=== pkt_prio_sched ===
[config.mk]
export PLATFORM = sky130hd
export DESIGN_NAME = pkt_prio_sched
export DESIGN_NICKNAME = d
export VERILOG_FILES = /design/src/rtl/pkt_prio_sched.sv
export SDC_FILE = /design/constraint.sdc
export NUM_CORES = 1
export LEC_CHECK = 0
export CORE_UTILIZATION = 56
export CTS_CLUSTER_DIAMETER = 80
export CTS_CLUSTER_SIZE = 20
export DETAILED_ROUTE_END_ITERATION = 8
export GPL_ROUTABILITY_DRIVEN = 1
export PLACE_DENSITY_LB_ADDON = 0.05
export REMOVE_ABC_BUFFERS = 1
export SLEW_MARGIN = 20
export SYNTH_ARGS = -nofsm -noshare
export SYNTH_HDL_FRONTEND = slang
export SYNTH_SLANG_ARGS = --single-unit
[constraint.sdc]
create_clock -name clk -period 4.7 [get_ports clk]
set_input_delay 0.94 -clock clk [delete_from_list [all_inputs] [get_ports clk]]
set_output_delay 0.94 -clock clk [all_outputs]
set_load 0.05 [all_outputs]
[src/rtl/pkt_prio_sched.sv]
// pkt_prio_sched: classifies incoming packets by priority tag into NUM_CLASS
// FIFO queues and serves them through a single registered output stage.
// Class 0 is the highest priority. Tag 0 and packets hitting a full class are
// dropped and counted.
// Optional build macro PKT_SCHED_AGING_EN adds per-class age counters that let
// a starved lower class override strict priority once it reaches AGE_LIMIT.
module pkt_prio_sched #(
   parameter int DWIDTH      = 32,
   parameter int PRIOR_WIDTH = 6,
   parameter int NUM_CLASS   = 4,
   parameter int DEPTH       = 8,
   parameter int AGE_LIMIT   = 16
) (
   input  logic                         clk,
   input  logic                         rst_n,
   input  logic                         in_valid,
   input  logic [DWIDTH-1:0]            in_data,
   input  logic [PRIOR_WIDTH-1:0]       in_prior,
   output logic                         out_valid,
   input  logic                         out_ready,
   output logic [DWIDTH-1:0]            out_data,
   output logic [PRIOR_WIDTH-1:0]       out_prior,
   output logic [$clog2(NUM_CLASS)-1:0] out_class,
   output logic [NUM_CLASS-1:0]         class_full,
   output logic [15:0]                  drop_cnt
);

   localparam int CW = $clog2(NUM_CLASS);
   localparam int PW = $clog2(DEPTH);
   localparam int OW = PW + 1;
   localparam int EW = PRIOR_WIDTH + DWIDTH;

   // queue storage: {prior, data} per entry; contents need no reset
   logic [EW-1:0]                 mem_q [NUM_CLASS][DEPTH];
   logic [NUM_CLASS-1:0][PW-1:0]  wptr_q, rptr_q;
   logic [NUM_CLASS-1:0][OW-1:0]  cnt_q;

   logic                          out_valid_q;
   logic [DWIDTH-1:0]             out_data_q;
   logic [PRIOR_WIDTH-1:0]        out_prior_q;
   logic [CW-1:0]                 out_class_q;
   logic [15:0]                   drop_cnt_q;

   logic [CW-1:0]                 in_cls;
   logic [NUM_CLASS-1:0]          ne, full, push, pop;
   logic                          accept, drop, load;
   logic [CW-1:0]                 sel;
   logic [EW-1:0]                 rd_ent;

   // map priority tag to class; tags above NUM_CLASS fold into the last class
   always_comb begin
      in_cls = '0;
      if (int'(in_prior) > NUM_CLASS)
         in_cls = CW'(NUM_CLASS - 1);
      else if (in_prior != '0)
         in_cls = CW'(in_prior - 1'b1);
   end

   // occupancy flags are taken from the registered counts, so a same-cycle
   // pop never rescues a packet aimed at a full class
   always_comb begin
      for (int c = 0; c < NUM_CLASS; c++) begin
         ne[c]   = (cnt_q[c] != '0);
         full[c] = (cnt_q[c] == OW'(DEPTH));
      end
   end

   assign drop   = in_valid && ((in_prior == '0) || full[in_cls]);
   assign accept = in_valid && (in_prior != '0) && !full[in_cls];
   assign load   = (!out_valid_q || out_ready) && (|ne);

`ifdef PKT_SCHED_AGING_EN
   localparam int AW = $clog2(AGE_LIMIT + 1);
   logic [NUM_CLASS-1:1][AW-1:0] age_q;
   logic [NUM_CLASS-1:1]         aged;

   // a class is starving once its age counter has saturated
   always_comb begin
      for (int c = 1; c < NUM_CLASS; c++)
         aged[c] = ne[c] && (age_q[c] == AW'(AGE_LIMIT));
   end

   // pick lowest non-empty class, then let the lowest starving class override
   always_comb begin
      sel = '0;
      for (int c = NUM_CLASS - 1; c >= 0; c--)
         if (ne[c]) sel = CW'(c);
      for (int c = NUM_CLASS - 1; c >= 1; c--)
         if (aged[c]) sel = CW'(c);
   end

   // age grows while a class waits, clears when served or drained
   always_ff @(posedge clk or negedge rst_n) begin
      if (!rst_n) begin
         age_q <= '0;
      end else begin
         for (int c = 1; c < NUM_CLASS; c++) begin
            if (pop[c] || !ne[c])
               age_q[c] <= '0;
            else if (age_q[c] != AW'(AGE_LIMIT))
               age_q[c] <= age_q[c] + 1'b1;
         end
      end
   end
`else
   // strict priority: lowest-index non-empty class wins
   always_comb begin
      sel = '0;
      for (int c = NUM_CLASS - 1; c >= 0; c--)
         if (ne[c]) sel = CW'(c);
   end
`endif

   // per-class push/pop strobes
   always_comb begin
      for (int c = 0; c < NUM_CLASS; c++) begin
         push[c] = accept && (in_cls == CW'(c));
         pop[c]  = load && (sel == CW'(c));
      end
   end

   assign rd_ent = mem_q[sel][rptr_q[sel]];

   // queue storage write
   always_ff @(posedge clk) begin
      for (int c = 0; c < NUM_CLASS; c++)
         if (push[c]) mem_q[c][wptr_q[c]] <= {in_prior, in_data};
   end

   // pointers wrap naturally at DEPTH; count holds on simultaneous push+pop
   always_ff @(posedge clk or negedge rst_n) begin
      if (!rst_n) begin
         wptr_q <= '0;
         rptr_q <= '0;
         cnt_q  <= '0;
      end else begin
         for (int c = 0; c < NUM_CLASS; c++) begin
            if (push[c]) wptr_q[c] <= wptr_q[c] + 1'b1;
            if (pop[c])  rptr_q[c] <= rptr_q[c] + 1'b1;
            if (push[c] && !pop[c])
               cnt_q[c] <= cnt_q[c] + 1'b1;
            else if (pop[c] && !push[c])
               cnt_q[c] <= cnt_q[c] - 1'b1;
         end
      end
   end

   // output register: refill whenever empty or consumed, else hold
   always_ff @(posedge clk or negedge rst_n) begin
      if (!rst_n) begin
         out_valid_q <= 1'b0;
         out_data_q  <= '0;
         out_prior_q <= '0;
         out_class_q <= '0;
      end else if (load) begin
         out_valid_q <= 1'b1;
         out_data_q  <= rd_ent[DWIDTH-1:0];
         out_prior_q <= rd_ent[EW-1:DWIDTH];
         out_class_q <= sel;
      end else if (out_ready) begin
         out_valid_q <= 1'b0;
      end
   end

   // saturating drop counter
   always_ff @(posedge clk or negedge rst_n) begin
      if (!rst_n)
         drop_cnt_q <= '0;
      else if (drop && (drop_cnt_q != 16'hFFFF))
         drop_cnt_q <= drop_cnt_q + 16'd1;
   end

   assign out_valid  = out_valid_q;
   assign out_data   = out_data_q;
   assign out_prior  = out_prior_q;
   assign out_class  = out_class_q;
   assign class_full = full;
   assign drop_cnt   = drop_cnt_q;

endmodule

=== led_matrix_scan_flat ===
`src/rtl/frogger_disp_pkg.sv`:
```
// Shared types and defaults for the LED matrix scan path.
// Holds the scan state encoding and the frame geometry defaults.
package frogger_disp_pkg;

    typedef enum logic {
        BLANK = 1'b0,
        DRIVE = 1'b1
    } scan_state_e;

    localparam int DEF_ROWS = 16;
    localparam int DEF_COLS = 16;

    // LSB position of row r inside a flat ROWS*COLS frame word.
    function automatic int row_lsb(input int row, input int cols);
        return row * cols;
    endfunction

endpackage

```
`src/rtl/led_matrix_scan_if.sv`:
```
// Frame-producer to matrix-scanner bus: pixel frame, update handshake, matrix drive.
// The producer side uses master, the scanner uses slave.
interface led_matrix_scan_if
    import frogger_disp_pkg::*;
#(
    parameter int ROWS = DEF_ROWS,
    parameter int COLS = DEF_COLS
);
    localparam int RW = $clog2(ROWS);

    logic [ROWS*COLS-1:0] pixel_rows;
    logic                 upd_req;
    logic                 upd_ack;
    logic [ROWS-1:0]      row_sel;
    logic [COLS-1:0]      col_data;
    logic                 frame_done;
    logic [RW-1:0]        cur_row;

    modport master (
        output pixel_rows, upd_req,
        input  upd_ack, row_sel, col_data, frame_done, cur_row
    );

    modport slave (
        input  pixel_rows, upd_req,
        output upd_ack, row_sel, col_data, frame_done, cur_row
    );

endinterface

```
`src/rtl/led_matrix_scan_timer.sv`:
```
// Row scan timing: BLANK/DRIVE phase counter and row index.
// Strobes mark the last cycle of a phase, the last row, and the frame wrap.
module scan_timer
    import frogger_disp_pkg::*;
#(
    parameter  int ROWS      = DEF_ROWS,
    parameter  int DWELL_CYC = 3125,
    parameter  int BLANK_CYC = 4,
    localparam int CW = $clog2(((BLANK_CYC > DWELL_CYC) ? BLANK_CYC : DWELL_CYC) + 1),
    localparam int RW = $clog2(ROWS)
) (
    input  logic          clk,
    input  logic          reset,
    output scan_state_e   state_q,
    output logic [RW-1:0] row_q,
    output logic          phase_last,
    output logic          row_last,
    output logic          wrap
);

    logic [CW-1:0] phase_q;

    always_comb begin
        phase_last = (state_q == BLANK) ? (phase_q == CW'(BLANK_CYC - 1))
                                        : (phase_q == CW'(DWELL_CYC - 1));
        row_last   = (row_q == RW'(ROWS - 1));
        wrap       = (state_q == DRIVE) && phase_last && row_last;
    end

    always_ff @(posedge clk) begin
        if (reset) begin
            state_q <= BLANK;
            phase_q <= '0;
            row_q   <= '0;
        end else begin
            case (state_q)
                BLANK: begin
                    if (phase_last) begin
                        state_q <= DRIVE;
                        phase_q <= '0;
                    end else begin
                        phase_q <= phase_q + CW'(1);
                    end
                end
                DRIVE: begin
                    if (phase_last) begin
                        state_q <= BLANK;
                        phase_q <= '0;
                        row_q   <= row_last ? '0 : row_q + RW'(1);
                    end else begin
                        phase_q <= phase_q + CW'(1);
                    end
                end
                default: begin
                    state_q <= BLANK;
                    phase_q <= '0;
                end
            endcase
        end
    end

endmodule

```
`src/rtl/led_matrix_scan.sv`:
```
// Double-buffered LED matrix scanner: captures a full frame only at frame
// boundaries and drives it one row at a time with blanking between rows.
module led_matrix_scan
    import frogger_disp_pkg::*;
#(
    parameter int ROWS      = DEF_ROWS,
    parameter int COLS      = DEF_COLS,
    parameter int DWELL_CYC = 3125,
    parameter int BLANK_CYC = 4
) (
    input  logic              clk,
    input  logic              reset,
    led_matrix_scan_if.slave  bus
);

    localparam int RW = $clog2(ROWS);

    scan_state_e          state_q;
    logic [RW-1:0]        row_q;
    logic                 phase_last;
    logic                 row_last;
    logic                 wrap;

    logic                 pending_q, pending_d;
    logic [ROWS*COLS-1:0] shadow_q, shadow_d;
    logic                 frame_done_q, frame_done_d;
    logic                 capture;
    logic [COLS-1:0]      shadow_rows [ROWS];

    scan_timer #(
        .ROWS      (ROWS),
        .DWELL_CYC (DWELL_CYC),
        .BLANK_CYC (BLANK_CYC)
    ) u_timer (
        .clk        (clk),
        .reset      (reset),
        .state_q    (state_q),
        .row_q      (row_q),
        .phase_last (phase_last),
        .row_last   (row_last),
        .wrap       (wrap)
    );

    generate
        for (genvar gi = 0; gi < ROWS; gi++) begin : g_rows
            assign shadow_rows[gi] = shadow_q[row_lsb(gi, COLS) +: COLS];
        end
    endgenerate

    // A request arriving on the capture cycle itself is served immediately.
    always_comb begin
        capture      = wrap && (pending_q || bus.upd_req);
        pending_d    = capture ? 1'b0 : (pending_q || bus.upd_req);
        shadow_d     = capture ? bus.pixel_rows : shadow_q;
        frame_done_d = wrap;
    end

    always_ff @(posedge clk) begin
        if (reset) begin
            pending_q    <= 1'b0;
            shadow_q     <= '0;
            frame_done_q <= 1'b0;
        end else begin
            pending_q    <= pending_d;
            shadow_q     <= shadow_d;
            frame_done_q <= frame_done_d;
        end
    end

    // Matrix drive decodes registers only, so input changes never reach the pins directly.
    assign bus.row_sel    = (state_q == DRIVE) ? (ROWS'(1) << row_q) : '0;
    assign bus.col_data   = (state_q == DRIVE) ? shadow_rows[row_q] : '0;
    assign bus.upd_ack    = capture;
    assign bus.frame_done = frame_done_q;
    assign bus.cur_row    = row_q;

endmodule

```
`src/flat_wrapper.sv`:
```
// flat-port wrapper written by rule: the top's interface ports become plain ports
module led_matrix_scan_flat import frogger_disp_pkg::*;
#(
    parameter int ROWS      = DEF_ROWS,
    parameter int COLS      = DEF_COLS,
    parameter int DWELL_CYC = 3125,
    parameter int BLANK_CYC = 4
)
  (clk, reset, bus_pixel_rows, bus_upd_req, bus_upd_ack, bus_row_sel, bus_col_data, bus_frame_done, bus_cur_row);
  led_matrix_scan_if #(.ROWS(ROWS), .COLS(COLS)) bus_i ();
  input  logic clk;
  input  logic reset;
  input wire logic [$bits(bus_i.pixel_rows)-1:0] bus_pixel_rows;
  input wire logic [$bits(bus_i.upd_req)-1:0] bus_upd_req;
  output wire logic [$bits(bus_i.upd_ack)-1:0] bus_upd_ack;
  output wire logic [$bits(bus_i.row_sel)-1:0] bus_row_sel;
  output wire logic [$bits(bus_i.col_data)-1:0] bus_col_data;
  output wire logic [$bits(bus_i.frame_done)-1:0] bus_frame_done;
  output wire logic [$bits(bus_i.cur_row)-1:0] bus_cur_row;
  assign bus_i.pixel_rows = bus_pixel_rows;
  assign bus_i.upd_req = bus_upd_req;
  assign bus_upd_ack = bus_i.upd_ack;
  assign bus_row_sel = bus_i.row_sel;
  assign bus_col_data = bus_i.col_data;
  assign bus_frame_done = bus_i.frame_done;
  assign bus_cur_row = bus_i.cur_row;
  led_matrix_scan #(.ROWS(ROWS), .COLS(COLS), .DWELL_CYC(DWELL_CYC), .BLANK_CYC(BLANK_CYC)) u_core (.clk(clk), .reset(reset), .bus(bus_i));
endmodule
```
`config.mk`:
```
export PLATFORM = sky130hd
export DESIGN_NAME = led_matrix_scan_flat
export DESIGN_NICKNAME = d
export VERILOG_FILES = /design/src/rtl/frogger_disp_pkg.sv /design/src/rtl/led_matrix_scan_if.sv /design/src/rtl/led_matrix_scan_timer.sv /design/src/rtl/led_matrix_scan.sv /design/src/flat_wrapper.sv
export SDC_FILE = /design/constraint.sdc
export NUM_CORES = 1
export LEC_CHECK = 0
export CAP_MARGIN = 25
export CORE_UTILIZATION = 40
export DETAILED_ROUTE_END_ITERATION = 12
export MAX_ROUTING_LAYER = met4
export PLACE_DENSITY = 0.7
export SETUP_SLACK_MARGIN = 0.5
export SYNTH_ARGS = -nofsm -noshare
export SYNTH_HDL_FRONTEND = slang
export SYNTH_SLANG_ARGS = --single-unit
```
`constraint.sdc`:
```
create_clock -name clk -period 3.15 [get_ports clk]
set_clock_uncertainty 0.1 [all_clocks]
set_input_delay 0.63 -clock clk [delete_from_list [all_inputs] [get_ports clk]]
set_output_delay 0.63 -clock clk [all_outputs]
set_load 0.05 [all_outputs]
```
=== mem_if_ctrl ===
===== src/rtl/mem_if_pkg.sv =====
// Shared types and defaults for the CPU memory-interface controller.
package mem_if_pkg;

    typedef enum logic [1:0] {
        IDLE     = 2'd0,
        GPIO_ACC = 2'd1,
        RAM_ACC  = 2'd2,
        DONE     = 2'd3
    } state_t;

    // Wide all-ones so any address width can slice its own GPIO address from it.
    localparam logic [31:0] DEF_GPIO_ADDR = 32'hFFFF_FFFF;
    localparam int          DEF_RAM_WAIT  = 1;

endpackage


===== src/rtl/mem_if_ctrl.sv =====
// Turns single CPU load/store requests into one GPIO register access or one
// wait-stated synchronous RAM access, finishing each with a one-cycle ready pulse.
module mem_if_ctrl
    import mem_if_pkg::*;
#(
    parameter int                ADDR_W    = 8,
    parameter int                DATA_W    = 8,
    parameter logic [ADDR_W-1:0] GPIO_ADDR = DEF_GPIO_ADDR[ADDR_W-1:0],
    parameter int                RAM_WAIT  = DEF_RAM_WAIT
) (
    input  logic              clk,
    input  logic              rst,
    input  logic              cpu_req,
    input  logic              cpu_we,
    input  logic [ADDR_W-1:0] cpu_addr,
    input  logic [DATA_W-1:0] cpu_wdata,
    output logic [DATA_W-1:0] cpu_rdata,
    output logic              cpu_ready,
    output logic              ram_en,
    output logic              ram_we,
    output logic [ADDR_W-1:0] ram_addr,
    output logic [DATA_W-1:0] ram_wdata,
    input  logic [DATA_W-1:0] ram_rdata,
    output logic [DATA_W-1:0] gpio_write,
    output logic              gpio_wr,
    input  logic [DATA_W-1:0] gpio_read,
    output logic [1:0]        state_dbg
);

    localparam int CNT_W = (RAM_WAIT < 1) ? 1 : $clog2(RAM_WAIT + 1);

    state_t            state, state_d;
    logic [CNT_W-1:0]  cnt, cnt_d;
    logic [ADDR_W-1:0] addr_q;
    logic [DATA_W-1:0] wdata_q;
    logic              we_q;
    logic              accept;
    logic              ram_last;

    assign accept   = (state == IDLE) && cpu_req;
    assign ram_last = (state == RAM_ACC) && (cnt == '0);

    always_ff @(posedge clk or negedge rst) begin
        if (!rst) begin
            state <= IDLE;
            cnt   <= '0;
        end else begin
            state <= state_d;
            cnt   <= cnt_d;
        end
    end

    // Strobes depend on the state register and latched we_q only.
    always_comb begin
        state_d   = state;
        cnt_d     = cnt;
        gpio_wr   = 1'b0;
        ram_en    = 1'b0;
        ram_we    = 1'b0;
        cpu_ready = 1'b0;
        case (state)
            IDLE: begin
                if (cpu_req) begin
                    if (cpu_addr == GPIO_ADDR) begin
                        state_d = GPIO_ACC;
                    end else begin
                        state_d = RAM_ACC;
                        cnt_d   = CNT_W'(RAM_WAIT);
                    end
                end
            end
            GPIO_ACC: begin
                gpio_wr = we_q;
                state_d = DONE;
            end
            RAM_ACC: begin
                ram_en = 1'b1;
                ram_we = we_q;
                if (cnt == '0) begin
                    state_d = DONE;
                end else begin
                    cnt_d = cnt - 1'b1;
                end
            end
            DONE: begin
                cpu_ready = 1'b1;
                state_d   = IDLE;
            end
            default: state_d = IDLE;
        endcase
    end

    always_ff @(posedge clk or negedge rst) begin
        if (!rst) begin
            addr_q    <= '0;
            wdata_q   <= '0;
            we_q      <= 1'b0;
            cpu_rdata <= '0;
        end else begin
            if (accept) begin
                addr_q  <= cpu_addr;
                wdata_q <= cpu_wdata;
                we_q    <= cpu_we;
            end
            // Loads capture on the edge that leaves the access state; stores keep cpu_rdata.
            if ((state == GPIO_ACC) && !we_q) begin
                cpu_rdata <= gpio_read;
            end else if (ram_last && !we_q) begin
                cpu_rdata <= ram_rdata;
            end
        end
    end

    assign ram_addr   = addr_q;
    assign ram_wdata  = wdata_q;
    assign gpio_write = wdata_q;
    assign state_dbg  = state;

endmodule

===== config.mk =====
export PLATFORM = sky130hd
export DESIGN_NAME = mem_if_ctrl
export DESIGN_NICKNAME = d
export VERILOG_FILES = /design/src/rtl/mem_if_pkg.sv /design/src/rtl/mem_if_ctrl.sv
export SDC_FILE = /design/constraint.sdc
export NUM_CORES = 1
export LEC_CHECK = 0
export ABC_AREA = 1
export CAP_MARGIN = 20
export CELL_PAD_IN_SITES_DETAIL_PLACEMENT = 0
export CELL_PAD_IN_SITES_GLOBAL_PLACEMENT = 1
export CORE_MARGIN = 2
export CORE_UTILIZATION = 32
export CTS_BUF_LIST = sky130_fd_sc_hd__clkbuf_4 sky130_fd_sc_hd__clkbuf_8
export CTS_CLUSTER_DIAMETER = 60
export DETAILED_ROUTE_END_ITERATION = 8
export PLACE_DENSITY = 0.89
export SYNTH_ARGS = -nofsm -noshare
export SYNTH_HDL_FRONTEND = slang
export SYNTH_SLANG_ARGS = --single-unit
export TNS_END_PERCENT = 50

===== constraint.sdc =====
create_clock -name clk -period 2.2 [get_ports clk]
set_input_delay 0.55 -clock clk [delete_from_list [all_inputs] [get_ports clk]]
set_output_delay 0.55 -clock clk [all_outputs]
set_load 0.02 [all_outputs]

mem_if_ctrl, signal wires on met1:
Supply wires on this layer in gray.
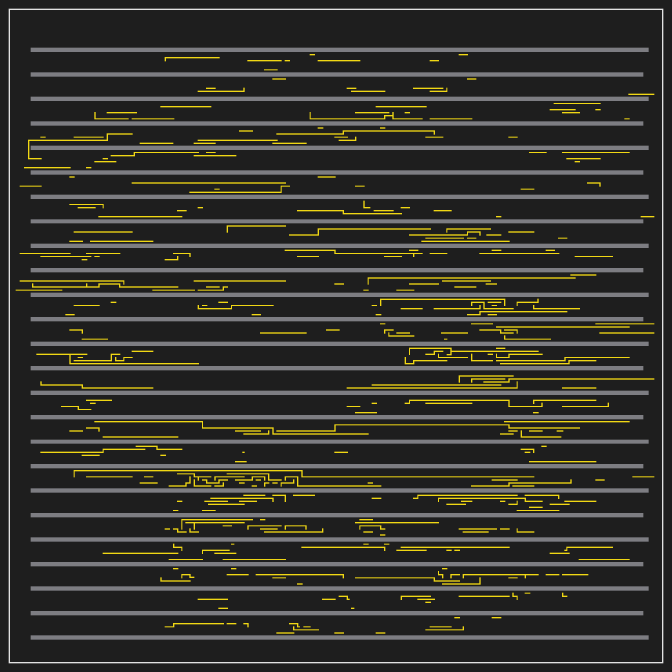
nets with wire on the layer: 205
wire length on this layer: 1410 um
routed vias: 1191
Routed WL: 3.26 mm

mem_if_ctrl, placed standard cells:
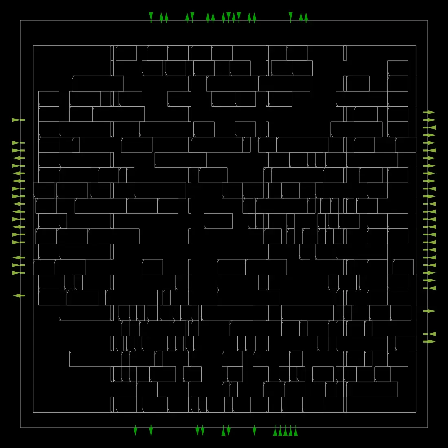
Final Core Density: 51.9%
Seq cells: 28
fin cells: 269
core area: 0.00444 mm^2

==> impl_metrics.tcl, mem_if_ctrl <==
# place-and-route summary
set metrics [dict create \
    num-fill-cells 417 \
    post_drt_wl_per_cell_um 12.1 \
    cp_common_cell "inv_1" \
    grt_pass1_wl_mm 5.29 \
    nonClockInverterCount 15 \
    async_flop_share_pct 100 \
    min_path_cells 1 \
    synth_area_per_cell_um2 10.1 \
    setup_viol 0 \
    grt_overflow 0 \
    buffers 76 \
    dp_cells 265 \
    clk_share_pct 3.09 \
    comb_area_um2 648 \
    synth-compound-area-share_pct 6.43 \
    top_logic_kind "simple AND/OR/NAND/NOR gates" \
    reg2reg_from "state_dbg[0]" \
    worst_pin_slew_ps 829 \
    nClkBuffers 3 \
    comb-power_mw 2.07 \
    area_growth_syn_to_layout_pct 53.8 \
    setup_ws_ps 152 \
    endpoint_kind "output port" \
    yosysCellCount 148 \
    flop_cell "dfrtp_1" \
    status "finished clean" \
    tap_cells 52 \
    placementRows 24 \
    xor_share_pct 0 \
    p_seq_share_pct 27.7 \
    die_w_um 72.4 \
    largest_area_cell "dfrtp_1" \
    yosys.cell_count.top_type "nand2_1" \
    busiest_layer "met2" \
    hp-class "reg -> reg" \
    port-buffer-count 73 \
]
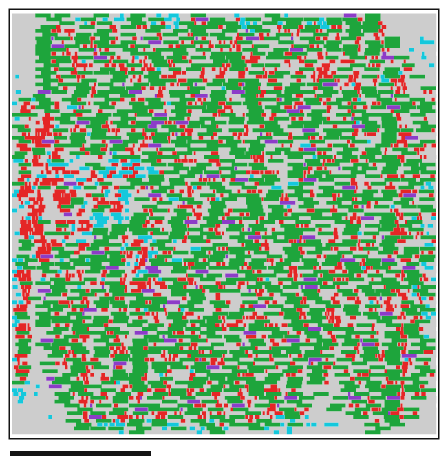
pkt_prio_sched: placement by cell class
Bar = 100 um. Fill, decap, tap and diode cells in gray.
[clock drivers and dummy loads] purple | cells: 136 | share of their area: 4.0%
[combinational and other logic] red | cells: 1722 | share of their area: 21%
[flops] green | cells: 1313 | share of their area: 71%
[other buffers and delay cells] cyan | cells: 247 | share of their area: 4.6%

pkt_prio_sched, signal wires by layer:
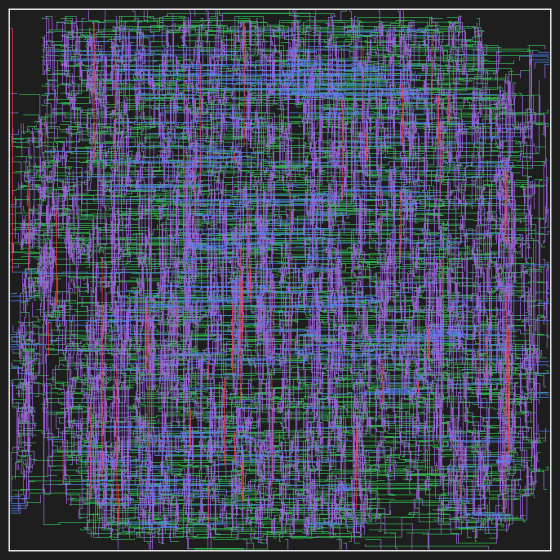
[metal 1] green | wire length: 57.7 mm
[metal 4] red | wire length: 3650 um
[metal 3] blue | wire length: 13000 um
[metal 2] purple | wire length: 66.6 mm
total track usage: 30.2%
Routed WL: 141 mm
routed len/inst: 30.7 um
routed vias: 31.0k

==> impl_metrics.tcl, pkt_prio_sched <==
# place-and-route summary
set metrics [dict create \
    dp_cells 4458 \
    start_kind "register" \
    clock_tree.buffer_depth 3 \
    logic_gates 1713 \
    syn_inst 3289 \
    comb_area_mm2 0.0115 \
    h-tree-depth 3 \
    cts_setup_buffers 0 \
    startpoint "cnt_q[8]" \
    top_power_group "sequential cells" \
    setup_viol 0 \
    placementRows 110 \
    ys_sh_simple_pct 4.74 \
    numCtsBuffers 76 \
    crit_arrival_ps 4670 \
    p_per_area_mw_per_mm2 554 \
    first_global_vias 30776 \
    cts_sinks 1313 \
    routed.top_layer "met4" \
    finalCriticalPeriod_ps 4110 \
    status "finished clean" \
    slew_headroom_pct 22.6 \
    lay_top_count "edfxtp_1" \
    largest_class "sequential cells" \
    finalCritPeriodShare_pct 87.4 \
]
led_matrix_scan_flat, signal wires on met1:
Supply wires on this layer in gray.
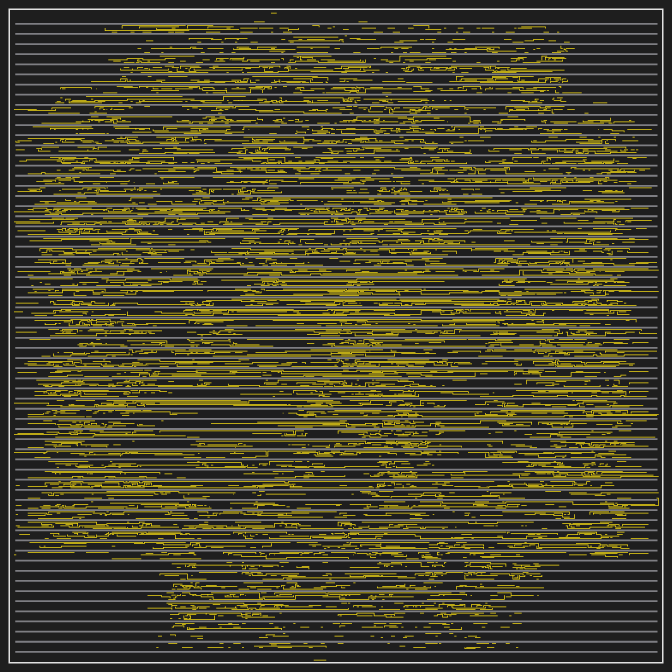
wire length on this layer: 19500 um
share of all routed wire: 42%
longest straight run: 80.7 um
nets with wire on the layer: 1828
main direction: horizontal

==> impl_metrics.tcl, led_matrix_scan_flat <==
# place-and-route summary
set metrics [dict create \
    placementRows 62 \
    num_io_pins 297 \
    grt_setup_unrepaired "yes" \
    failed_checks "negative setup slack" \
    cp_top_family "simple AND/OR/NAND/NOR gates" \
    reg2reg_from "u_core.u_timer.phase_q[5]" \
    reg2regPathDepth 13 \
    startpoint "u_core.u_timer.phase_q[5]" \
    nets 2043 \
    grt_pass1_wl_mm 66.0 \
    power.total_mw 7.57 \
    core_area_mm2 0.0291 \
    clk_pin_slew_ps 60 \
    seq-cell-share_pct 29.7 \
    vias_per_cell 5.48 \
    setup_ws_ps -167 \
    lay_top_count "nand2_1" \
    cts_setup_buffers 39 \
    placedInstanceArea_mm2 0.0156 \
    vias 12008 \
    syn-cell-area_mm2 0.0120 \
    area_growth_syn_to_layout_pct 55.7 \
    cts-resized-gates 180 \
    syn_inst 1459 \
    h-tree-depth 1 \
    p_seq_share_pct 46.1 \
    instances_no_fill 2191 \
    synth_area_per_cell_um2 8.21 \
    slew_viol_final 0 \
    seq_area_mm2 0.00554 \
    ys_sh_simple_pct 20.8 \
    p_int_mw 5.94 \
    reg2reg_to "u_core.shadow_q[108]" \
    hp-class "reg -> reg" \
    fmax_ghz 0.302 \
    status "finished with violations" \
    setup_viol 6 \
    nClkBuffers 45 \
]

=== pwm_multi_channel ===
pwm_multi_channel, signal wires by layer:
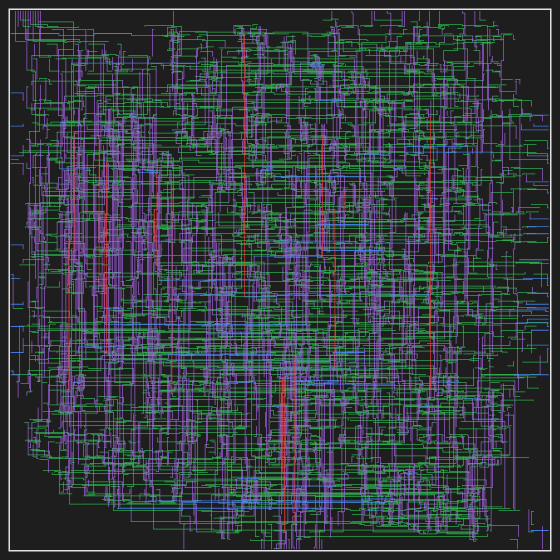

### config.mk
export PLATFORM = sky130hd
export DESIGN_NAME = pwm_multi_channel
export DESIGN_NICKNAME = d
export VERILOG_FILES = /design/src/rtl/pwm_pkg.sv /design/src/rtl/pwm_channel_cmp.sv /design/src/rtl/pwm_multi_channel.sv
export SDC_FILE = /design/constraint.sdc
export NUM_CORES = 1
export LEC_CHECK = 0
export CAP_MARGIN = 20
export CELL_PAD_IN_SITES_DETAIL_PLACEMENT = 1
export CELL_PAD_IN_SITES_GLOBAL_PLACEMENT = 2
export CORE_MARGIN = 2
export CORE_UTILIZATION = 35
export DETAILED_ROUTE_END_ITERATION = 12
export PLACE_DENSITY_LB_ADDON = 0.1
export SYNTH_ARGS = -nofsm -noshare
export SYNTH_HDL_FRONTEND = slang
export SYNTH_SLANG_ARGS = --single-unit
export TNS_END_PERCENT = 100
### constraint.sdc
create_clock -name clk -period 24.4 [get_ports clk]
set_input_delay 3.66 -clock clk [delete_from_list [all_inputs] [get_ports clk]]
set_output_delay 3.66 -clock clk [all_outputs]
set_load 0.005 [all_outputs]
### src/rtl/pwm_pkg.sv
// -----------------------------------------------------------------------------
// pwm_pkg
// Shared types and defaults for the multi-channel PWM generator.
//   pwm_state_e : period-counter FSM states (idle, counting up, counting down)
//   pwm_mode_e  : alignment mode of the whole generator (edge or center)
// -----------------------------------------------------------------------------
package pwm_pkg;

  // Default geometry used by the top level and the per-channel comparator.
  localparam int PWM_DEFAULT_WIDTH = 16;
  localparam int PWM_DEFAULT_N     = 4;

  typedef enum logic [1:0] {
    PWM_IDLE = 2'd0,
    PWM_UP   = 2'd1,
    PWM_DOWN = 2'd2
  } pwm_state_e;

  typedef enum logic {
    PWM_EDGE   = 1'b0,
    PWM_CENTER = 1'b1
  } pwm_mode_e;

endpackage

### src/rtl/pwm_channel_cmp.sv
// -----------------------------------------------------------------------------
// pwm_channel_cmp
// One PWM channel: holds the channel's active (shadow) duty and polarity,
// clamps the duty to the active period, compares it against the shared
// counter and registers the resulting output.
//
// All compare inputs are the *next-cycle* values coming from the top level
// (counter, period, mode, idle flag). Evaluating them one cycle early lets the
// output flop line up with the counter value of the cycle in which it is seen.
//
// Ports
//   clk       in   clock, rising edge
//   rst_n     in   asynchronous active-low reset
//   load      in   1 = capture duty_in/pol_in on this edge (idle or boundary)
//   idle_d    in   1 = generator will be idle next cycle
//   mode_d    in   alignment mode in effect next cycle
//   cnt_d     in   counter value of the next cycle
//   period_d  in   active period of the next cycle
//   duty_in   in   requested duty for this channel
//   pol_in    in   requested polarity (1 = inverted output)
//   pwm_out   out  registered PWM output
// -----------------------------------------------------------------------------
module pwm_channel_cmp
  import pwm_pkg::*;
#(
  parameter int WIDTH = PWM_DEFAULT_WIDTH
) (
  input  logic             clk,
  input  logic             rst_n,
  input  logic             load,
  input  logic             idle_d,
  input  pwm_mode_e        mode_d,
  input  logic [WIDTH-1:0] cnt_d,
  input  logic [WIDTH-1:0] period_d,
  input  logic [WIDTH-1:0] duty_in,
  input  logic             pol_in,
  output logic             pwm_out
);

  logic [WIDTH-1:0] duty_q;
  logic [WIDTH-1:0] duty_d;
  logic             pol_q;
  logic             pol_d;
  logic             pwm_q;
  logic             pwm_d;
  logic [WIDTH-1:0] duty_clamp;
  logic [WIDTH-1:0] center_thresh;
  logic             active;

  always_comb begin
    duty_d = load ? duty_in : duty_q;
    pol_d  = load ? pol_in  : pol_q;

    // A duty at or above the period means "always active"; clamping keeps the
    // center threshold below from underflowing.
    duty_clamp    = (duty_d > period_d) ? period_d : duty_d;
    center_thresh = period_d - duty_clamp;

    active = 1'b0;
    // A zero period has no counter range at all, so the channel stays
    // inactive (the center compare alone would otherwise be always true).
    if (!idle_d && (period_d != '0)) begin
      if (mode_d == PWM_EDGE) begin
        active = (cnt_d < duty_clamp);
      end else begin
        // Each counter value is visited once going up and once going down,
        // so the top Dc values give 2*Dc highs centred on the turn-around.
        active = (cnt_d >= center_thresh);
      end
    end

    pwm_d = active ^ pol_d;
  end

  always_ff @(posedge clk or negedge rst_n) begin
    if (!rst_n) begin
      duty_q <= '0;
      pol_q  <= 1'b0;
      pwm_q  <= 1'b0;
    end else begin
      duty_q <= duty_d;
      pol_q  <= pol_d;
      pwm_q  <= pwm_d;
    end
  end

  assign pwm_out = pwm_q;

endmodule

### src/rtl/pwm_multi_channel.sv
// -----------------------------------------------------------------------------
// pwm_multi_channel
// N-channel PWM generator built around one shared period counter. Supports
// edge-aligned and center-aligned operation and per-channel duty/polarity.
// Period, mode, duty and polarity are held in active (shadow) registers that
// only update while idle or on the edge that starts a new period, so changes
// written mid-period never produce a truncated or glitched pulse.
//
// Ports
//   clk      in   clock, rising edge
//   rst_n    in   asynchronous active-low reset
//   enable   in   1 = run, 0 = idle (outputs at inactive level)
//   mode     in   0 = edge-aligned, 1 = center-aligned
//   period   in   period length P in counter steps
//   duty     in   channel i duty at [i*WIDTH +: WIDTH]
//   pol      in   per-channel output inversion
//   pwm_out  out  registered PWM outputs
//   tick     out  registered 1-cycle pulse in the first cycle of each period
// -----------------------------------------------------------------------------
module pwm_multi_channel
  import pwm_pkg::*;
#(
  parameter int WIDTH = PWM_DEFAULT_WIDTH,
  parameter int N     = PWM_DEFAULT_N
) (
  input  logic               clk,
  input  logic               rst_n,
  input  logic               enable,
  input  logic               mode,
  input  logic [WIDTH-1:0]   period,
  input  logic [N*WIDTH-1:0] duty,
  input  logic [N-1:0]       pol,
  output logic [N-1:0]       pwm_out,
  output logic               tick
);

  localparam logic [WIDTH-1:0] CNT_ONE = WIDTH'(1);

  pwm_state_e       state_q;
  pwm_state_e       state_d;
  logic [WIDTH-1:0] cnt_q;
  logic [WIDTH-1:0] cnt_d;
  logic             tick_q;
  logic             tick_d;
  logic [WIDTH-1:0] period_q;
  logic [WIDTH-1:0] period_d;
  pwm_mode_e        mode_q;
  pwm_mode_e        mode_d;

  logic             load;
  logic             at_top;
  logic             wrap_up;
  logic             idle_d;

  // ---------------------------------------------------------------------------
  // Counter FSM
  // ---------------------------------------------------------------------------
  always_comb begin
    state_d = state_q;
    cnt_d   = cnt_q;
    tick_d  = 1'b0;
    load    = 1'b0;

    // Periods of 0 or 1 have no room to count, so they are always at the top.
    // The >= (rather than ==) keeps the counter bounded even if it were ever
    // above the period.
    at_top  = (period_q <= CNT_ONE) || (cnt_q >= (period_q - CNT_ONE));

    // A zero period has no down-slope either; treat it like an edge-mode
    // period so it still ticks every cycle.
    wrap_up = (mode_q == PWM_EDGE) || (period_q == '0);

    unique case (state_q)
      PWM_IDLE: begin
        load = 1'b1;
        cnt_d = '0;
        if (enable) begin
          state_d = PWM_UP;
          tick_d  = 1'b1;
        end
      end

      PWM_UP: begin
        if (at_top) begin
          if (wrap_up) begin
            cnt_d  = '0;
            tick_d = 1'b1;
            load   = 1'b1;
          end else begin
            // Hold the top value for one cycle so it is seen on the way down too.
            state_d = PWM_DOWN;
          end
        end else begin
          cnt_d = cnt_q + CNT_ONE;
        end
      end

      PWM_DOWN: begin
        if (cnt_q == '0) begin
          state_d = PWM_UP;
          tick_d  = 1'b1;
          load    = 1'b1;
        end else begin
          cnt_d = cnt_q - CNT_ONE;
        end
      end

      default: begin
        state_d = PWM_IDLE;
        cnt_d   = '0;
      end
    endcase

    // Disable wins from any state; only an already-idle cycle keeps loading.
    if (!enable) begin
      state_d = PWM_IDLE;
      cnt_d   = '0;
      tick_d  = 1'b0;
      load    = (state_q == PWM_IDLE);
    end

    period_d = load ? period : period_q;
    mode_d   = load ? pwm_mode_e'(mode) : mode_q;
    idle_d   = (state_d == PWM_IDLE);
  end

  always_ff @(posedge clk or negedge rst_n) begin
    if (!rst_n) begin
      state_q  <= PWM_IDLE;
      cnt_q    <= '0;
      tick_q   <= 1'b0;
      period_q <= '0;
      mode_q   <= PWM_EDGE;
    end else begin
      state_q  <= state_d;
      cnt_q    <= cnt_d;
      tick_q   <= tick_d;
      period_q <= period_d;
      mode_q   <= mode_d;
    end
  end

  assign tick = tick_q;

  // ---------------------------------------------------------------------------
  // Per-channel compare
  // ---------------------------------------------------------------------------
  generate
    for (genvar gi = 0; gi < N; gi++) begin : g_chan
      pwm_channel_cmp #(
        .WIDTH (WIDTH)
      ) u_cmp (
        .clk      (clk),
        .rst_n    (rst_n),
        .load     (load),
        .idle_d   (idle_d),
        .mode_d   (mode_d),
        .cnt_d    (cnt_d),
        .period_d (period_d),
        .duty_in  (duty[gi*WIDTH +: WIDTH]),
        .pol_in   (pol[gi]),
        .pwm_out  (pwm_out[gi])
      );
    end
  endgenerate

endmodule
=== display_arbiter_flat ===
File: src/rtl/display_arbiter_if.sv
// Request/grant bundle between the two display requesters and display_arbiter.
// The master side drives the requests and values. The slave side (the arbiter) drives grant and the display value.
interface display_arbiter_if;
  logic [1:0]  req;
  logic [13:0] value0;
  logic [13:0] value1;
  logic [1:0]  grant;
  logic [13:0] displayValue;
  logic        busy;
  logic        overflow;

  modport master (
    output req, value0, value1,
    input  grant, displayValue, busy, overflow
  );

  modport slave (
    input  req, value0, value1,
    output grant, displayValue, busy, overflow
  );
endinterface

File: src/rtl/display_arbiter.sv
// Two-requester arbiter for the four-digit display. It uses round-robin with a minimum hold time and clamps values to 9999.
// Optional macro DISPLAY_PRIORITY_EN: requester 0 gets fixed priority and preempts requester 1 immediately.
module display_arbiter #(
  parameter int HOLD_MS = 500,
  parameter int CNT_W   = 10
) (
  input  logic             clock_1KHz,
  input  logic             reset,
  display_arbiter_if.slave bus
);

  typedef enum logic [1:0] {IDLE, SERVE, GAP} state_t;

  localparam logic [13:0]      MAX_VAL  = 14'd9999;
  localparam logic [CNT_W-1:0] HOLD_CNT = CNT_W'(HOLD_MS);

  state_t           state_q, state_d;
  logic             owner_q, owner_d;
  logic             last_q, last_d;
  logic [CNT_W-1:0] cnt_q, cnt_d;
  logic [1:0]       grant_q, grant_d;
  logic [13:0]      disp_q, disp_d;
  logic             busy_q, busy_d;
  logic             ovf_q, ovf_d;

  logic [13:0]      value_sel;
  logic             req_own;
  logic             req_oth;
  logic             preempt;

  function automatic logic [13:0] clamp_val(input logic [13:0] v);
    return (v > MAX_VAL) ? MAX_VAL : v;
  endfunction

  // Pick the owner from a non-zero request vector. A tie goes to whoever did not own the display last.
  function automatic logic pick_owner(input logic [1:0] r, input logic last);
    if (r == 2'b01) return 1'b0;
    if (r == 2'b10) return 1'b1;
`ifdef DISPLAY_PRIORITY_EN
    return 1'b0;
`else
    return ~last;
`endif
  endfunction

  assign value_sel = owner_q ? bus.value1 : bus.value0;
  assign req_own   = bus.req[owner_q];
  assign req_oth   = bus.req[~owner_q];

`ifdef DISPLAY_PRIORITY_EN
  assign preempt = owner_q & bus.req[0];
`else
  assign preempt = req_oth && (cnt_q == HOLD_CNT);
`endif

  always_comb begin
    state_d = state_q;
    owner_d = owner_q;
    last_d  = last_q;
    cnt_d   = cnt_q;
    grant_d = grant_q;
    disp_d  = disp_q;
    busy_d  = busy_q;
    ovf_d   = ovf_q;
    case (state_q)
      IDLE, GAP: begin
        grant_d = 2'b00;
        busy_d  = 1'b0;
        if (bus.req != 2'b00) begin
          state_d = SERVE;
          owner_d = pick_owner(bus.req, last_q);
          grant_d = owner_d ? 2'b10 : 2'b01;
          busy_d  = 1'b1;
          cnt_d   = '0;
        end else begin
          state_d = IDLE;
        end
      end
      SERVE: begin
        disp_d = clamp_val(value_sel);
        ovf_d  = (value_sel > MAX_VAL);
        if (cnt_q != HOLD_CNT) cnt_d = cnt_q + 1'b1;
        if (!req_own || preempt) begin
          state_d = GAP;
          grant_d = 2'b00;
          busy_d  = 1'b0;
          last_d  = owner_q;
        end
      end
      default: begin
        state_d = IDLE;
        grant_d = 2'b00;
        busy_d  = 1'b0;
      end
    endcase
  end

  always_ff @(posedge clock_1KHz) begin
    if (reset) begin
      state_q <= IDLE;
      owner_q <= 1'b0;
      last_q  <= 1'b1;
      cnt_q   <= '0;
      grant_q <= 2'b00;
      disp_q  <= '0;
      busy_q  <= 1'b0;
      ovf_q   <= 1'b0;
    end else begin
      state_q <= state_d;
      owner_q <= owner_d;
      last_q  <= last_d;
      cnt_q   <= cnt_d;
      grant_q <= grant_d;
      disp_q  <= disp_d;
      busy_q  <= busy_d;
      ovf_q   <= ovf_d;
    end
  end

  assign bus.grant        = grant_q;
  assign bus.displayValue = disp_q;
  assign bus.busy         = busy_q;
  assign bus.overflow     = ovf_q;

endmodule

File: src/flat_wrapper.sv
// flat-port wrapper written by rule: the top's interface ports become plain ports
module display_arbiter_flat 
#(
  parameter int HOLD_MS = 500,
  parameter int CNT_W   = 10
)
  (clock_1KHz, reset, bus_req, bus_value0, bus_value1, bus_grant, bus_displayValue, bus_busy, bus_overflow);
  display_arbiter_if bus_i ();
  input  logic clock_1KHz;
  input  logic reset;
  input wire logic [$bits(bus_i.req)-1:0] bus_req;
  input wire logic [$bits(bus_i.value0)-1:0] bus_value0;
  input wire logic [$bits(bus_i.value1)-1:0] bus_value1;
  output wire logic [$bits(bus_i.grant)-1:0] bus_grant;
  output wire logic [$bits(bus_i.displayValue)-1:0] bus_displayValue;
  output wire logic [$bits(bus_i.busy)-1:0] bus_busy;
  output wire logic [$bits(bus_i.overflow)-1:0] bus_overflow;
  assign bus_i.req = bus_req;
  assign bus_i.value0 = bus_value0;
  assign bus_i.value1 = bus_value1;
  assign bus_grant = bus_i.grant;
  assign bus_displayValue = bus_i.displayValue;
  assign bus_busy = bus_i.busy;
  assign bus_overflow = bus_i.overflow;
  display_arbiter #(.HOLD_MS(HOLD_MS), .CNT_W(CNT_W)) u_core (.clock_1KHz(clock_1KHz), .reset(reset), .bus(bus_i));
endmodule
File: config.mk
export PLATFORM = sky130hd
export DESIGN_NAME = display_arbiter_flat
export DESIGN_NICKNAME = d
export VERILOG_FILES = /design/src/rtl/display_arbiter_if.sv /design/src/rtl/display_arbiter.sv /design/src/flat_wrapper.sv
export SDC_FILE = /design/constraint.sdc
export NUM_CORES = 1
export LEC_CHECK = 0
export CORE_MARGIN = 1.5
export CORE_UTILIZATION = 50
export DETAILED_ROUTE_END_ITERATION = 10
export PLACE_DENSITY = 0.85
export SLEW_MARGIN = 40
export SYNTH_ARGS = -nofsm -noshare
export SYNTH_HDL_FRONTEND = slang
export SYNTH_SLANG_ARGS = --single-unit
File: constraint.sdc
create_clock -name clock_1KHz -period 4.4 [get_ports clock_1KHz]
set_input_delay 0.44 -clock clock_1KHz [delete_from_list [all_inputs] [get_ports clock_1KHz]]
set_output_delay 0.44 -clock clock_1KHz [all_outputs]
set_load 0.05 [all_outputs]
=== adder_share_arbiter ===
$ cat src/rtl/adder_share_arbiter.sv
// adder_share_arbiter: round-robin arbitration of two requesters onto one two-stage adder pipeline
module adder_share_arbiter #(
  parameter int WIDTH = 32,
  parameter int CNT_W = 16
) (
  input  logic             clock,
  input  logic             reset,
  input  logic             enable,
  input  logic             in_valid0,
  input  logic [WIDTH-1:0] in_a0,
  input  logic [WIDTH-1:0] in_b0,
  input  logic             in_valid1,
  input  logic [WIDTH-1:0] in_a1,
  input  logic [WIDTH-1:0] in_b1,
  output logic             in_ready0,
  output logic             in_ready1,
  output logic             rsp_valid,
  output logic             rsp_id,
  output logic [WIDTH:0]   rsp_sum,
  output logic             busy,
  output logic [CNT_W-1:0] issue_cnt0,
  output logic [CNT_W-1:0] issue_cnt1
);
  logic             rr_ptr_q, rr_ptr_d;
  logic             s1_valid_q, s1_valid_d, s1_id_q, s1_id_d;
  logic [WIDTH-1:0] s1_a_q, s1_a_d, s1_b_q, s1_b_d;
  logic             s2_valid_q, s2_valid_d, s2_id_q, s2_id_d;
  logic [WIDTH:0]   s2_sum_q, s2_sum_d;
  logic [CNT_W-1:0] cnt0_q, cnt0_d, cnt1_q, cnt1_d;
  logic             acc;

  // grants ignore pipeline occupancy; rr_ptr only breaks ties
  always_comb begin
    in_ready0  = !reset && enable && in_valid0 && (!in_valid1 || !rr_ptr_q);
    in_ready1  = !reset && enable && in_valid1 && (!in_valid0 || rr_ptr_q);
    acc        = in_ready0 | in_ready1;
    rr_ptr_d   = acc ? in_ready0 : rr_ptr_q;
    s1_valid_d = acc;
    s1_id_d    = in_ready1;
    s1_a_d     = in_ready1 ? in_a1 : in_a0;
    s1_b_d     = in_ready1 ? in_b1 : in_b0;
    s2_valid_d = s1_valid_q;
    s2_id_d    = s1_id_q;
    s2_sum_d   = {1'b0, s1_a_q} + {1'b0, s1_b_q};
    cnt0_d     = cnt0_q + CNT_W'(in_ready0);
    cnt1_d     = cnt1_q + CNT_W'(in_ready1);
  end

  always_ff @(posedge clock or posedge reset) begin
    if (reset) begin
      rr_ptr_q   <= 1'b0;
      s1_valid_q <= 1'b0;
      s1_id_q    <= 1'b0;
      s1_a_q     <= '0;
      s1_b_q     <= '0;
      s2_valid_q <= 1'b0;
      s2_id_q    <= 1'b0;
      s2_sum_q   <= '0;
      cnt0_q     <= '0;
      cnt1_q     <= '0;
    end else begin
      rr_ptr_q   <= rr_ptr_d;
      s1_valid_q <= s1_valid_d;
      s1_id_q    <= s1_id_d;
      s1_a_q     <= s1_a_d;
      s1_b_q     <= s1_b_d;
      s2_valid_q <= s2_valid_d;
      s2_id_q    <= s2_id_d;
      s2_sum_q   <= s2_sum_d;
      cnt0_q     <= cnt0_d;
      cnt1_q     <= cnt1_d;
    end
  end

  assign rsp_valid  = s2_valid_q;
  assign rsp_id     = s2_id_q;
  assign rsp_sum    = s2_sum_q;
  assign busy       = s1_valid_q | s2_valid_q;
  assign issue_cnt0 = cnt0_q;
  assign issue_cnt1 = cnt1_q;
endmodule

$ cat config.mk
export PLATFORM = sky130hd
export DESIGN_NAME = adder_share_arbiter
export DESIGN_NICKNAME = d
export VERILOG_FILES = /design/src/rtl/adder_share_arbiter.sv
export SDC_FILE = /design/constraint.sdc
export NUM_CORES = 1
export LEC_CHECK = 0
export ABC_AREA = 0
export ABC_CLOCK_PERIOD_IN_PS = 4600
export CORE_UTILIZATION = 42
export DETAILED_ROUTE_END_ITERATION = 10
export PLACE_DENSITY_LB_ADDON = 0.12
export SETUP_SLACK_MARGIN = 0.02
export SLEW_MARGIN = 5
export SYNTH_ARGS = -nofsm -noshare
export SYNTH_HDL_FRONTEND = slang
export SYNTH_SLANG_ARGS = --single-unit
$ cat constraint.sdc
create_clock -name clock -period 4.6 [get_ports clock]
set_input_delay 1.15 -clock clock [delete_from_list [all_inputs] [get_ports clock]]
set_output_delay 1.15 -clock clock [all_outputs]
set_load 0.05 [all_outputs]
=== pipeline_hazard_ctrl ===
--- src/rtl/pipeline_hazard_ctrl.sv ---
// ----------------------------------------------------------------------------
// pipeline_hazard_ctrl: stall/flush/bubble sequencer for a 5-stage RV32I pipe. Rev 1.0
// ----------------------------------------------------------------------------
`default_nettype none

module pipeline_hazard_ctrl #(
  parameter int MAX_WAIT = 255,
  parameter int CNT_W    = 16
) (
  input  logic             clk,
  input  logic             reset,
  input  logic [4:0]       id_rs1,
  input  logic [4:0]       id_rs2,
  input  logic             id_use_rs1,
  input  logic             id_use_rs2,
  input  logic [4:0]       ex_rd,
  input  logic             ex_memread,
  input  logic             ex_redirect,
  input  logic             mem_req,
  input  logic             mem_ready,
  output logic             pc_we,
  output logic             ifid_we,
  output logic             ifid_flush,
  output logic             idex_bubble,
  output logic             exmem_we,
  output logic             mem_timeout,
  output logic [CNT_W-1:0] stall_cnt,
  output logic [CNT_W-1:0] flush_cnt
);

  localparam int WAIT_W = $clog2(MAX_WAIT + 1);

  typedef enum logic [1:0] {
    RUN      = 2'd0,
    MEM_WAIT = 2'd1,
    ERR      = 2'd2
  } state_t;

  state_t            state, state_nx;
  logic [WAIT_W-1:0] wait_cnt, wait_nx;
  logic              hazard_lu;
  logic              mem_stall;
  logic              freeze;
  logic              redirect_take;
  logic              count_en;

  assign hazard_lu = ex_memread && (ex_rd != 5'd0) &&
                     ((id_use_rs1 && (id_rs1 == ex_rd)) ||
                      (id_use_rs2 && (id_rs2 == ex_rd)));
  assign mem_stall = mem_req && !mem_ready;
  // Once waiting, only mem_ready releases the freeze; mem_req is not re-qualified.
  assign freeze    = (state == MEM_WAIT) ? !mem_ready : mem_stall;

  always_ff @(posedge clk or posedge reset) begin
    if (reset) begin
      state    <= RUN;
      wait_cnt <= '0;
    end else begin
      state    <= state_nx;
      wait_cnt <= wait_nx;
    end
  end

  always_comb begin
    state_nx      = state;
    wait_nx       = wait_cnt;
    pc_we         = 1'b0;
    ifid_we       = 1'b0;
    ifid_flush    = 1'b0;
    idex_bubble   = 1'b1;
    exmem_we      = 1'b0;
    mem_timeout   = 1'b0;
    redirect_take = 1'b0;
    count_en      = 1'b0;
    if (!reset) begin
      case (state)
        RUN, MEM_WAIT: begin
          count_en = 1'b1;
          if (freeze) begin
            idex_bubble = 1'b0;
            if (state == RUN) begin
              state_nx = MEM_WAIT;
              wait_nx  = WAIT_W'(1);
            end else if (wait_cnt == WAIT_W'(MAX_WAIT)) begin
              state_nx = ERR;
            end else begin
              wait_nx = wait_cnt + WAIT_W'(1);
            end
          end else begin
            state_nx = RUN;
            wait_nx  = '0;
            if (ex_redirect) begin
              pc_we         = 1'b1;
              ifid_we       = 1'b1;
              ifid_flush    = 1'b1;
              exmem_we      = 1'b1;
              redirect_take = 1'b1;
            end else if (hazard_lu) begin
              exmem_we = 1'b1;
            end else begin
              pc_we       = 1'b1;
              ifid_we     = 1'b1;
              idex_bubble = 1'b0;
              exmem_we    = 1'b1;
            end
          end
        end
        ERR: begin
          mem_timeout = 1'b1;
        end
        default: begin
          state_nx = RUN;
          wait_nx  = '0;
        end
      endcase
    end
  end

  always_ff @(posedge clk or posedge reset) begin
    if (reset) begin
      stall_cnt <= '0;
      flush_cnt <= '0;
    end else if (count_en) begin
      if (!pc_we && (stall_cnt != '1))
        stall_cnt <= stall_cnt + CNT_W'(1);
      if (redirect_take && (flush_cnt != '1))
        flush_cnt <= flush_cnt + CNT_W'(1);
    end
  end

endmodule

`default_nettype wire

--- config.mk ---
export PLATFORM = sky130hd
export DESIGN_NAME = pipeline_hazard_ctrl
export DESIGN_NICKNAME = d
export VERILOG_FILES = /design/src/rtl/pipeline_hazard_ctrl.sv
export SDC_FILE = /design/constraint.sdc
export NUM_CORES = 1
export LEC_CHECK = 0
export CORE_UTILIZATION = 45
export CTS_CLUSTER_SIZE = 14
export DETAILED_ROUTE_END_ITERATION = 16
export GPL_ROUTABILITY_DRIVEN = 0
export PLACE_DENSITY_LB_ADDON = 0.12
export SYNTH_ARGS = -nofsm -noshare
export SYNTH_HDL_FRONTEND = slang
export SYNTH_SLANG_ARGS = --single-unit
--- constraint.sdc ---
create_clock -name clk -period 6.2 [get_ports clk]
set_clock_uncertainty 0.1 [all_clocks]
set_input_delay 1.24 -clock clk [delete_from_list [all_inputs] [get_ports clk]]
set_output_delay 1.24 -clock clk [all_outputs]
set_load 0.01 [all_outputs]
=== sync_fifo_param ===
==> config.mk <==
export PLATFORM = sky130hd
export DESIGN_NAME = sync_fifo_param
export DESIGN_NICKNAME = d
export VERILOG_FILES = /design/src/rtl/fifo_pkg.sv /design/src/rtl/fifo_mem.sv /design/src/rtl/sync_fifo_param.sv
export SDC_FILE = /design/constraint.sdc
export NUM_CORES = 1
export LEC_CHECK = 0
export ABC_CLOCK_PERIOD_IN_PS = 4650
export CAP_MARGIN = 40
export CORE_MARGIN = 5
export CORE_UTILIZATION = 58
export CTS_CLUSTER_SIZE = 24
export DETAILED_ROUTE_END_ITERATION = 10
export PLACE_DENSITY = 0.77
export SETUP_SLACK_MARGIN = 0.1
export SLEW_MARGIN = 20
export SYNTH_ARGS = -nofsm -noshare
export SYNTH_HDL_FRONTEND = slang
export SYNTH_SLANG_ARGS = --single-unit
==> constraint.sdc <==
create_clock -name clk -period 4.65 [get_ports clk]
set_input_delay 1.395 -clock clk [delete_from_list [all_inputs] [get_ports clk]]
set_output_delay 1.395 -clock clk [all_outputs]
set_load 0.05 [all_outputs]
==> src/rtl/fifo_pkg.sv <==
// fifo_pkg: shared width helpers and read-mode constants for the parametrised FIFO.
package fifo_pkg;

    localparam bit FWFT_OFF = 1'b0;
    localparam bit FWFT_ON  = 1'b1;

    function automatic int ptr_w(input int depth);
        return $clog2(depth);
    endfunction

    // One extra bit so the counter can hold DEPTH itself.
    function automatic int cnt_w(input int depth);
        return $clog2(depth) + 1;
    endfunction

    function automatic bit is_pow2(input int n);
        return n >= 2 && (n & (n - 1)) == 0;
    endfunction

endpackage

==> src/rtl/fifo_mem.sv <==
// fifo_mem: DEPTH x WIDTH register array, one synchronous write port, one asynchronous read port.
module fifo_mem
    import fifo_pkg::*;
#(
    parameter int WIDTH = 8,
    parameter int DEPTH = 16
) (
    input  logic                      clk,
    input  logic                      we_i,
    input  logic [ptr_w(DEPTH)-1:0]   waddr_i,
    input  logic [WIDTH-1:0]          wdata_i,
    input  logic [ptr_w(DEPTH)-1:0]   raddr_i,
    output logic [WIDTH-1:0]          rdata_o
);

    logic [WIDTH-1:0] mem_q [DEPTH];

    // Contents are deliberately not reset; occupancy tracking makes stale words invisible.
    always_ff @(posedge clk) begin
        if (we_i) mem_q[waddr_i] <= wdata_i;
    end

    assign rdata_o = mem_q[raddr_i];

endmodule

==> src/rtl/sync_fifo_param.sv <==
// sync_fifo_param: single-clock FIFO with threshold flags, error pulses and registered/FWFT read modes.
module sync_fifo_param
    import fifo_pkg::*;
#(
    parameter int WIDTH    = 8,
    parameter int DEPTH    = 16,
    parameter int AF_LEVEL = DEPTH - 2,
    parameter int AE_LEVEL = 2,
    parameter bit FWFT     = FWFT_OFF
) (
    input  logic                     clk,
    input  logic                     rst,
    input  logic [WIDTH-1:0]         ip,
    input  logic                     wr,
    input  logic                     rd,
    output logic [WIDTH-1:0]         op,
    output logic                     empty,
    output logic                     full,
    output logic                     almost_empty,
    output logic                     almost_full,
    output logic                     overflow,
    output logic                     underflow,
    output logic [cnt_w(DEPTH)-1:0]  cnt
);

    localparam int PW = ptr_w(DEPTH);
    localparam int CW = cnt_w(DEPTH);

    if (!is_pow2(DEPTH) || AE_LEVEL < 0 || AE_LEVEL >= AF_LEVEL || AF_LEVEL > DEPTH) begin : g_bad_cfg
        $error("sync_fifo_param: illegal DEPTH/AE_LEVEL/AF_LEVEL combination");
    end

    logic [PW-1:0]    wr_ptr_q, wr_ptr_d, rd_ptr_q, rd_ptr_d;
    logic [CW-1:0]    cnt_q, cnt_d;
    logic [WIDTH-1:0] op_q, op_d, rdata;
    logic             overflow_q, underflow_q, wr_ok, rd_ok;

    assign empty        = cnt_q == '0;
    assign full         = cnt_q == CW'(DEPTH);
    assign almost_empty = cnt_q <= CW'(AE_LEVEL);
    assign almost_full  = cnt_q >= CW'(AF_LEVEL);

    // Acceptance uses pre-edge flags, so a full FIFO never passes a write through the slot freed by a read.
    always_comb begin
        wr_ok    = wr && !full;
        rd_ok    = rd && !empty;
        wr_ptr_d = wr_ok ? wr_ptr_q + 1'b1 : wr_ptr_q;
        rd_ptr_d = rd_ok ? rd_ptr_q + 1'b1 : rd_ptr_q;
        cnt_d    = (wr_ok && !rd_ok) ? cnt_q + 1'b1 :
                   (rd_ok && !wr_ok) ? cnt_q - 1'b1 : cnt_q;
        op_d     = rd_ok ? rdata : op_q;
    end

    always_ff @(posedge clk) begin
        if (rst) begin
            wr_ptr_q    <= '0;
            rd_ptr_q    <= '0;
            cnt_q       <= '0;
            op_q        <= '0;
            overflow_q  <= 1'b0;
            underflow_q <= 1'b0;
        end else begin
            wr_ptr_q    <= wr_ptr_d;
            rd_ptr_q    <= rd_ptr_d;
            cnt_q       <= cnt_d;
            op_q        <= op_d;
            overflow_q  <= wr && full;
            underflow_q <= rd && empty;
        end
    end

    fifo_mem #(.WIDTH(WIDTH), .DEPTH(DEPTH)) u_mem (
        .clk    (clk),
        .we_i   (wr_ok),
        .waddr_i(wr_ptr_q),
        .wdata_i(ip),
        .raddr_i(rd_ptr_q),
        .rdata_o(rdata)
    );

    // FWFT shows the head word straight from registered state; zero while nothing is stored.
    assign op        = FWFT ? (empty ? '0 : rdata) : op_q;
    assign cnt       = cnt_q;
    assign overflow  = overflow_q;
    assign underflow = underflow_q;

endmodule
pipeline_hazard_ctrl, placement by cell class:
Bar = 20 um. Fill, decap, tap and diode cells in gray.
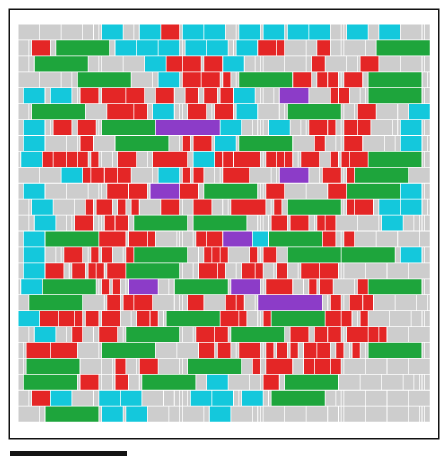
[flops] green | cells: 42 | share of their area: 35%
[clock drivers and dummy loads] purple | cells: 8 | share of their area: 4.8%
[other buffers and delay cells] cyan | cells: 61 | share of their area: 20%
[combinational and other logic] red | cells: 179 | share of their area: 40%

pipeline_hazard_ctrl, placed standard cells:
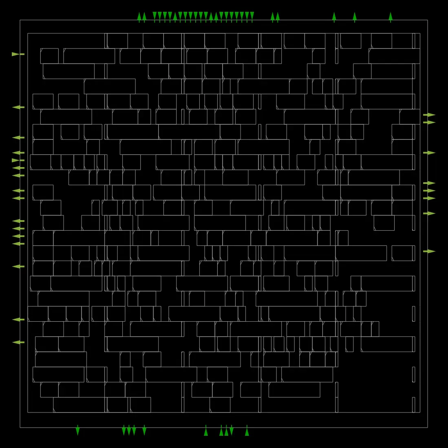
n_taps: 67
fin cells: 357
row count: 25
core area: 0.00479 mm^2
flop share of the area: 34.1%

==> impl_metrics.tcl, pipeline_hazard_ctrl <==
# place-and-route summary
set metrics [dict create \
    status "finished clean" \
    reg2reg_to "stall_cnt[1]" \
    p_seq_share_pct 42.6 \
    pg_seq_uw 345 \
    setup_ws_ps 1330 \
    buffers 61 \
    fmax_ghz 0.205 \
    vdd_drop_max_uv 164 \
    synth-compound-area-share_pct 9.07 \
    wl_met3_um 166 \
    synth_nets 250 \
    first_global_vias 1761 \
    grt_max_degree 44 \
    ys_sh_simple_pct 22.7 \
    grt_overflow 0 \
    syn_inst 224 \
    p_per_area_mw_per_mm2 263 \
    ff_count 42 \
    grt_use_met3_pct 4.70 \
    comb_area_mm2 0.00116 \
    path_depth 6 \
    die-area_mm2 0.00535 \
    logic_gates 170 \
    endpoint_kind "output port" \
    startpoint "ex_rd[1]" \
    swShare_pct 27.6 \
    design_area_mm2 0.00308 \
]
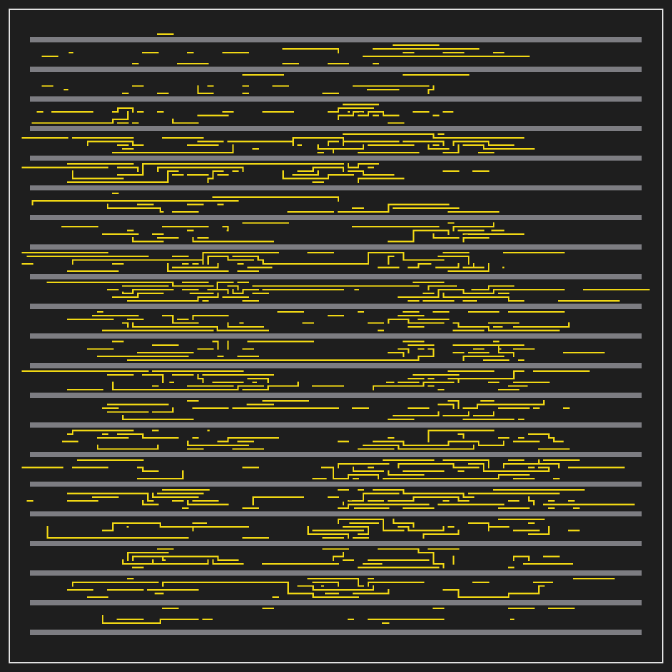
display_arbiter_flat: signal wires on met1
Supply wires on this layer in gray.
wire length on this layer: 1700 um
main direction: horizontal
longest straight run: 26.7 um
share of all routed wire: 44%

display_arbiter_flat, placement by cell class:
Bar = 20 um. Fill, decap, tap and diode cells in gray.
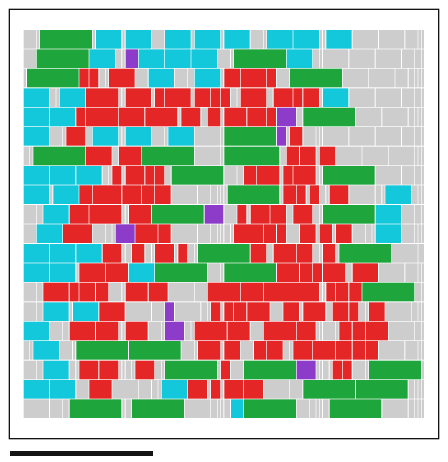
[flops] green | cells: 31 | share of their area: 30%
[combinational and other logic] red | cells: 133 | share of their area: 45%
[other buffers and delay cells] cyan | cells: 49 | share of their area: 23%
[clock drivers and dummy loads] purple | cells: 8 | share of their area: 2.4%

==> impl_metrics.tcl, display_arbiter_flat <==
# place-and-route summary
set metrics [dict create \
    layout-drive-gt1-share_pct 9.05 \
    nets 254 \
    top_logic_kind "AND-OR/OR-AND gates" \
    largest_reg_flops 14 \
    dr.pass1.iters 4 \
    grt_max_degree 30 \
    synth.top_cell.area_share_pct 38.4 \
    endpoint_kind "output port" \
    ys_chip_area_mm2 0.00162 \
    seq_area_um2 622 \
    pre_cts_ws_ps 2340 \
    grtUsageMet1_pct 27.4 \
    clk_pin_slew_ps 100 \
    area_growth_syn_to_layout_pct 32.8 \
    clk_share_pct 2.33 \
    place_congestion 0.854 \
    status "finished clean" \
    crit_arrival_ps 1600 \
    numCtsBuffers 5 \
    setup_viol 0 \
    ant_nets 0 \
    slew_headroom_pct 54.9 \
    grt_setup_unrepaired "no" \
    num-fill-cells 251 \
    largest_area_cell "dfxtp_1" \
    wl_met3_um 218 \
    ff_count 31 \
    startpoint "u_core.state_q[0]" \
    path_depth 1 \
    warnings 27 \
    hpwl_mm 2.89 \
    drt_iter0_drc 74 \
    grt_use_met3_pct 6.71 \
    holdBufCountCts 0 \
    postSynthSeqShare_pct 38.4 \
    tap_cells 44 \
    fmax_ghz 0.490 \
    wl_met1_mm 1.70 \
    synth-compound-area-share_pct 25.8 \
    finalCritPeriodShare_pct 46.4 \
    clock_latency_ps 330 \
    p_per_area_mw_per_mm2 307 \
]
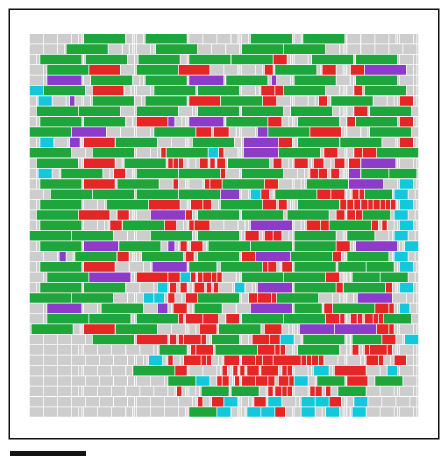
sync_fifo_param: placement by cell class
Bar = 20 um. Fill, decap, tap and diode cells in gray.
[clock drivers and dummy loads] purple | cells: 32 | share of their area: 9.3%
[other buffers and delay cells] cyan | cells: 40 | share of their area: 5.4%
[flops] green | cells: 151 | share of their area: 62%
[combinational and other logic] red | cells: 203 | share of their area: 23%

==> impl_metrics.tcl, sync_fifo_param <==
# place-and-route summary
set metrics [dict create \
    status "finished clean" \
    instances_no_fill 562 \
    routed.top_layer "met4" \
    layout_top_cells "edfxtp_1 (128), nor2_1 (42), mux2i_1 (31)" \
    fmax_ghz 0.256 \
    yosys.cell_count.top_type "edfxtp_1" \
    ys_sh_simple_pct 7.39 \
    vias_per_cell 5.97 \
    endpoint_kind "output port" \
    busiest_layer "met2" \
    first_global_vias 3443 \
    initial_utilization_pct 59.0 \
    crit_path_max_fanout 6 \
    flop_cell "edfxtp_1" \
    h-tree-depth 4 \
    syn-cell-area_mm2 0.00606 \
    nonClockInverterCount 8 \
    grt_usage_pct 20.9 \
    seq-cell-share_pct 60.3 \
    yosysCellCount 375 \
    crit_slowest_cell "clkdlybuf4s50_1" \
    crit_buf_inv 1 \
    root_buffer "clkbuf_8" \
    p_switching_mw 1.24 \
    comb_share_pct 22.5 \
    cpPeakStageDelay_ps 810 \
    clock_latency_ps 520 \
    dp_cells 527 \
    largest_area_cell "edfxtp_1" \
    grt_setup_unrepaired "no" \
    core_area_mm2 0.0103 \
    async_flop_share_pct 0 \
    die_w_um 112 \
    finalCriticalPeriod_ps 3910 \
    die_height_um 112 \
    power_frac_comb_pct 25.4 \
    pre_cts_ws_ps 621 \
]
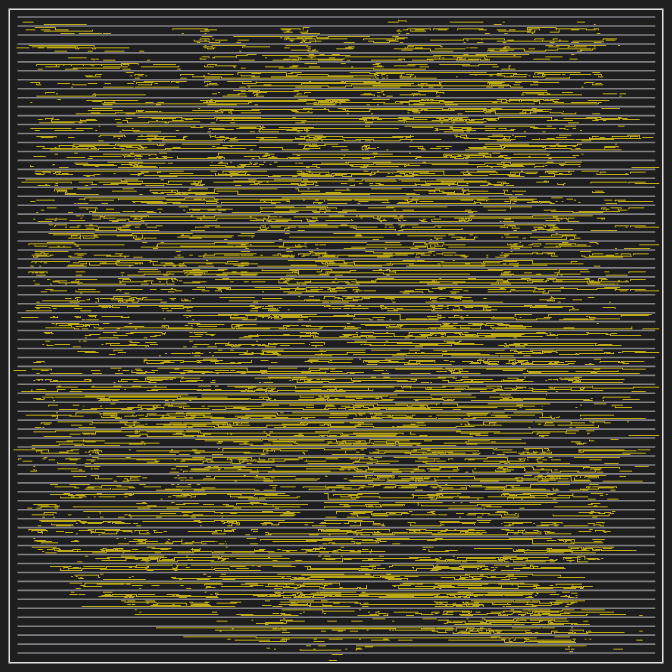
pwm_multi_channel: signal wires on met1
Supply wires on this layer in gray.
longest straight run: 82.6 um
share of all routed wire: 48%
main direction: horizontal
wire length on this layer: 24.7 mm
nets with wire on the layer: 1906
Routed WL: 51.1 mm
GR Util met1: 36.7%
routed vias: 12.2k

Notes on 'signal wires by layer' of pwm_multi_channel above:
[metal 3] blue | wire length: 1980 um
[metal 4] red | wire length: 1130 um
[metal 2] purple | wire length: 23.3 mm
[metal 1] green | wire length: 24.7 mm
routed len/inst: 23.3 um
total track usage: 26.7%

==> impl_metrics.tcl, pwm_multi_channel <==
# place-and-route summary
set metrics [dict create \
    grt_util_met2_pct 43.9 \
    layout_top_cells "nand2_1 (279), ha_1 (268), dfrtp_1 (108)" \
    wl_met1_mm 24.7 \
    num_io_pins 93 \
    finalCritPeriodShare_pct 51.7 \
    top_regs "g_chan.u_cmp.duty_q (64), cnt_q (16), period_q (16)" \
    power_clock_uw 170 \
    clockPowerShare_pct 14.0 \
    yosys_warnings 0 \
    numCtsBuffers 9 \
    min_path_cells 2 \
    design_area_mm2 0.0152 \
    area_growth_syn_to_layout_pct 15.5 \
    dr.pass1.iters 4 \
    postSynthSeqShare_pct 20.5 \
    slew_headroom_pct 24.0 \
    seq_area_mm2 0.00270 \
    criticalPathCategory "in -> reg" \
    setup_viol 0 \
    synth_area_per_cell_um2 8.33 \
    syn-cell-area_mm2 0.0132 \
    status "finished clean" \
    grt_pass1_wl_mm 77.3 \
    cts_setup_buffers 0 \
    crit_buf_inv 2 \
]
adder_share_arbiter, signal wires on met1:
Supply wires on this layer in gray.
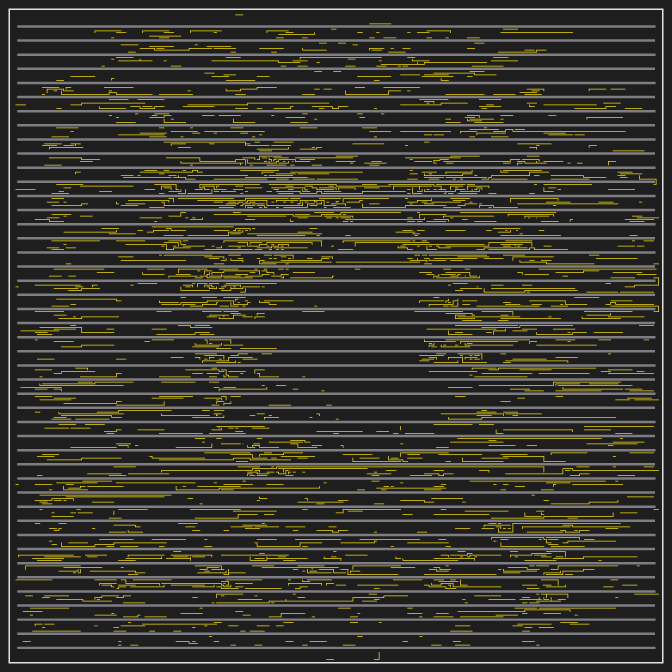
wire length on this layer: 6360 um
share of all routed wire: 43%
longest straight run: 51.5 um
nets with wire on the layer: 791
routed vias: 4839
GR Util met1: 24.8%
Routed WL: 14.7 mm

==> impl_metrics.tcl, adder_share_arbiter <==
# place-and-route summary
set metrics [dict create \
    clk_pin_slew_ps 60 \
    initial_utilization_pct 43.6 \
    design_area_mm2 0.00926 \
    num_io_pins 203 \
    finalHoldWorstSlack_ps 350 \
    setup_viol 0 \
    clk_share_pct 6.39 \
    pre_cts_ws_ps 513 \
    ant_nets 0 \
    seq_area_mm2 0.00335 \
    reg2regPathDepth 7 \
    ys_chip_area_mm2 0.00641 \
    grt_usage_pct 19.8 \
    crit_chain "clkdlybuf4s50_1 -> nor2b_1 -> nand2_1 -> a21oi_1 -> clkdlybuf4s50_1" \
    crit_buf_inv 2 \
    status "finished with violations" \
    failed_checks "design-rule violations" \
    routed.top_layer "met4" \
    crit_path_max_fanout 3 \
    first_global_vias 4905 \
    power_clock_mw 1.36 \
    ff_count 134 \
    synth_area_per_cell_um2 11.9 \
    synth_flops 134 \
    root_buffer "clkbuf_16" \
    p_leak_nw 3.89 \
    startpoint "reset" \
    drc 13 \
]

==> gallery <==
Wire density map.
(a)
15 x 15 tiles, from black (low) to pale yellow (high), scaled to the fullest tile. Values are wire area over tile area, all layers added.
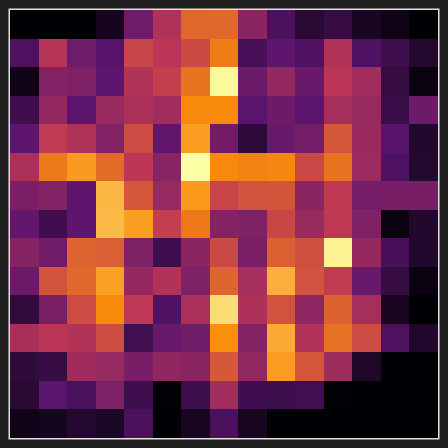
(b)
12 x 12 tiles, from black (low) to pale yellow (high), scaled to the fullest tile. Values are wire area over tile area, all layers added.
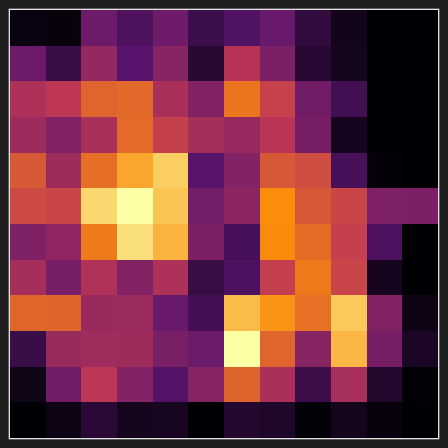
(c)
22 x 22 tiles, from black (low) to pale yellow (high), scaled to the fullest tile. Values are wire area over tile area, all layers added.
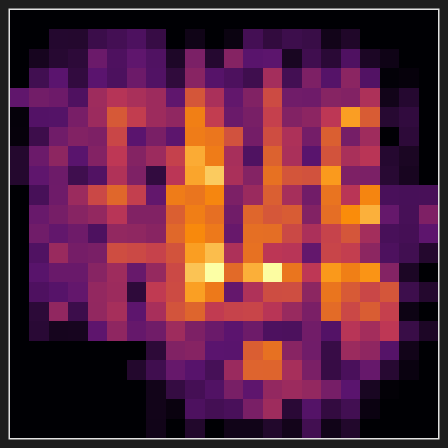
(d)
25 x 25 tiles, from black (low) to pale yellow (high), scaled to the fullest tile. Values are wire area over tile area, all layers added.
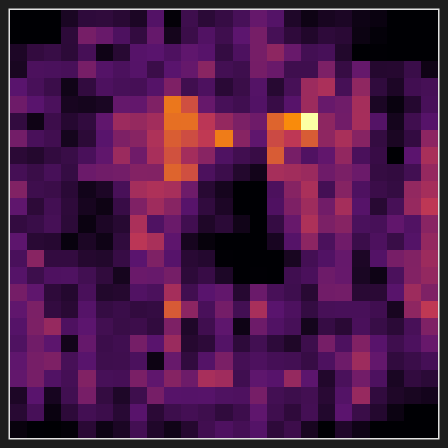
(e)
40 x 40 tiles, from black (low) to pale yellow (high), scaled to the fullest tile. Values are wire area over tile area, all layers added.
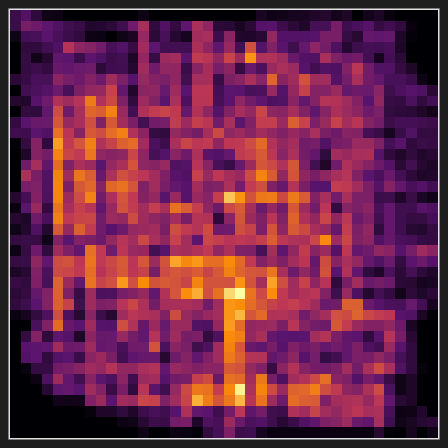
display_arbiter_flat -> (b)
pipeline_hazard_ctrl -> (a)
adder_share_arbiter -> (d)
pwm_multi_channel -> (e)
sync_fifo_param -> (c)


=== subband_synthesizer_flat ===
**src/rtl/synth_pkg.sv**
```systemverilog
// Shared constants, FSM state type, synthesis gain table and the output
// round/saturate helper for the subband synthesizer.
package synth_pkg;

    localparam int NBANDS = 16;
    localparam int IN_W   = 27;
    localparam int GAIN_W = 10;
    localparam int OUT_W  = 10;
    localparam int SHIFT  = 8;
    localparam int ACC_W  = IN_W + GAIN_W + 4;
    localparam int IDX_W  = $clog2(NBANDS);

    localparam logic [IDX_W-1:0] IDX_LAST = IDX_W'(NBANDS - 1);
    localparam logic [IDX_W-1:0] IDX_ONE  = {{(IDX_W-1){1'b0}}, 1'b1};

    typedef enum logic [1:0] {
        ST_IDLE  = 2'd0,
        ST_ACCUM = 2'd1,
        ST_ROUND = 2'd2,
        ST_HOLD  = 2'd3
    } state_t;

    typedef logic signed [GAIN_W-1:0] gain_t;

    // Unity gain at SHIFT=8; production tables are substituted here only.
    localparam gain_t GAIN [NBANDS] = '{default: 10'sd256};

    localparam logic signed [ACC_W-1:0] RND_BIAS = {{(ACC_W-1){1'b0}}, 1'b1} << (SHIFT - 1);
    localparam logic signed [ACC_W-1:0] OUT_MAX  = ACC_W'((32'sd1 <<< (OUT_W - 1)) - 32'sd1);
    localparam logic signed [ACC_W-1:0] OUT_MIN  = ACC_W'(-(32'sd1 <<< (OUT_W - 1)));

    typedef struct packed {
        logic signed [OUT_W-1:0] data;
        logic                    clamped;
    } sat_t;

    function automatic sat_t sat_round(input logic signed [ACC_W-1:0] acc);
        logic signed [ACC_W-1:0] rnd;
        sat_t res;
        rnd = (acc + RND_BIAS) >>> SHIFT;
        if (rnd > OUT_MAX) begin
            res.data    = OUT_MAX[OUT_W-1:0];
            res.clamped = 1'b1;
        end else if (rnd < OUT_MIN) begin
            res.data    = OUT_MIN[OUT_W-1:0];
            res.clamped = 1'b1;
        end else begin
            res.data    = rnd[OUT_W-1:0];
            res.clamped = 1'b0;
        end
        return res;
    endfunction

endpackage

```
**src/rtl/subband_synthesizer_if.sv**
```systemverilog
// Frame input / sample output handshake bundle of the subband synthesizer.
interface subband_synthesizer_if;
    import synth_pkg::*;

    logic signed [IN_W-1:0]  band_in [NBANDS];
    logic                    band_valid;
    logic                    band_ready;
    logic signed [OUT_W-1:0] out_data;
    logic                    out_valid;
    logic                    out_ready;
    logic                    sat_flag;

    modport master (
        output band_in, band_valid, out_ready,
        input  band_ready, out_data, out_valid, sat_flag
    );

    modport slave (
        input  band_in, band_valid, out_ready,
        output band_ready, out_data, out_valid, sat_flag
    );

endinterface

```
**src/rtl/synth_mac.sv**
```systemverilog
// Signed multiply-accumulate; the accumulator is wide enough that a full
// frame of extreme products cannot wrap.
module synth_mac
    import synth_pkg::*;
(
    input  logic                     clock,
    input  logic                     reset,
    input  logic                     clear,
    input  logic                     enable,
    input  logic signed [IN_W-1:0]   sample,
    input  logic signed [GAIN_W-1:0] gain,
    output logic signed [ACC_W-1:0]  acc
);

    logic signed [IN_W+GAIN_W-1:0] prod_s;
    logic signed [ACC_W-1:0]       prod_ext_s;

    assign prod_s     = sample * gain;
    assign prod_ext_s = {{(ACC_W-IN_W-GAIN_W){prod_s[IN_W+GAIN_W-1]}}, prod_s};

    // Accumulator register: clear at frame start, add one product per step.
    always_ff @(posedge clock or negedge reset) begin
        if (!reset) begin
            acc <= '0;
        end else if (clear) begin
            acc <= '0;
        end else if (enable) begin
            acc <= acc + prod_ext_s;
        end else begin
            acc <= acc;
        end
    end

endmodule

```
**src/rtl/subband_synthesizer.sv**
```systemverilog
// Subband synthesizer: captures a frame of NBANDS samples, forms the gain
// weighted sum over NBANDS steps, rounds/saturates and holds the result.
module subband_synthesizer
    import synth_pkg::*;
(
    input  logic                 clock,
    input  logic                 reset,
    input  logic                 clk_enable,
    subband_synthesizer_if.slave bus
);

    state_t                  state_r, next_state_s;
    logic [IDX_W-1:0]        idx_r;
    logic signed [IN_W-1:0]  bank_r [NBANDS];
    logic signed [ACC_W-1:0] acc_s;
    logic signed [OUT_W-1:0] out_data_r;
    logic                    out_valid_r, sat_flag_r, band_ready_r;
    logic                    capture_s, mac_en_s, load_s, release_s;
    sat_t                    sat_s;

    // State register.
    always_ff @(posedge clock or negedge reset) begin
        if (!reset) begin
            state_r <= ST_IDLE;
        end else begin
            state_r <= next_state_s;
        end
    end

    // Next-state logic; disabled edges leave the state unchanged.
    always_comb begin
        next_state_s = state_r;
        if (clk_enable) begin
            case (state_r)
                ST_IDLE:  next_state_s = bus.band_valid ? ST_ACCUM : ST_IDLE;
                ST_ACCUM: next_state_s = (idx_r == IDX_LAST) ? ST_ROUND : ST_ACCUM;
                ST_ROUND: next_state_s = ST_HOLD;
                ST_HOLD:  next_state_s = bus.out_ready ? ST_IDLE : ST_HOLD;
                default:  next_state_s = ST_IDLE;
            endcase
        end else begin
            next_state_s = state_r;
        end
    end

    // Per-state datapath strobes, qualified by the global enable.
    always_comb begin
        capture_s = 1'b0;
        mac_en_s  = 1'b0;
        load_s    = 1'b0;
        release_s = 1'b0;
        if (clk_enable) begin
            case (state_r)
                ST_IDLE:  capture_s = bus.band_valid;
                ST_ACCUM: mac_en_s  = 1'b1;
                ST_ROUND: load_s    = 1'b1;
                ST_HOLD:  release_s = bus.out_ready;
                default:  capture_s = 1'b0;
            endcase
        end else begin
            capture_s = 1'b0;
        end
    end

    // Sample bank and step index; the bank is frozen once a frame is taken.
    always_ff @(posedge clock or negedge reset) begin
        if (!reset) begin
            idx_r <= '0;
            for (int i = 0; i < NBANDS; i++) bank_r[i] <= '0;
        end else if (capture_s) begin
            idx_r <= '0;
            for (int i = 0; i < NBANDS; i++) bank_r[i] <= bus.band_in[i];
        end else if (mac_en_s) begin
            idx_r <= idx_r + IDX_ONE;
        end else begin
            idx_r <= idx_r;
        end
    end

    synth_mac u_mac (
        .clock  (clock),
        .reset  (reset),
        .clear  (capture_s),
        .enable (mac_en_s),
        .sample (bank_r[idx_r]),
        .gain   (GAIN[idx_r]),
        .acc    (acc_s)
    );

    assign sat_s = sat_round(acc_s);

    // Output sample, valid, sticky saturation flag and registered ready.
    always_ff @(posedge clock or negedge reset) begin
        if (!reset) begin
            out_data_r   <= '0;
            out_valid_r  <= 1'b0;
            sat_flag_r   <= 1'b0;
            band_ready_r <= 1'b1;
        end else begin
            band_ready_r <= (next_state_s == ST_IDLE);
            if (load_s) begin
                out_data_r  <= sat_s.data;
                out_valid_r <= 1'b1;
                sat_flag_r  <= sat_flag_r | sat_s.clamped;
            end else if (release_s) begin
                out_valid_r <= 1'b0;
            end else begin
                out_valid_r <= out_valid_r;
            end
        end
    end

    assign bus.out_data   = out_data_r;
    assign bus.out_valid  = out_valid_r;
    assign bus.sat_flag   = sat_flag_r;
    assign bus.band_ready = band_ready_r;

endmodule

```
**src/flat_wrapper.sv**
```systemverilog
// flat-port wrapper written by rule: the top's interface ports become plain ports
module subband_synthesizer_flat import synth_pkg::*;
  (clock, reset, clk_enable, bus_band_in, bus_band_valid, bus_out_ready, bus_band_ready, bus_out_data, bus_out_valid, bus_sat_flag);
  subband_synthesizer_if bus_i ();
  input  logic clock;
  input  logic reset;
  input  logic clk_enable;
  input wire logic [$bits(bus_i.band_in)-1:0] bus_band_in;
  input wire logic [$bits(bus_i.band_valid)-1:0] bus_band_valid;
  input wire logic [$bits(bus_i.out_ready)-1:0] bus_out_ready;
  output wire logic [$bits(bus_i.band_ready)-1:0] bus_band_ready;
  output wire logic [$bits(bus_i.out_data)-1:0] bus_out_data;
  output wire logic [$bits(bus_i.out_valid)-1:0] bus_out_valid;
  output wire logic [$bits(bus_i.sat_flag)-1:0] bus_sat_flag;
  assign bus_i.band_in = {>>{bus_band_in}};
  assign bus_i.band_valid = bus_band_valid;
  assign bus_i.out_ready = bus_out_ready;
  assign bus_band_ready = bus_i.band_ready;
  assign bus_out_data = bus_i.out_data;
  assign bus_out_valid = bus_i.out_valid;
  assign bus_sat_flag = bus_i.sat_flag;
  subband_synthesizer u_core (.clock(clock), .reset(reset), .clk_enable(clk_enable), .bus(bus_i));
endmodule
```
**config.mk**
```make
export PLATFORM = sky130hd
export DESIGN_NAME = subband_synthesizer_flat
export DESIGN_NICKNAME = d
export VERILOG_FILES = /design/src/rtl/synth_pkg.sv /design/src/rtl/subband_synthesizer_if.sv /design/src/rtl/synth_mac.sv /design/src/rtl/subband_synthesizer.sv /design/src/flat_wrapper.sv
export SDC_FILE = /design/constraint.sdc
export NUM_CORES = 1
export LEC_CHECK = 0
export ABC_CLOCK_PERIOD_IN_PS = 6900
export CAP_MARGIN = 20
export CORE_MARGIN = 3
export CORE_UTILIZATION = 53
export DETAILED_ROUTE_END_ITERATION = 10
export PLACE_DENSITY = 0.82
export SLEW_MARGIN = 20
export SYNTH_ARGS = -nofsm -noshare
export SYNTH_HDL_FRONTEND = slang
export SYNTH_SLANG_ARGS = --single-unit
```
**constraint.sdc**
```tcl
create_clock -name clock -period 6.9 [get_ports clock]
set_input_delay 1.38 -clock clock [delete_from_list [all_inputs] [get_ports clock]]
set_output_delay 1.38 -clock clock [all_outputs]
set_load 0.1 [all_outputs]
```
=== pattern_bist_ctrl ===
[src/rtl/pattern_bist_ctrl.sv]
// pattern_bist_ctrl: exhaustive pattern driver with MISR compaction and golden-signature check
module pattern_bist_ctrl #(
  parameter int NUM_PI = 4,
  parameter int NUM_PO = 2,
  parameter int SETTLE = 1,
  parameter int MISR_W = 16,
  parameter logic [MISR_W-1:0] MISR_POLY = 16'h002D,
  parameter logic [MISR_W-1:0] MISR_SEED = 16'h0000,
  parameter logic [MISR_W-1:0] GOLDEN = 16'h0000
) (
  input  logic              clk,
  input  logic              rst,
  input  logic              start,
  output logic [NUM_PI-1:0] pi,
  input  logic [NUM_PO-1:0] po,
  output logic              busy,
  output logic              done,
  output logic              pass,
  output logic [MISR_W-1:0] signature,
  output logic [NUM_PI-1:0] pat_idx
);
  typedef enum logic [1:0] {S_IDLE, S_WAIT, S_CAPTURE, S_DONE} state_t;
  state_t state_q, state_d;
  logic [NUM_PI-1:0] pat_q, pat_d;
  logic [7:0] wcnt_q, wcnt_d;
  logic [MISR_W-1:0] sig_q, sig_d, po_ext;
  logic start_run, last_pat;
  assign start_run = start && (state_q == S_IDLE || state_q == S_DONE);
  assign last_pat = (pat_q == '1);
  // state and datapath registers, all cleared by synchronous reset
  always_ff @(posedge clk) begin
    if (rst) begin
      state_q <= S_IDLE;
      pat_q <= '0;
      wcnt_q <= '0;
      sig_q <= MISR_SEED;
    end else begin
      state_q <= state_d;
      pat_q <= pat_d;
      wcnt_q <= wcnt_d;
      sig_q <= sig_d;
    end
  end
  // next-state: settle for SETTLE cycles, capture, stop after the last pattern
  always_comb begin
    state_d = state_q;
    case (state_q)
      S_IDLE, S_DONE: state_d = start ? S_WAIT : state_q;
      S_WAIT: state_d = (wcnt_q == 8'(SETTLE - 1)) ? S_CAPTURE : S_WAIT;
      S_CAPTURE: state_d = last_pat ? S_DONE : S_WAIT;
      default: state_d = S_IDLE;
    endcase
  end
  // datapath: run init, settle counter, MISR shift with feedback and po injection
  always_comb begin
    pat_d = pat_q;
    wcnt_d = wcnt_q;
    sig_d = sig_q;
    po_ext = '0;
    po_ext[NUM_PO-1:0] = po;
    if (start_run) begin
      pat_d = '0;
      wcnt_d = '0;
      sig_d = MISR_SEED;
    end else if (state_q == S_WAIT) begin
      wcnt_d = wcnt_q + 8'd1;
    end else if (state_q == S_CAPTURE) begin
      sig_d = {sig_q[MISR_W-2:0], 1'b0} ^ (sig_q[MISR_W-1] ? MISR_POLY : '0) ^ po_ext;
      pat_d = last_pat ? pat_q : pat_q + 1'b1;
      wcnt_d = '0;
    end
  end
  // outputs decoded from state; pi comes straight from the pattern register
  always_comb begin
    busy = (state_q == S_WAIT) || (state_q == S_CAPTURE);
    done = (state_q == S_DONE);
    pass = done && (sig_q == GOLDEN);
    pi = pat_q;
    pat_idx = pat_q;
    signature = sig_q;
  end
endmodule

[config.mk]
export PLATFORM = sky130hd
export DESIGN_NAME = pattern_bist_ctrl
export DESIGN_NICKNAME = d
export VERILOG_FILES = /design/src/rtl/pattern_bist_ctrl.sv
export SDC_FILE = /design/constraint.sdc
export NUM_CORES = 1
export LEC_CHECK = 0
export CAP_MARGIN = 0
export CORE_MARGIN = 2
export CORE_UTILIZATION = 30
export CTS_CLUSTER_SIZE = 24
export DETAILED_ROUTE_END_ITERATION = 12
export HOLD_SLACK_MARGIN = 0.02
export MAX_ROUTING_LAYER = met4
export PLACE_DENSITY_LB_ADDON = 0.15
export SLEW_MARGIN = 20
export SYNTH_ARGS = -nofsm -noshare
export SYNTH_HDL_FRONTEND = slang
export SYNTH_SLANG_ARGS = --single-unit
[constraint.sdc]
create_clock -name clk -period 4.4 [get_ports clk]
set_input_delay 0.44 -clock clk [delete_from_list [all_inputs] [get_ports clk]]
set_output_delay 0.44 -clock clk [all_outputs]
set_load 0.02 [all_outputs]
=== mem_access_flat ===
--- src/rtl/mem_access_if.sv ---
// Data-bus bundle between the MEM stage (master) and data memory (slave).
// Request/ack handshake; rdata is valid in the same cycle as ack.
interface mem_access_if;
    logic        dbus_req;
    logic        dbus_we;
    logic [31:0] dbus_addr;
    logic [3:0]  dbus_sel;
    logic [31:0] dbus_wdata;
    logic        dbus_ack;
    logic [31:0] dbus_rdata;

    modport master (
        output dbus_req, dbus_we, dbus_addr, dbus_sel, dbus_wdata,
        input  dbus_ack, dbus_rdata
    );

    modport slave (
        input  dbus_req, dbus_we, dbus_addr, dbus_sel, dbus_wdata,
        output dbus_ack, dbus_rdata
    );
endinterface

--- src/rtl/mem_access.sv ---
// MEM pipeline stage: passes ALU results through, runs big-endian loads/stores on the data bus.
// Optional macro MEM_ALIGN_CHECK_EN rejects misaligned half/word accesses instead of masking.
module mem_access #(
    parameter int unsigned ACK_TIMEOUT = 0,
    parameter int unsigned CNT_W       = 8
) (
    input  logic         clk,
    input  logic         rst,
    input  logic [4:0]   ex_wd,
    input  logic         ex_wreg,
    input  logic [31:0]  ex_wdata,
    input  logic [3:0]   ex_memop,
    input  logic [31:0]  ex_addr,
    input  logic [31:0]  ex_sdata,
    output logic [4:0]   mem_wd,
    output logic         mem_wreg,
    output logic [31:0]  mem_wdata,
    output logic         stallreq,
    mem_access_if.master dbus,
    output logic         mem_buserr,
    output logic         mem_misalign
);
    localparam logic [3:0] OpLb = 4'd1, OpLbu = 4'd2, OpLh = 4'd3, OpLhu = 4'd4, OpLw = 4'd5;
    localparam logic [3:0] OpSb = 4'd6, OpSh = 4'd7, OpSw = 4'd8;
    localparam logic [CNT_W-1:0] TimeoutVal = CNT_W'(ACK_TIMEOUT);
    localparam bit               TimeoutEn  = (ACK_TIMEOUT != 0);

    typedef enum logic [1:0] {StIdle, StBusy, StDone} state_e;

    state_e           r_state;
    logic [CNT_W-1:0] r_cnt;
    logic             r_req, r_we, r_buserr;
    logic [31:0]      r_addr, r_wdata, r_rdata;
    logic [3:0]       r_sel;

    logic        w_is_load, w_is_store, w_is_byte, w_is_half, w_is_word;
    logic        w_misalign, w_start;
    logic [3:0]  w_sel;
    logic [31:0] w_wdata, w_load_data;
    logic [7:0]  w_load_byte;
    logic [15:0] w_load_half;

    assign w_is_load  = (ex_memop >= OpLb) && (ex_memop <= OpLw);
    assign w_is_store = (ex_memop >= OpSb) && (ex_memop <= OpSw);
    assign w_is_byte  = (ex_memop == OpLb) || (ex_memop == OpLbu) || (ex_memop == OpSb);
    assign w_is_half  = (ex_memop == OpLh) || (ex_memop == OpLhu) || (ex_memop == OpSh);
    assign w_is_word  = (ex_memop == OpLw) || (ex_memop == OpSw);

`ifdef MEM_ALIGN_CHECK_EN
    assign w_misalign = (w_is_half && ex_addr[0]) || (w_is_word && (ex_addr[1:0] != 2'b00));
`else
    assign w_misalign = 1'b0;
`endif
    assign w_start = (w_is_load || w_is_store) && !w_misalign;

    // Lane selection ignores sub-natural address bits, which masks misalignment.
    always_comb begin
        w_sel   = 4'b1111;
        w_wdata = ex_sdata;
        if (w_is_byte) begin
            w_sel   = 4'b1000 >> ex_addr[1:0];
            w_wdata = {4{ex_sdata[7:0]}};
        end else if (w_is_half) begin
            w_sel   = ex_addr[1] ? 4'b0011 : 4'b1100;
            w_wdata = {2{ex_sdata[15:0]}};
        end
    end

    always_comb begin
        unique case (ex_addr[1:0])
            2'd0:    w_load_byte = r_rdata[31:24];
            2'd1:    w_load_byte = r_rdata[23:16];
            2'd2:    w_load_byte = r_rdata[15:8];
            default: w_load_byte = r_rdata[7:0];
        endcase
        w_load_half = ex_addr[1] ? r_rdata[15:0] : r_rdata[31:16];
        case (ex_memop)
            OpLb:    w_load_data = {{24{w_load_byte[7]}}, w_load_byte};
            OpLbu:   w_load_data = {24'd0, w_load_byte};
            OpLh:    w_load_data = {{16{w_load_half[15]}}, w_load_half};
            OpLhu:   w_load_data = {16'd0, w_load_half};
            default: w_load_data = r_rdata;
        endcase
    end

    always_ff @(posedge clk or negedge rst) begin
        if (!rst) begin
            r_state  <= StIdle;
            r_cnt    <= '0;
            r_req    <= 1'b0;
            r_we     <= 1'b0;
            r_addr   <= '0;
            r_sel    <= '0;
            r_wdata  <= '0;
            r_rdata  <= '0;
            r_buserr <= 1'b0;
        end else begin
            case (r_state)
                StIdle: begin
                    r_buserr <= 1'b0;
                    r_cnt    <= '0;
                    if (w_start) begin
                        r_state <= StBusy;
                        r_req   <= 1'b1;
                        r_we    <= w_is_store;
                        r_addr  <= {ex_addr[31:2], 2'b00};
                        r_sel   <= w_sel;
                        r_wdata <= w_wdata;
                    end
                end
                StBusy: begin
                    // An ack on the deadline edge still wins over the timeout.
                    if (dbus.dbus_ack) begin
                        r_rdata <= dbus.dbus_rdata;
                        r_req   <= 1'b0;
                        r_state <= StDone;
                    end else if (TimeoutEn && (r_cnt + 1'b1 == TimeoutVal)) begin
                        r_req    <= 1'b0;
                        r_buserr <= 1'b1;
                        r_state  <= StDone;
                    end else begin
                        r_cnt <= r_cnt + 1'b1;
                    end
                end
                default: begin
                    r_buserr <= 1'b0;
                    r_state  <= StIdle;
                end
            endcase
        end
    end

    always_comb begin
        mem_wd       = '0;
        mem_wreg     = 1'b0;
        mem_wdata    = '0;
        stallreq     = 1'b0;
        mem_misalign = 1'b0;
        if (rst) begin
            mem_wd    = ex_wd;
            mem_wdata = ex_wdata;
            case (r_state)
                StIdle: begin
                    stallreq     = w_start;
                    mem_misalign = w_misalign;
                    mem_wreg     = ex_wreg && !w_is_load && !w_is_store;
                end
                StBusy: stallreq = 1'b1;
                default: begin
                    if (w_is_load && !r_buserr) begin
                        mem_wreg  = ex_wreg;
                        mem_wdata = w_load_data;
                    end
                end
            endcase
        end
    end

    assign dbus.dbus_req   = r_req;
    assign dbus.dbus_we    = r_we;
    assign dbus.dbus_addr  = r_addr;
    assign dbus.dbus_sel   = r_sel;
    assign dbus.dbus_wdata = r_wdata;
    assign mem_buserr      = r_buserr;
endmodule

--- src/flat_wrapper.sv ---
// flat-port wrapper written by rule: the top's interface ports become plain ports
module mem_access_flat 
#(
    parameter int unsigned ACK_TIMEOUT = 0,
    parameter int unsigned CNT_W       = 8
)
  (clk, rst, ex_wd, ex_wreg, ex_wdata, ex_memop, ex_addr, ex_sdata, mem_wd, mem_wreg, mem_wdata, stallreq, mem_buserr, mem_misalign, dbus_dbus_req, dbus_dbus_we, dbus_dbus_addr, dbus_dbus_sel, dbus_dbus_wdata, dbus_dbus_ack, dbus_dbus_rdata);
  mem_access_if dbus_i ();
  input  logic clk;
  input  logic rst;
  input  logic [4:0] ex_wd;
  input  logic ex_wreg;
  input  logic [31:0] ex_wdata;
  input  logic [3:0] ex_memop;
  input  logic [31:0] ex_addr;
  input  logic [31:0] ex_sdata;
  output logic [4:0] mem_wd;
  output logic mem_wreg;
  output logic [31:0] mem_wdata;
  output logic stallreq;
  output logic mem_buserr;
  output logic mem_misalign;
  output wire logic [$bits(dbus_i.dbus_req)-1:0] dbus_dbus_req;
  output wire logic [$bits(dbus_i.dbus_we)-1:0] dbus_dbus_we;
  output wire logic [$bits(dbus_i.dbus_addr)-1:0] dbus_dbus_addr;
  output wire logic [$bits(dbus_i.dbus_sel)-1:0] dbus_dbus_sel;
  output wire logic [$bits(dbus_i.dbus_wdata)-1:0] dbus_dbus_wdata;
  input wire logic [$bits(dbus_i.dbus_ack)-1:0] dbus_dbus_ack;
  input wire logic [$bits(dbus_i.dbus_rdata)-1:0] dbus_dbus_rdata;
  assign dbus_dbus_req = dbus_i.dbus_req;
  assign dbus_dbus_we = dbus_i.dbus_we;
  assign dbus_dbus_addr = dbus_i.dbus_addr;
  assign dbus_dbus_sel = dbus_i.dbus_sel;
  assign dbus_dbus_wdata = dbus_i.dbus_wdata;
  assign dbus_i.dbus_ack = dbus_dbus_ack;
  assign dbus_i.dbus_rdata = dbus_dbus_rdata;
  mem_access #(.ACK_TIMEOUT(ACK_TIMEOUT), .CNT_W(CNT_W)) u_core (.clk(clk), .rst(rst), .ex_wd(ex_wd), .ex_wreg(ex_wreg), .ex_wdata(ex_wdata), .ex_memop(ex_memop), .ex_addr(ex_addr), .ex_sdata(ex_sdata), .mem_wd(mem_wd), .mem_wreg(mem_wreg), .mem_wdata(mem_wdata), .stallreq(stallreq), .dbus(dbus_i), .mem_buserr(mem_buserr), .mem_misalign(mem_misalign));
endmodule
--- config.mk ---
export PLATFORM = sky130hd
export DESIGN_NAME = mem_access_flat
export DESIGN_NICKNAME = d
export VERILOG_FILES = /design/src/rtl/mem_access_if.sv /design/src/rtl/mem_access.sv /design/src/flat_wrapper.sv
export SDC_FILE = /design/constraint.sdc
export NUM_CORES = 1
export LEC_CHECK = 0
export ABC_CLOCK_PERIOD_IN_PS = 5300
export CAP_MARGIN = 5
export CORE_MARGIN = 2
export CORE_UTILIZATION = 38
export CTS_CLUSTER_SIZE = 25
export DETAILED_ROUTE_END_ITERATION = 12
export PLACE_DENSITY = 0.85
export SLEW_MARGIN = 20
export SYNTH_ARGS = -nofsm -noshare
export SYNTH_HDL_FRONTEND = slang
export SYNTH_SLANG_ARGS = --single-unit
--- constraint.sdc ---
create_clock -name clk -period 5.3 [get_ports clk]
set_clock_uncertainty 0.05 [all_clocks]
set_input_delay 1.06 -clock clk [delete_from_list [all_inputs] [get_ports clk]]
set_output_delay 1.06 -clock clk [all_outputs]
set_load 0.01 [all_outputs]
=== z16_button_debouncer_flat ===
[config.mk]
export PLATFORM = sky130hd
export DESIGN_NAME = z16_button_debouncer_flat
export DESIGN_NICKNAME = d
export VERILOG_FILES = /design/src/rtl/z16_button_debouncer_if.sv /design/src/rtl/z16_button_debouncer.sv /design/src/flat_wrapper.sv
export SDC_FILE = /design/constraint.sdc
export NUM_CORES = 1
export LEC_CHECK = 0
export CAP_MARGIN = 30
export CORE_ASPECT_RATIO = 1.25
export CORE_MARGIN = 3
export CORE_UTILIZATION = 45
export DETAILED_ROUTE_END_ITERATION = 16
export HOLD_SLACK_MARGIN = 0.03
export PLACE_DENSITY_LB_ADDON = 0.15
export SLEW_MARGIN = 20
export SYNTH_ARGS = -nofsm -noshare
export SYNTH_HDL_FRONTEND = slang
export SYNTH_SLANG_ARGS = --single-unit
[constraint.sdc]
create_clock -name i_clk -period 4.8 [get_ports i_clk]
set_clock_uncertainty 0.05 [all_clocks]
set_input_delay 0.96 -clock i_clk [delete_from_list [all_inputs] [get_ports i_clk]]
set_output_delay 0.96 -clock i_clk [all_outputs]
set_load 0.03 [all_outputs]
[src/rtl/z16_button_debouncer_if.sv]
// z16_button_debouncer_if: raw button pin in, debounced level and press/release pulses out
interface z16_button_debouncer_if;
  logic i_button_raw;
  logic o_button;
  logic o_press;
  logic o_release;
  modport master (output i_button_raw, input o_button, o_press, o_release);
  modport slave  (input i_button_raw, output o_button, o_press, o_release);
endinterface

[src/rtl/z16_button_debouncer.sv]
// z16_button_debouncer: synchronise and debounce the board button into a clean level plus press/release pulses
module z16_button_debouncer #(
  parameter int CNT_MAX    = 270000,
  parameter bit ACTIVE_LOW = 1'b1
) (
  input  logic                   i_clk,
  input  logic                   i_rst,
  z16_button_debouncer_if.slave  bus
);
  localparam int W = $clog2(CNT_MAX + 1);
  localparam logic [W-1:0] LAST = W'(CNT_MAX - 1);
  typedef enum logic [1:0] {RELEASED, PRESS_WAIT, PRESSED, RELEASE_WAIT} state_t;
  state_t state, state_nxt;
  logic [W-1:0] cnt, cnt_nxt;
  logic sync1, sync2, press_nxt, rel_nxt;
  always_ff @(posedge i_clk) begin
    if (i_rst) begin
      sync1         <= 1'b0;
      sync2         <= 1'b0;
      state         <= RELEASED;
      cnt           <= '0;
      bus.o_button  <= 1'b0;
      bus.o_press   <= 1'b0;
      bus.o_release <= 1'b0;
    end else begin
      sync1         <= bus.i_button_raw ^ ACTIVE_LOW;
      sync2         <= sync1;
      state         <= state_nxt;
      cnt           <= cnt_nxt;
      bus.o_button  <= state_nxt == PRESSED || state_nxt == RELEASE_WAIT;
      bus.o_press   <= press_nxt;
      bus.o_release <= rel_nxt;
    end
  end
  // the counter restarts from zero on every state entry, so it never passes LAST
  always_comb begin
    state_nxt = state;
    cnt_nxt   = cnt + 1'b1;
    press_nxt = 1'b0;
    rel_nxt   = 1'b0;
    case (state)
      RELEASED: begin
        cnt_nxt = '0;
        if (sync2) state_nxt = PRESS_WAIT;
      end
      PRESS_WAIT:
        if (!sync2) begin
          state_nxt = RELEASED;
          cnt_nxt   = '0;
        end else if (cnt == LAST) begin
          state_nxt = PRESSED;
          cnt_nxt   = '0;
          press_nxt = 1'b1;
        end
      PRESSED: begin
        cnt_nxt = '0;
        if (!sync2) state_nxt = RELEASE_WAIT;
      end
      RELEASE_WAIT:
        if (sync2) begin
          state_nxt = PRESSED;
          cnt_nxt   = '0;
        end else if (cnt == LAST) begin
          state_nxt = RELEASED;
          cnt_nxt   = '0;
          rel_nxt   = 1'b1;
        end
    endcase
  end
endmodule

[src/flat_wrapper.sv]
// flat-port wrapper written by rule: the top's interface ports become plain ports
module z16_button_debouncer_flat 
#(
  parameter int CNT_MAX    = 270000,
  parameter bit ACTIVE_LOW = 1'b1
)
  (i_clk, i_rst, bus_i_button_raw, bus_o_button, bus_o_press, bus_o_release);
  z16_button_debouncer_if bus_i ();
  input  logic i_clk;
  input  logic i_rst;
  input wire logic [$bits(bus_i.i_button_raw)-1:0] bus_i_button_raw;
  output wire logic [$bits(bus_i.o_button)-1:0] bus_o_button;
  output wire logic [$bits(bus_i.o_press)-1:0] bus_o_press;
  output wire logic [$bits(bus_i.o_release)-1:0] bus_o_release;
  assign bus_i.i_button_raw = bus_i_button_raw;
  assign bus_o_button = bus_i.o_button;
  assign bus_o_press = bus_i.o_press;
  assign bus_o_release = bus_i.o_release;
  z16_button_debouncer #(.CNT_MAX(CNT_MAX), .ACTIVE_LOW(ACTIVE_LOW)) u_core (.i_clk(i_clk), .i_rst(i_rst), .bus(bus_i));
endmodule
subband_synthesizer_flat, signal wires on met1:
Supply wires on this layer in gray.
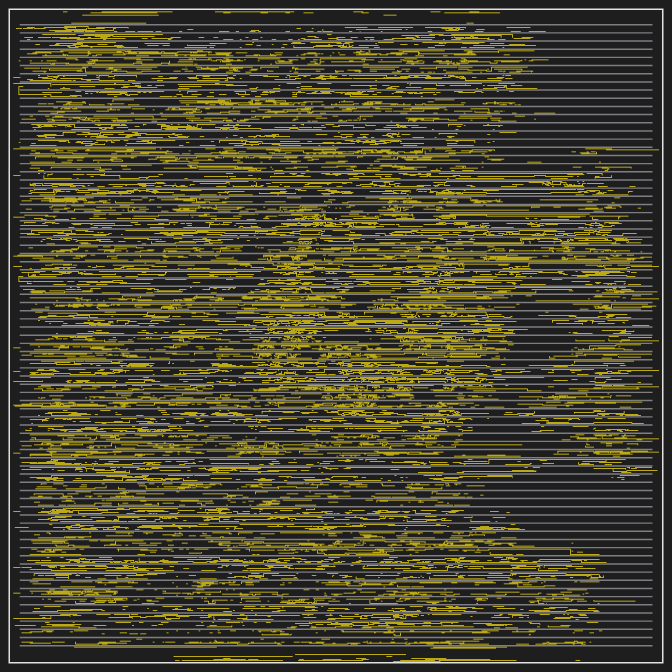
wire length on this layer: 26.3 mm
main direction: horizontal
share of all routed wire: 41%
nets with wire on the layer: 2335
GR Util met1: 36.5%
Routed WL: 64.1 mm

subband_synthesizer_flat, placement by cell class:
Bar = 50 um. Fill, decap, tap and diode cells in gray.
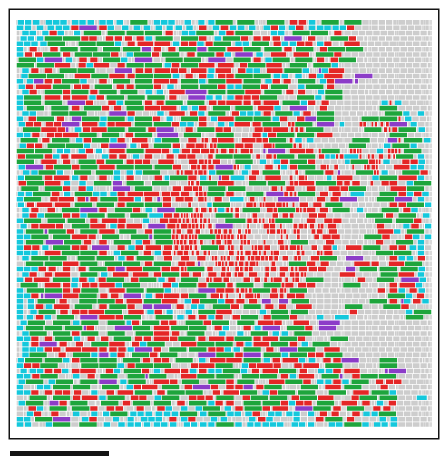
[clock drivers and dummy loads] purple | cells: 88 | share of their area: 5.8%
[other buffers and delay cells] cyan | cells: 466 | share of their area: 16%
[combinational and other logic] red | cells: 1015 | share of their area: 37%
[flops] green | cells: 484 | share of their area: 41%
flop share of the area: 39.9%
post-route cell area: 0.0304 mm^2
Final Core Density: 69.8%

==> impl_metrics.tcl, subband_synthesizer_flat <==
# place-and-route summary
set metrics [dict create \
    clock_tree.buffer_depth 3 \
    grt_max_degree 163 \
    reg2reg_to "u_core.u_mac.acc[32]" \
    crit_path_max_fanout 34 \
    crit_chain "buf_12 -> mux4_2 -> mux4_2 -> ha_1 -> ha_1 -> ha_1 -> fa_1 -> a211oi_1 -> o211ai_1 -> a21oi_1 -> o211ai_1 -> a311oi_1 -> xor2_1 -> o21ai_1" \
    worst_pin_slew_ps 1070 \
    clock_latency_ps 600 \
    layout_top_cells "dfrtp_1 (479), clkdlybuf4s50_1 (448), mux2_1 (433)" \
    ff_count 484 \
    core_area_mm2 0.0436 \
    regMostFlops "u_core.bank_r" \
    setup_ws_ps 1510 \
    die_height_um 217 \
    cts_setup_buffers 0 \
    grt_util_met2_pct 44.9 \
    start_kind "register" \
    cts_sinks 484 \
    clk_pin_slew_ps 60 \
    p_leak_nw 13.5 \
    yosys_warnings 0 \
    num-fill-cells 2986 \
    synth.distinct_cells 55 \
    port-buffer-count 449 \
    yosysCellCount 1591 \
    ys_sh_adder_pct 5.07 \
    fin_setup_tns_ps 0 \
    warnings 41 \
    crit_slowest_cell "dfrtp_4" \
    area_leaders "dfrtp_1 (51%), mux2_1 (21%), mux4_2 (13%), ha_1 (5.0%), nand2_1 (1.2%)" \
    crit_buf_inv 1 \
    reg2reg_from "u_core.idx_r[0]" \
    crit_arrival_ps 5830 \
    nClkBuffers 76 \
    swShare_pct 37.4 \
    grt_setup_unrepaired "no" \
    dp_cells 2550 \
    grt_pass1_wl_mm 99.7 \
    fin_skew_ps 39.6 \
    finalHoldViolCount 0 \
    p_int_mw 9.17 \
    status "finished clean" \
    cts-resized-gates 0 \
    first_global_vias 16882 \
    power_clock_mw 2.78 \
    reg2regPathDepth 14 \
    syn_inst 1591 \
    drc 0 \
    slew_viol_final 0 \
    dr.pass1.iters 5 \
    fmax_ghz 0.185 \
    area_growth_syn_to_layout_pct 28.7 \
    drt_iter0_drc 1329 \
    antenna_found_initial 30 \
    nonClockInverterCount 14 \
    cpPeakStageDelay_ps 870 \
    criticalPathCategory "reg -> reg" \
    wl_met3_mm 4.65 \
]
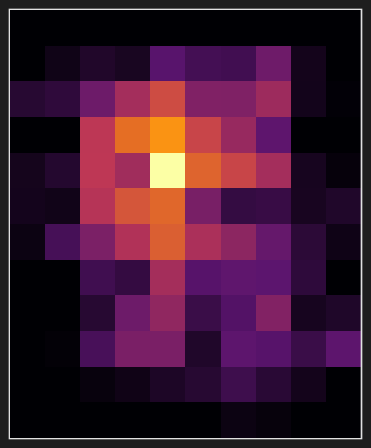
z16_button_debouncer_flat: wire density map
10 x 12 tiles, from black (low) to pale yellow (high), scaled to the fullest tile. Values are wire area over tile area, all layers added.
mean over tiles: 0.094
densest ninth of the die: center
tiles over half the peak: 9.2%
nearly empty tiles: 31%
emptiest ninth of the die: south-west

z16_button_debouncer_flat, signal wires on met1:
Supply wires on this layer in gray.
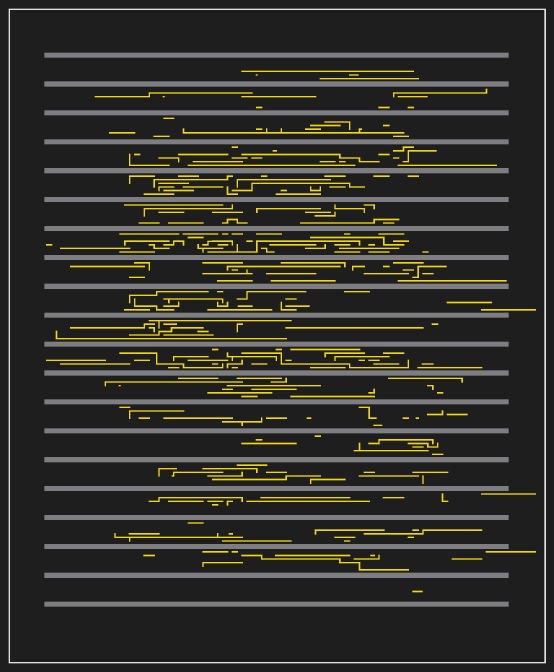
longest straight run: 21.6 um
main direction: horizontal
GR Util met1: 19.5%
Routed WL: 1.87 mm
routed vias: 822

==> impl_metrics.tcl, z16_button_debouncer_flat <==
# place-and-route summary
set metrics [dict create \
    status "finished clean" \
    place_congestion 0.781 \
    ys_sh_adder_pct 1.13 \
    port-buffer-count 5 \
    endpoint_kind "register" \
    ant_nets 0 \
    cap_violations 0 \
    crit_slowest_cell "o211ai_2" \
    startpoint "u_core.cnt[4]" \
    fmax_ghz 0.428 \
    drc 0 \
    vias_per_cell 5.24 \
    crit_arrival_ps 2470 \
    crit_buf_inv 0 \
    setup_ws_ps 2460 \
    crit_end "u_core.cnt[5]" \
    yosysCellCount 121 \
    hpwl_mm 1.36 \
    syn_inst 121 \
    warnings 26 \
    grt_util_met2_pct 20.9 \
    edf_count 0 \
    hp-class "reg -> reg" \
    p_switching_uw 62.2 \
    clk_share_pct 1.88 \
    crit_required_ps 4930 \
    path_depth 4 \
    syn-cell-area_mm2 0.00110 \
    reg2reg_to "u_core.cnt[5]" \
    routed.top_layer "met4" \
    dr.pass1.iters 4 \
    p_per_area_mw_per_mm2 259 \
    pg_seq_uw 217 \
    finalCriticalPeriod_ps 2340 \
    clock_tree.buffer_depth 2 \
    finalCritPeriodShare_pct 48.7 \
    finalHoldWorstSlack_ps 404 \
    mux_share_pct 1.81 \
    ys_chip_area_mm2 0.00110 \
    grt_pass1_wl_mm 3.29 \
    ys_sh_simple_pct 31.5 \
    xor_share_pct 11.9 \
    largest_class "multi-input combinational cells" \
    wl_met1_um 966 \
    slew_headroom_pct 51.5 \
    ff_count 26 \
    layout_top_cells "dfxtp_1 (26), nor2_1 (20), xnor2_1 (11)" \
    postSynthSeqShare_pct 47.2 \
    yosys.cell_count.top_type "dfxtp_1" \
    clockPowerShare_pct 28.7 \
    grt_setup_unrepaired "no" \
    initial_utilization_pct 48.9 \
    logic_gates 88 \
    reg2regPathDepth 4 \
    finalHoldViolCount 0 \
    placedInstanceArea_mm2 0.00118 \
    power_clock_uw 89.2 \
]
pattern_bist_ctrl, signal wires by layer:
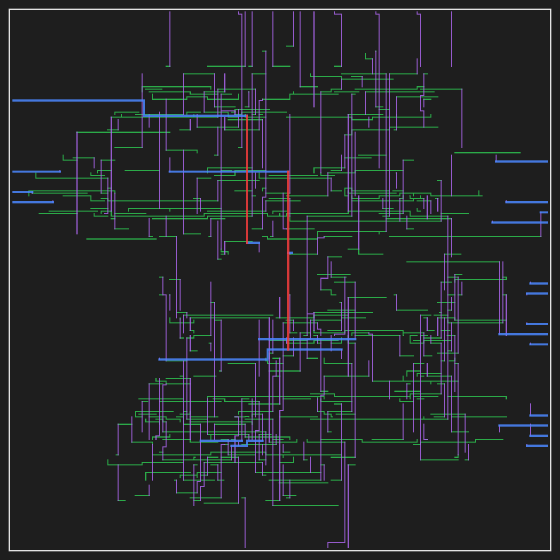
[metal 4] red | wire length: 40.8 um
[metal 1] green | wire length: 1450 um
[metal 3] blue | wire length: 164 um
[metal 2] purple | wire length: 1300 um

==> impl_metrics.tcl, pattern_bist_ctrl <==
# place-and-route summary
set metrics [dict create \
    status "finished clean" \
    synth_area_per_cell_um2 9.27 \
    nets 189 \
    die_w_um 72.3 \
    core_area_mm2 0.00441 \
    swShare_pct 28.3 \
    p_switching_uw 180 \
    rrSetupSlack_ps 2200 \
    area_growth_syn_to_layout_pct 28.7 \
    postSynthSeqShare_pct 42.9 \
    crit_chain "ha_1 -> nor4b_1 -> nand4_1 -> nor4_1 -> clkdlybuf4s50_1" \
    edf_count 0 \
    wl_mm 2.95 \
    largest_area_cell "dfxtp_1" \
    layout_top_cells "clkdlybuf4s50_1 (31), dfxtp_1 (30), nor2_1 (21)" \
    synth.distinct_cells 37 \
    placementRows 24 \
    crit_required_ps 3960 \
    drt_iter0_drc 41 \
    crit_slowest_cell "clkdlybuf4s50_1" \
    post_drt_wl_per_cell_um 12.8 \
    grt_setup_unrepaired "no" \
    hp-class "reg -> reg" \
    fin_skew_ps 4.54 \
    p_leak_nw 0.583 \
    root_buffer "clkbuf_8" \
    largest_reg_flops 16 \
    reg2regPathDepth 5 \
    reg2reg_to "pat_idx[0]" \
    yosysCellCount 151 \
    vias 1165 \
    vdd_drop_max_uv 144 \
    tritoncts "yes" \
    ys_sh_adder_pct 5.36 \
    logic_gates 104 \
    power_frac_comb_pct 19.5 \
    finalHoldWorstSlack_ps 495 \
    busiest_layer "met2" \
    insertedDiodeCount 0 \
    synthTopCellsByCount "dfxtp_1 (30), nor2_1 (21), mux2i_1 (12)" \
    crit_buf_inv 1 \
    grt_pass1_wl_mm 4.86 \
]
mem_access_flat, signal wires on met1:
Supply wires on this layer in gray.
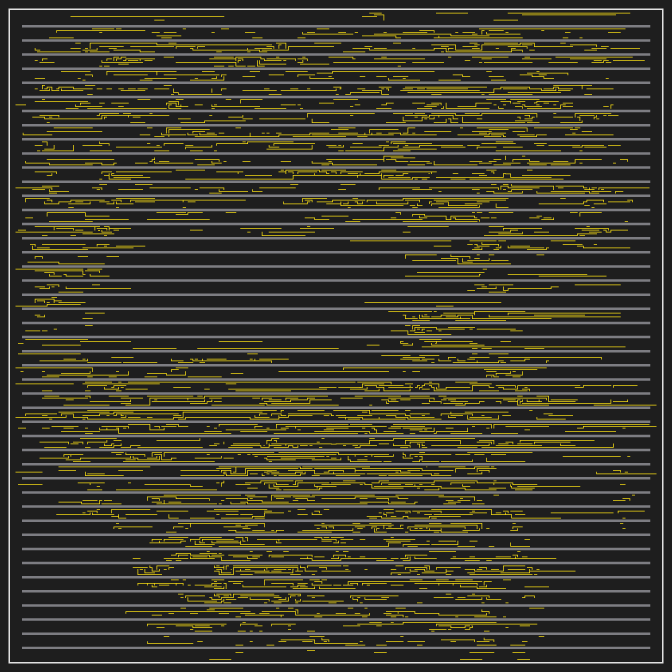
share of all routed wire: 42%
wire length on this layer: 7850 um
nets with wire on the layer: 876

==> impl_metrics.tcl, mem_access_flat <==
# place-and-route summary
set metrics [dict create \
    status "finished clean" \
    synth.distinct_cells 50 \
    setup_ws_ps 335 \
    endpoint_kind "output port" \
    fin_setup_tns_ps 0 \
    area_growth_syn_to_layout_pct 53.1 \
    clockPowerShare_pct 22.9 \
    rrSetupSlack_ps 3250 \
    tap_cells 184 \
    cp_top_family "buffers and inverters" \
    nonClockInverterCount 4 \
    p_leak_nw 3.87 \
    vdd_drop_max_uv 227 \
    core_area_mm2 0.0145 \
    crit_path_max_fanout 10 \
    crit_end "mem_wdata[0]" \
    busiest_layer "met2" \
    top_power_group "sequential cells" \
    edf_count 0 \
    die-area_mm2 0.0158 \
    nets 1018 \
    crit_arrival_ps 3860 \
    async_flop_share_pct 100 \
    crit_buf_inv 3 \
    pg_seq_mw 1.27 \
    instances_no_fill 1066 \
    path_depth 7 \
    postLayoutCoreUtil_pct 59.4 \
    p_per_area_mw_per_mm2 371 \
    synthTopCellsByCount "nand2_1 (241), dfrtp_1 (102), mux2i_1 (43)" \
    grt_util_met2_pct 38.5 \
    comb_share_pct 32.7 \
    insertedDiodeCount 0 \
    ys_sh_simple_pct 26.1 \
]


==> layout pictures side by side <==
Signal wires by layer.
panel A
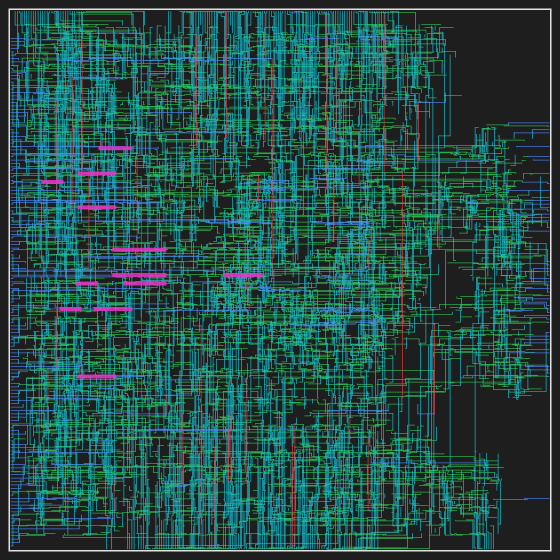
panel B
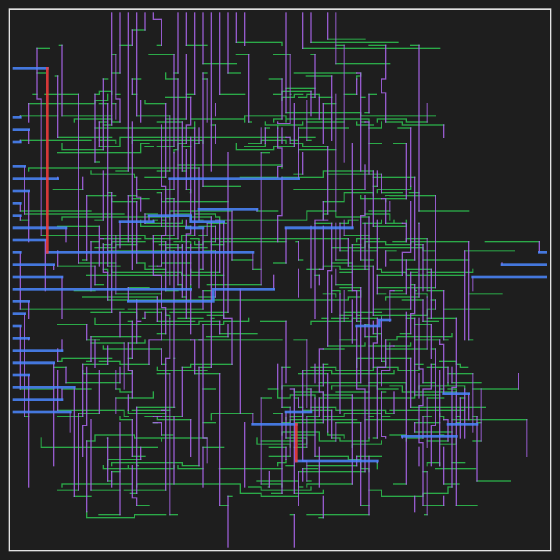
panel C
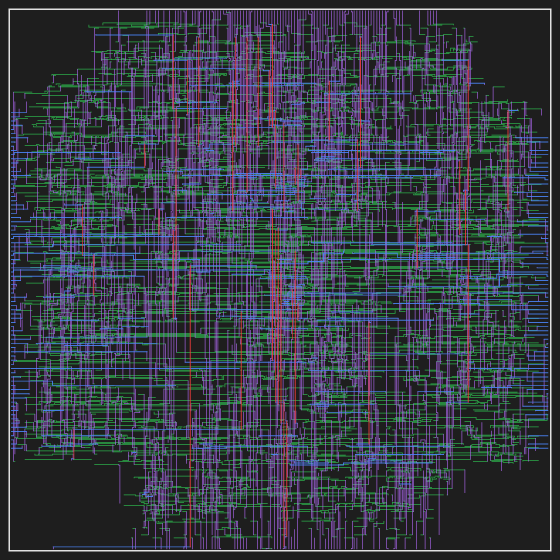
panel D
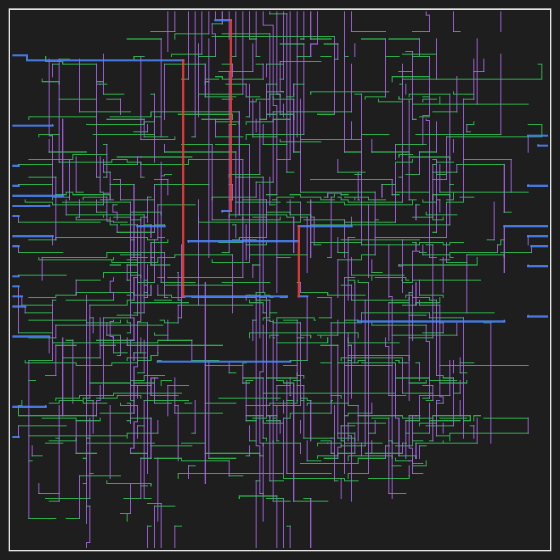
panel E
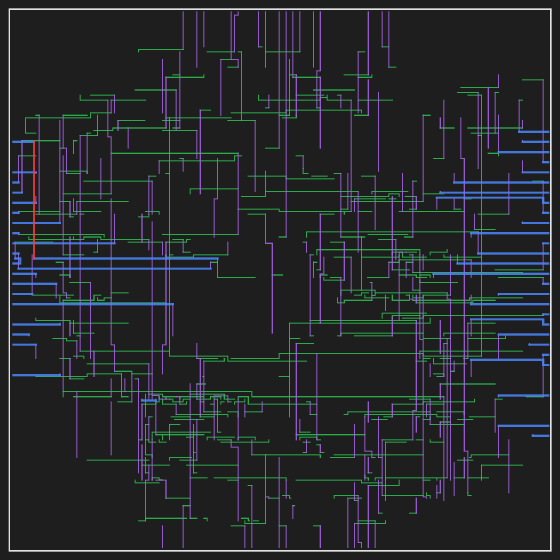
panel F
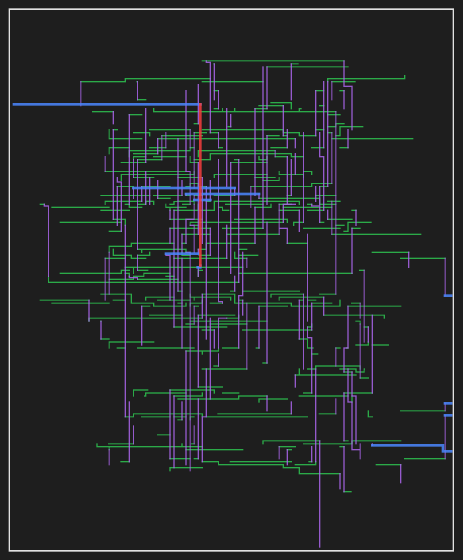
- panel E = mem_if_ctrl
- panel C = led_matrix_scan_flat
- panel F = z16_button_debouncer_flat
- panel D = pipeline_hazard_ctrl
- panel A = subband_synthesizer_flat
- panel B = display_arbiter_flat


==> screenshots <==
Placement by cell class.
image #1
Bar = 50 um. Fill, decap, tap and diode cells in gray.
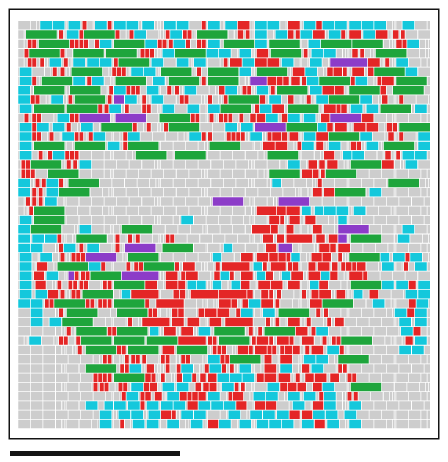
image #2
Bar = 20 um. Fill, decap, tap and diode cells in gray.
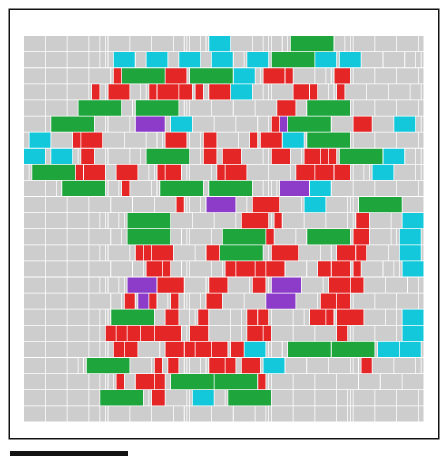
image #3
Bar = 50 um. Fill, decap, tap and diode cells in gray.
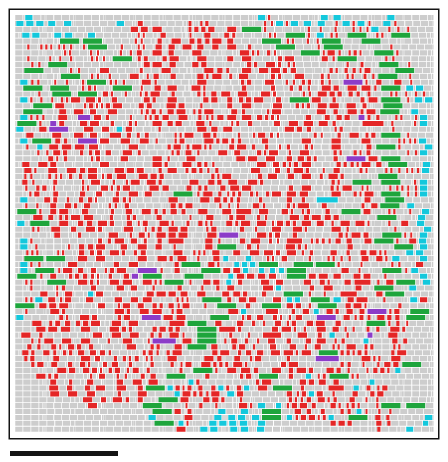
image #4
Bar = 20 um. Fill, decap, tap and diode cells in gray.
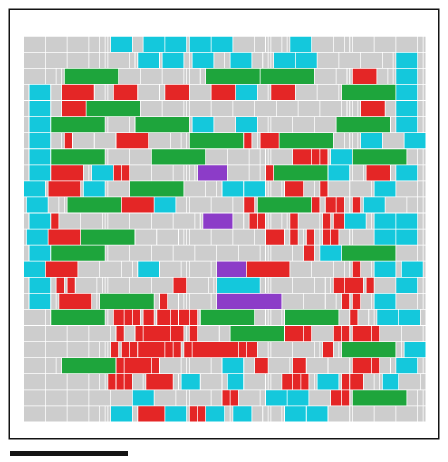
image #5
Bar = 50 um. Fill, decap, tap and diode cells in gray.
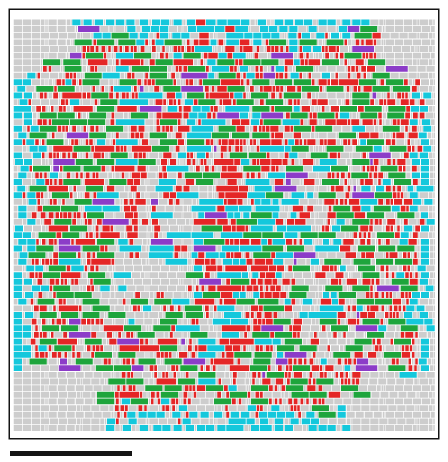
image #6
Bar = 20 um. Fill, decap, tap and diode cells in gray.
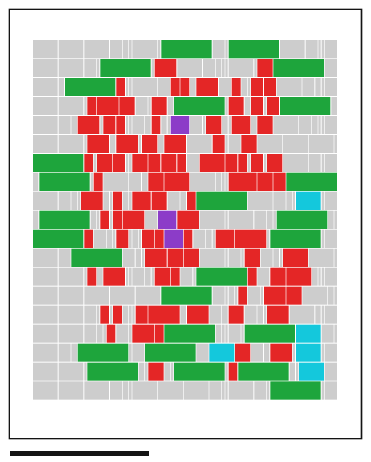
Of these, most sequential cells: image #5
Of these, smallest die: image #6
Image #3 is pwm_multi_channel.
Image #5 is led_matrix_scan_flat.
Image #4 is mem_if_ctrl.
Image #6 is z16_button_debouncer_flat.
Image #1 is mem_access_flat.
Image #2 is pattern_bist_ctrl.

Key to image #5:
[clock drivers and dummy loads] purple | cells: 54 | share of their area: 5.5%
[combinational and other logic] red | cells: 1062 | share of their area: 36%
[flops] green | cells: 275 | share of their area: 31%
[other buffers and delay cells] cyan | cells: 408 | share of their area: 28%

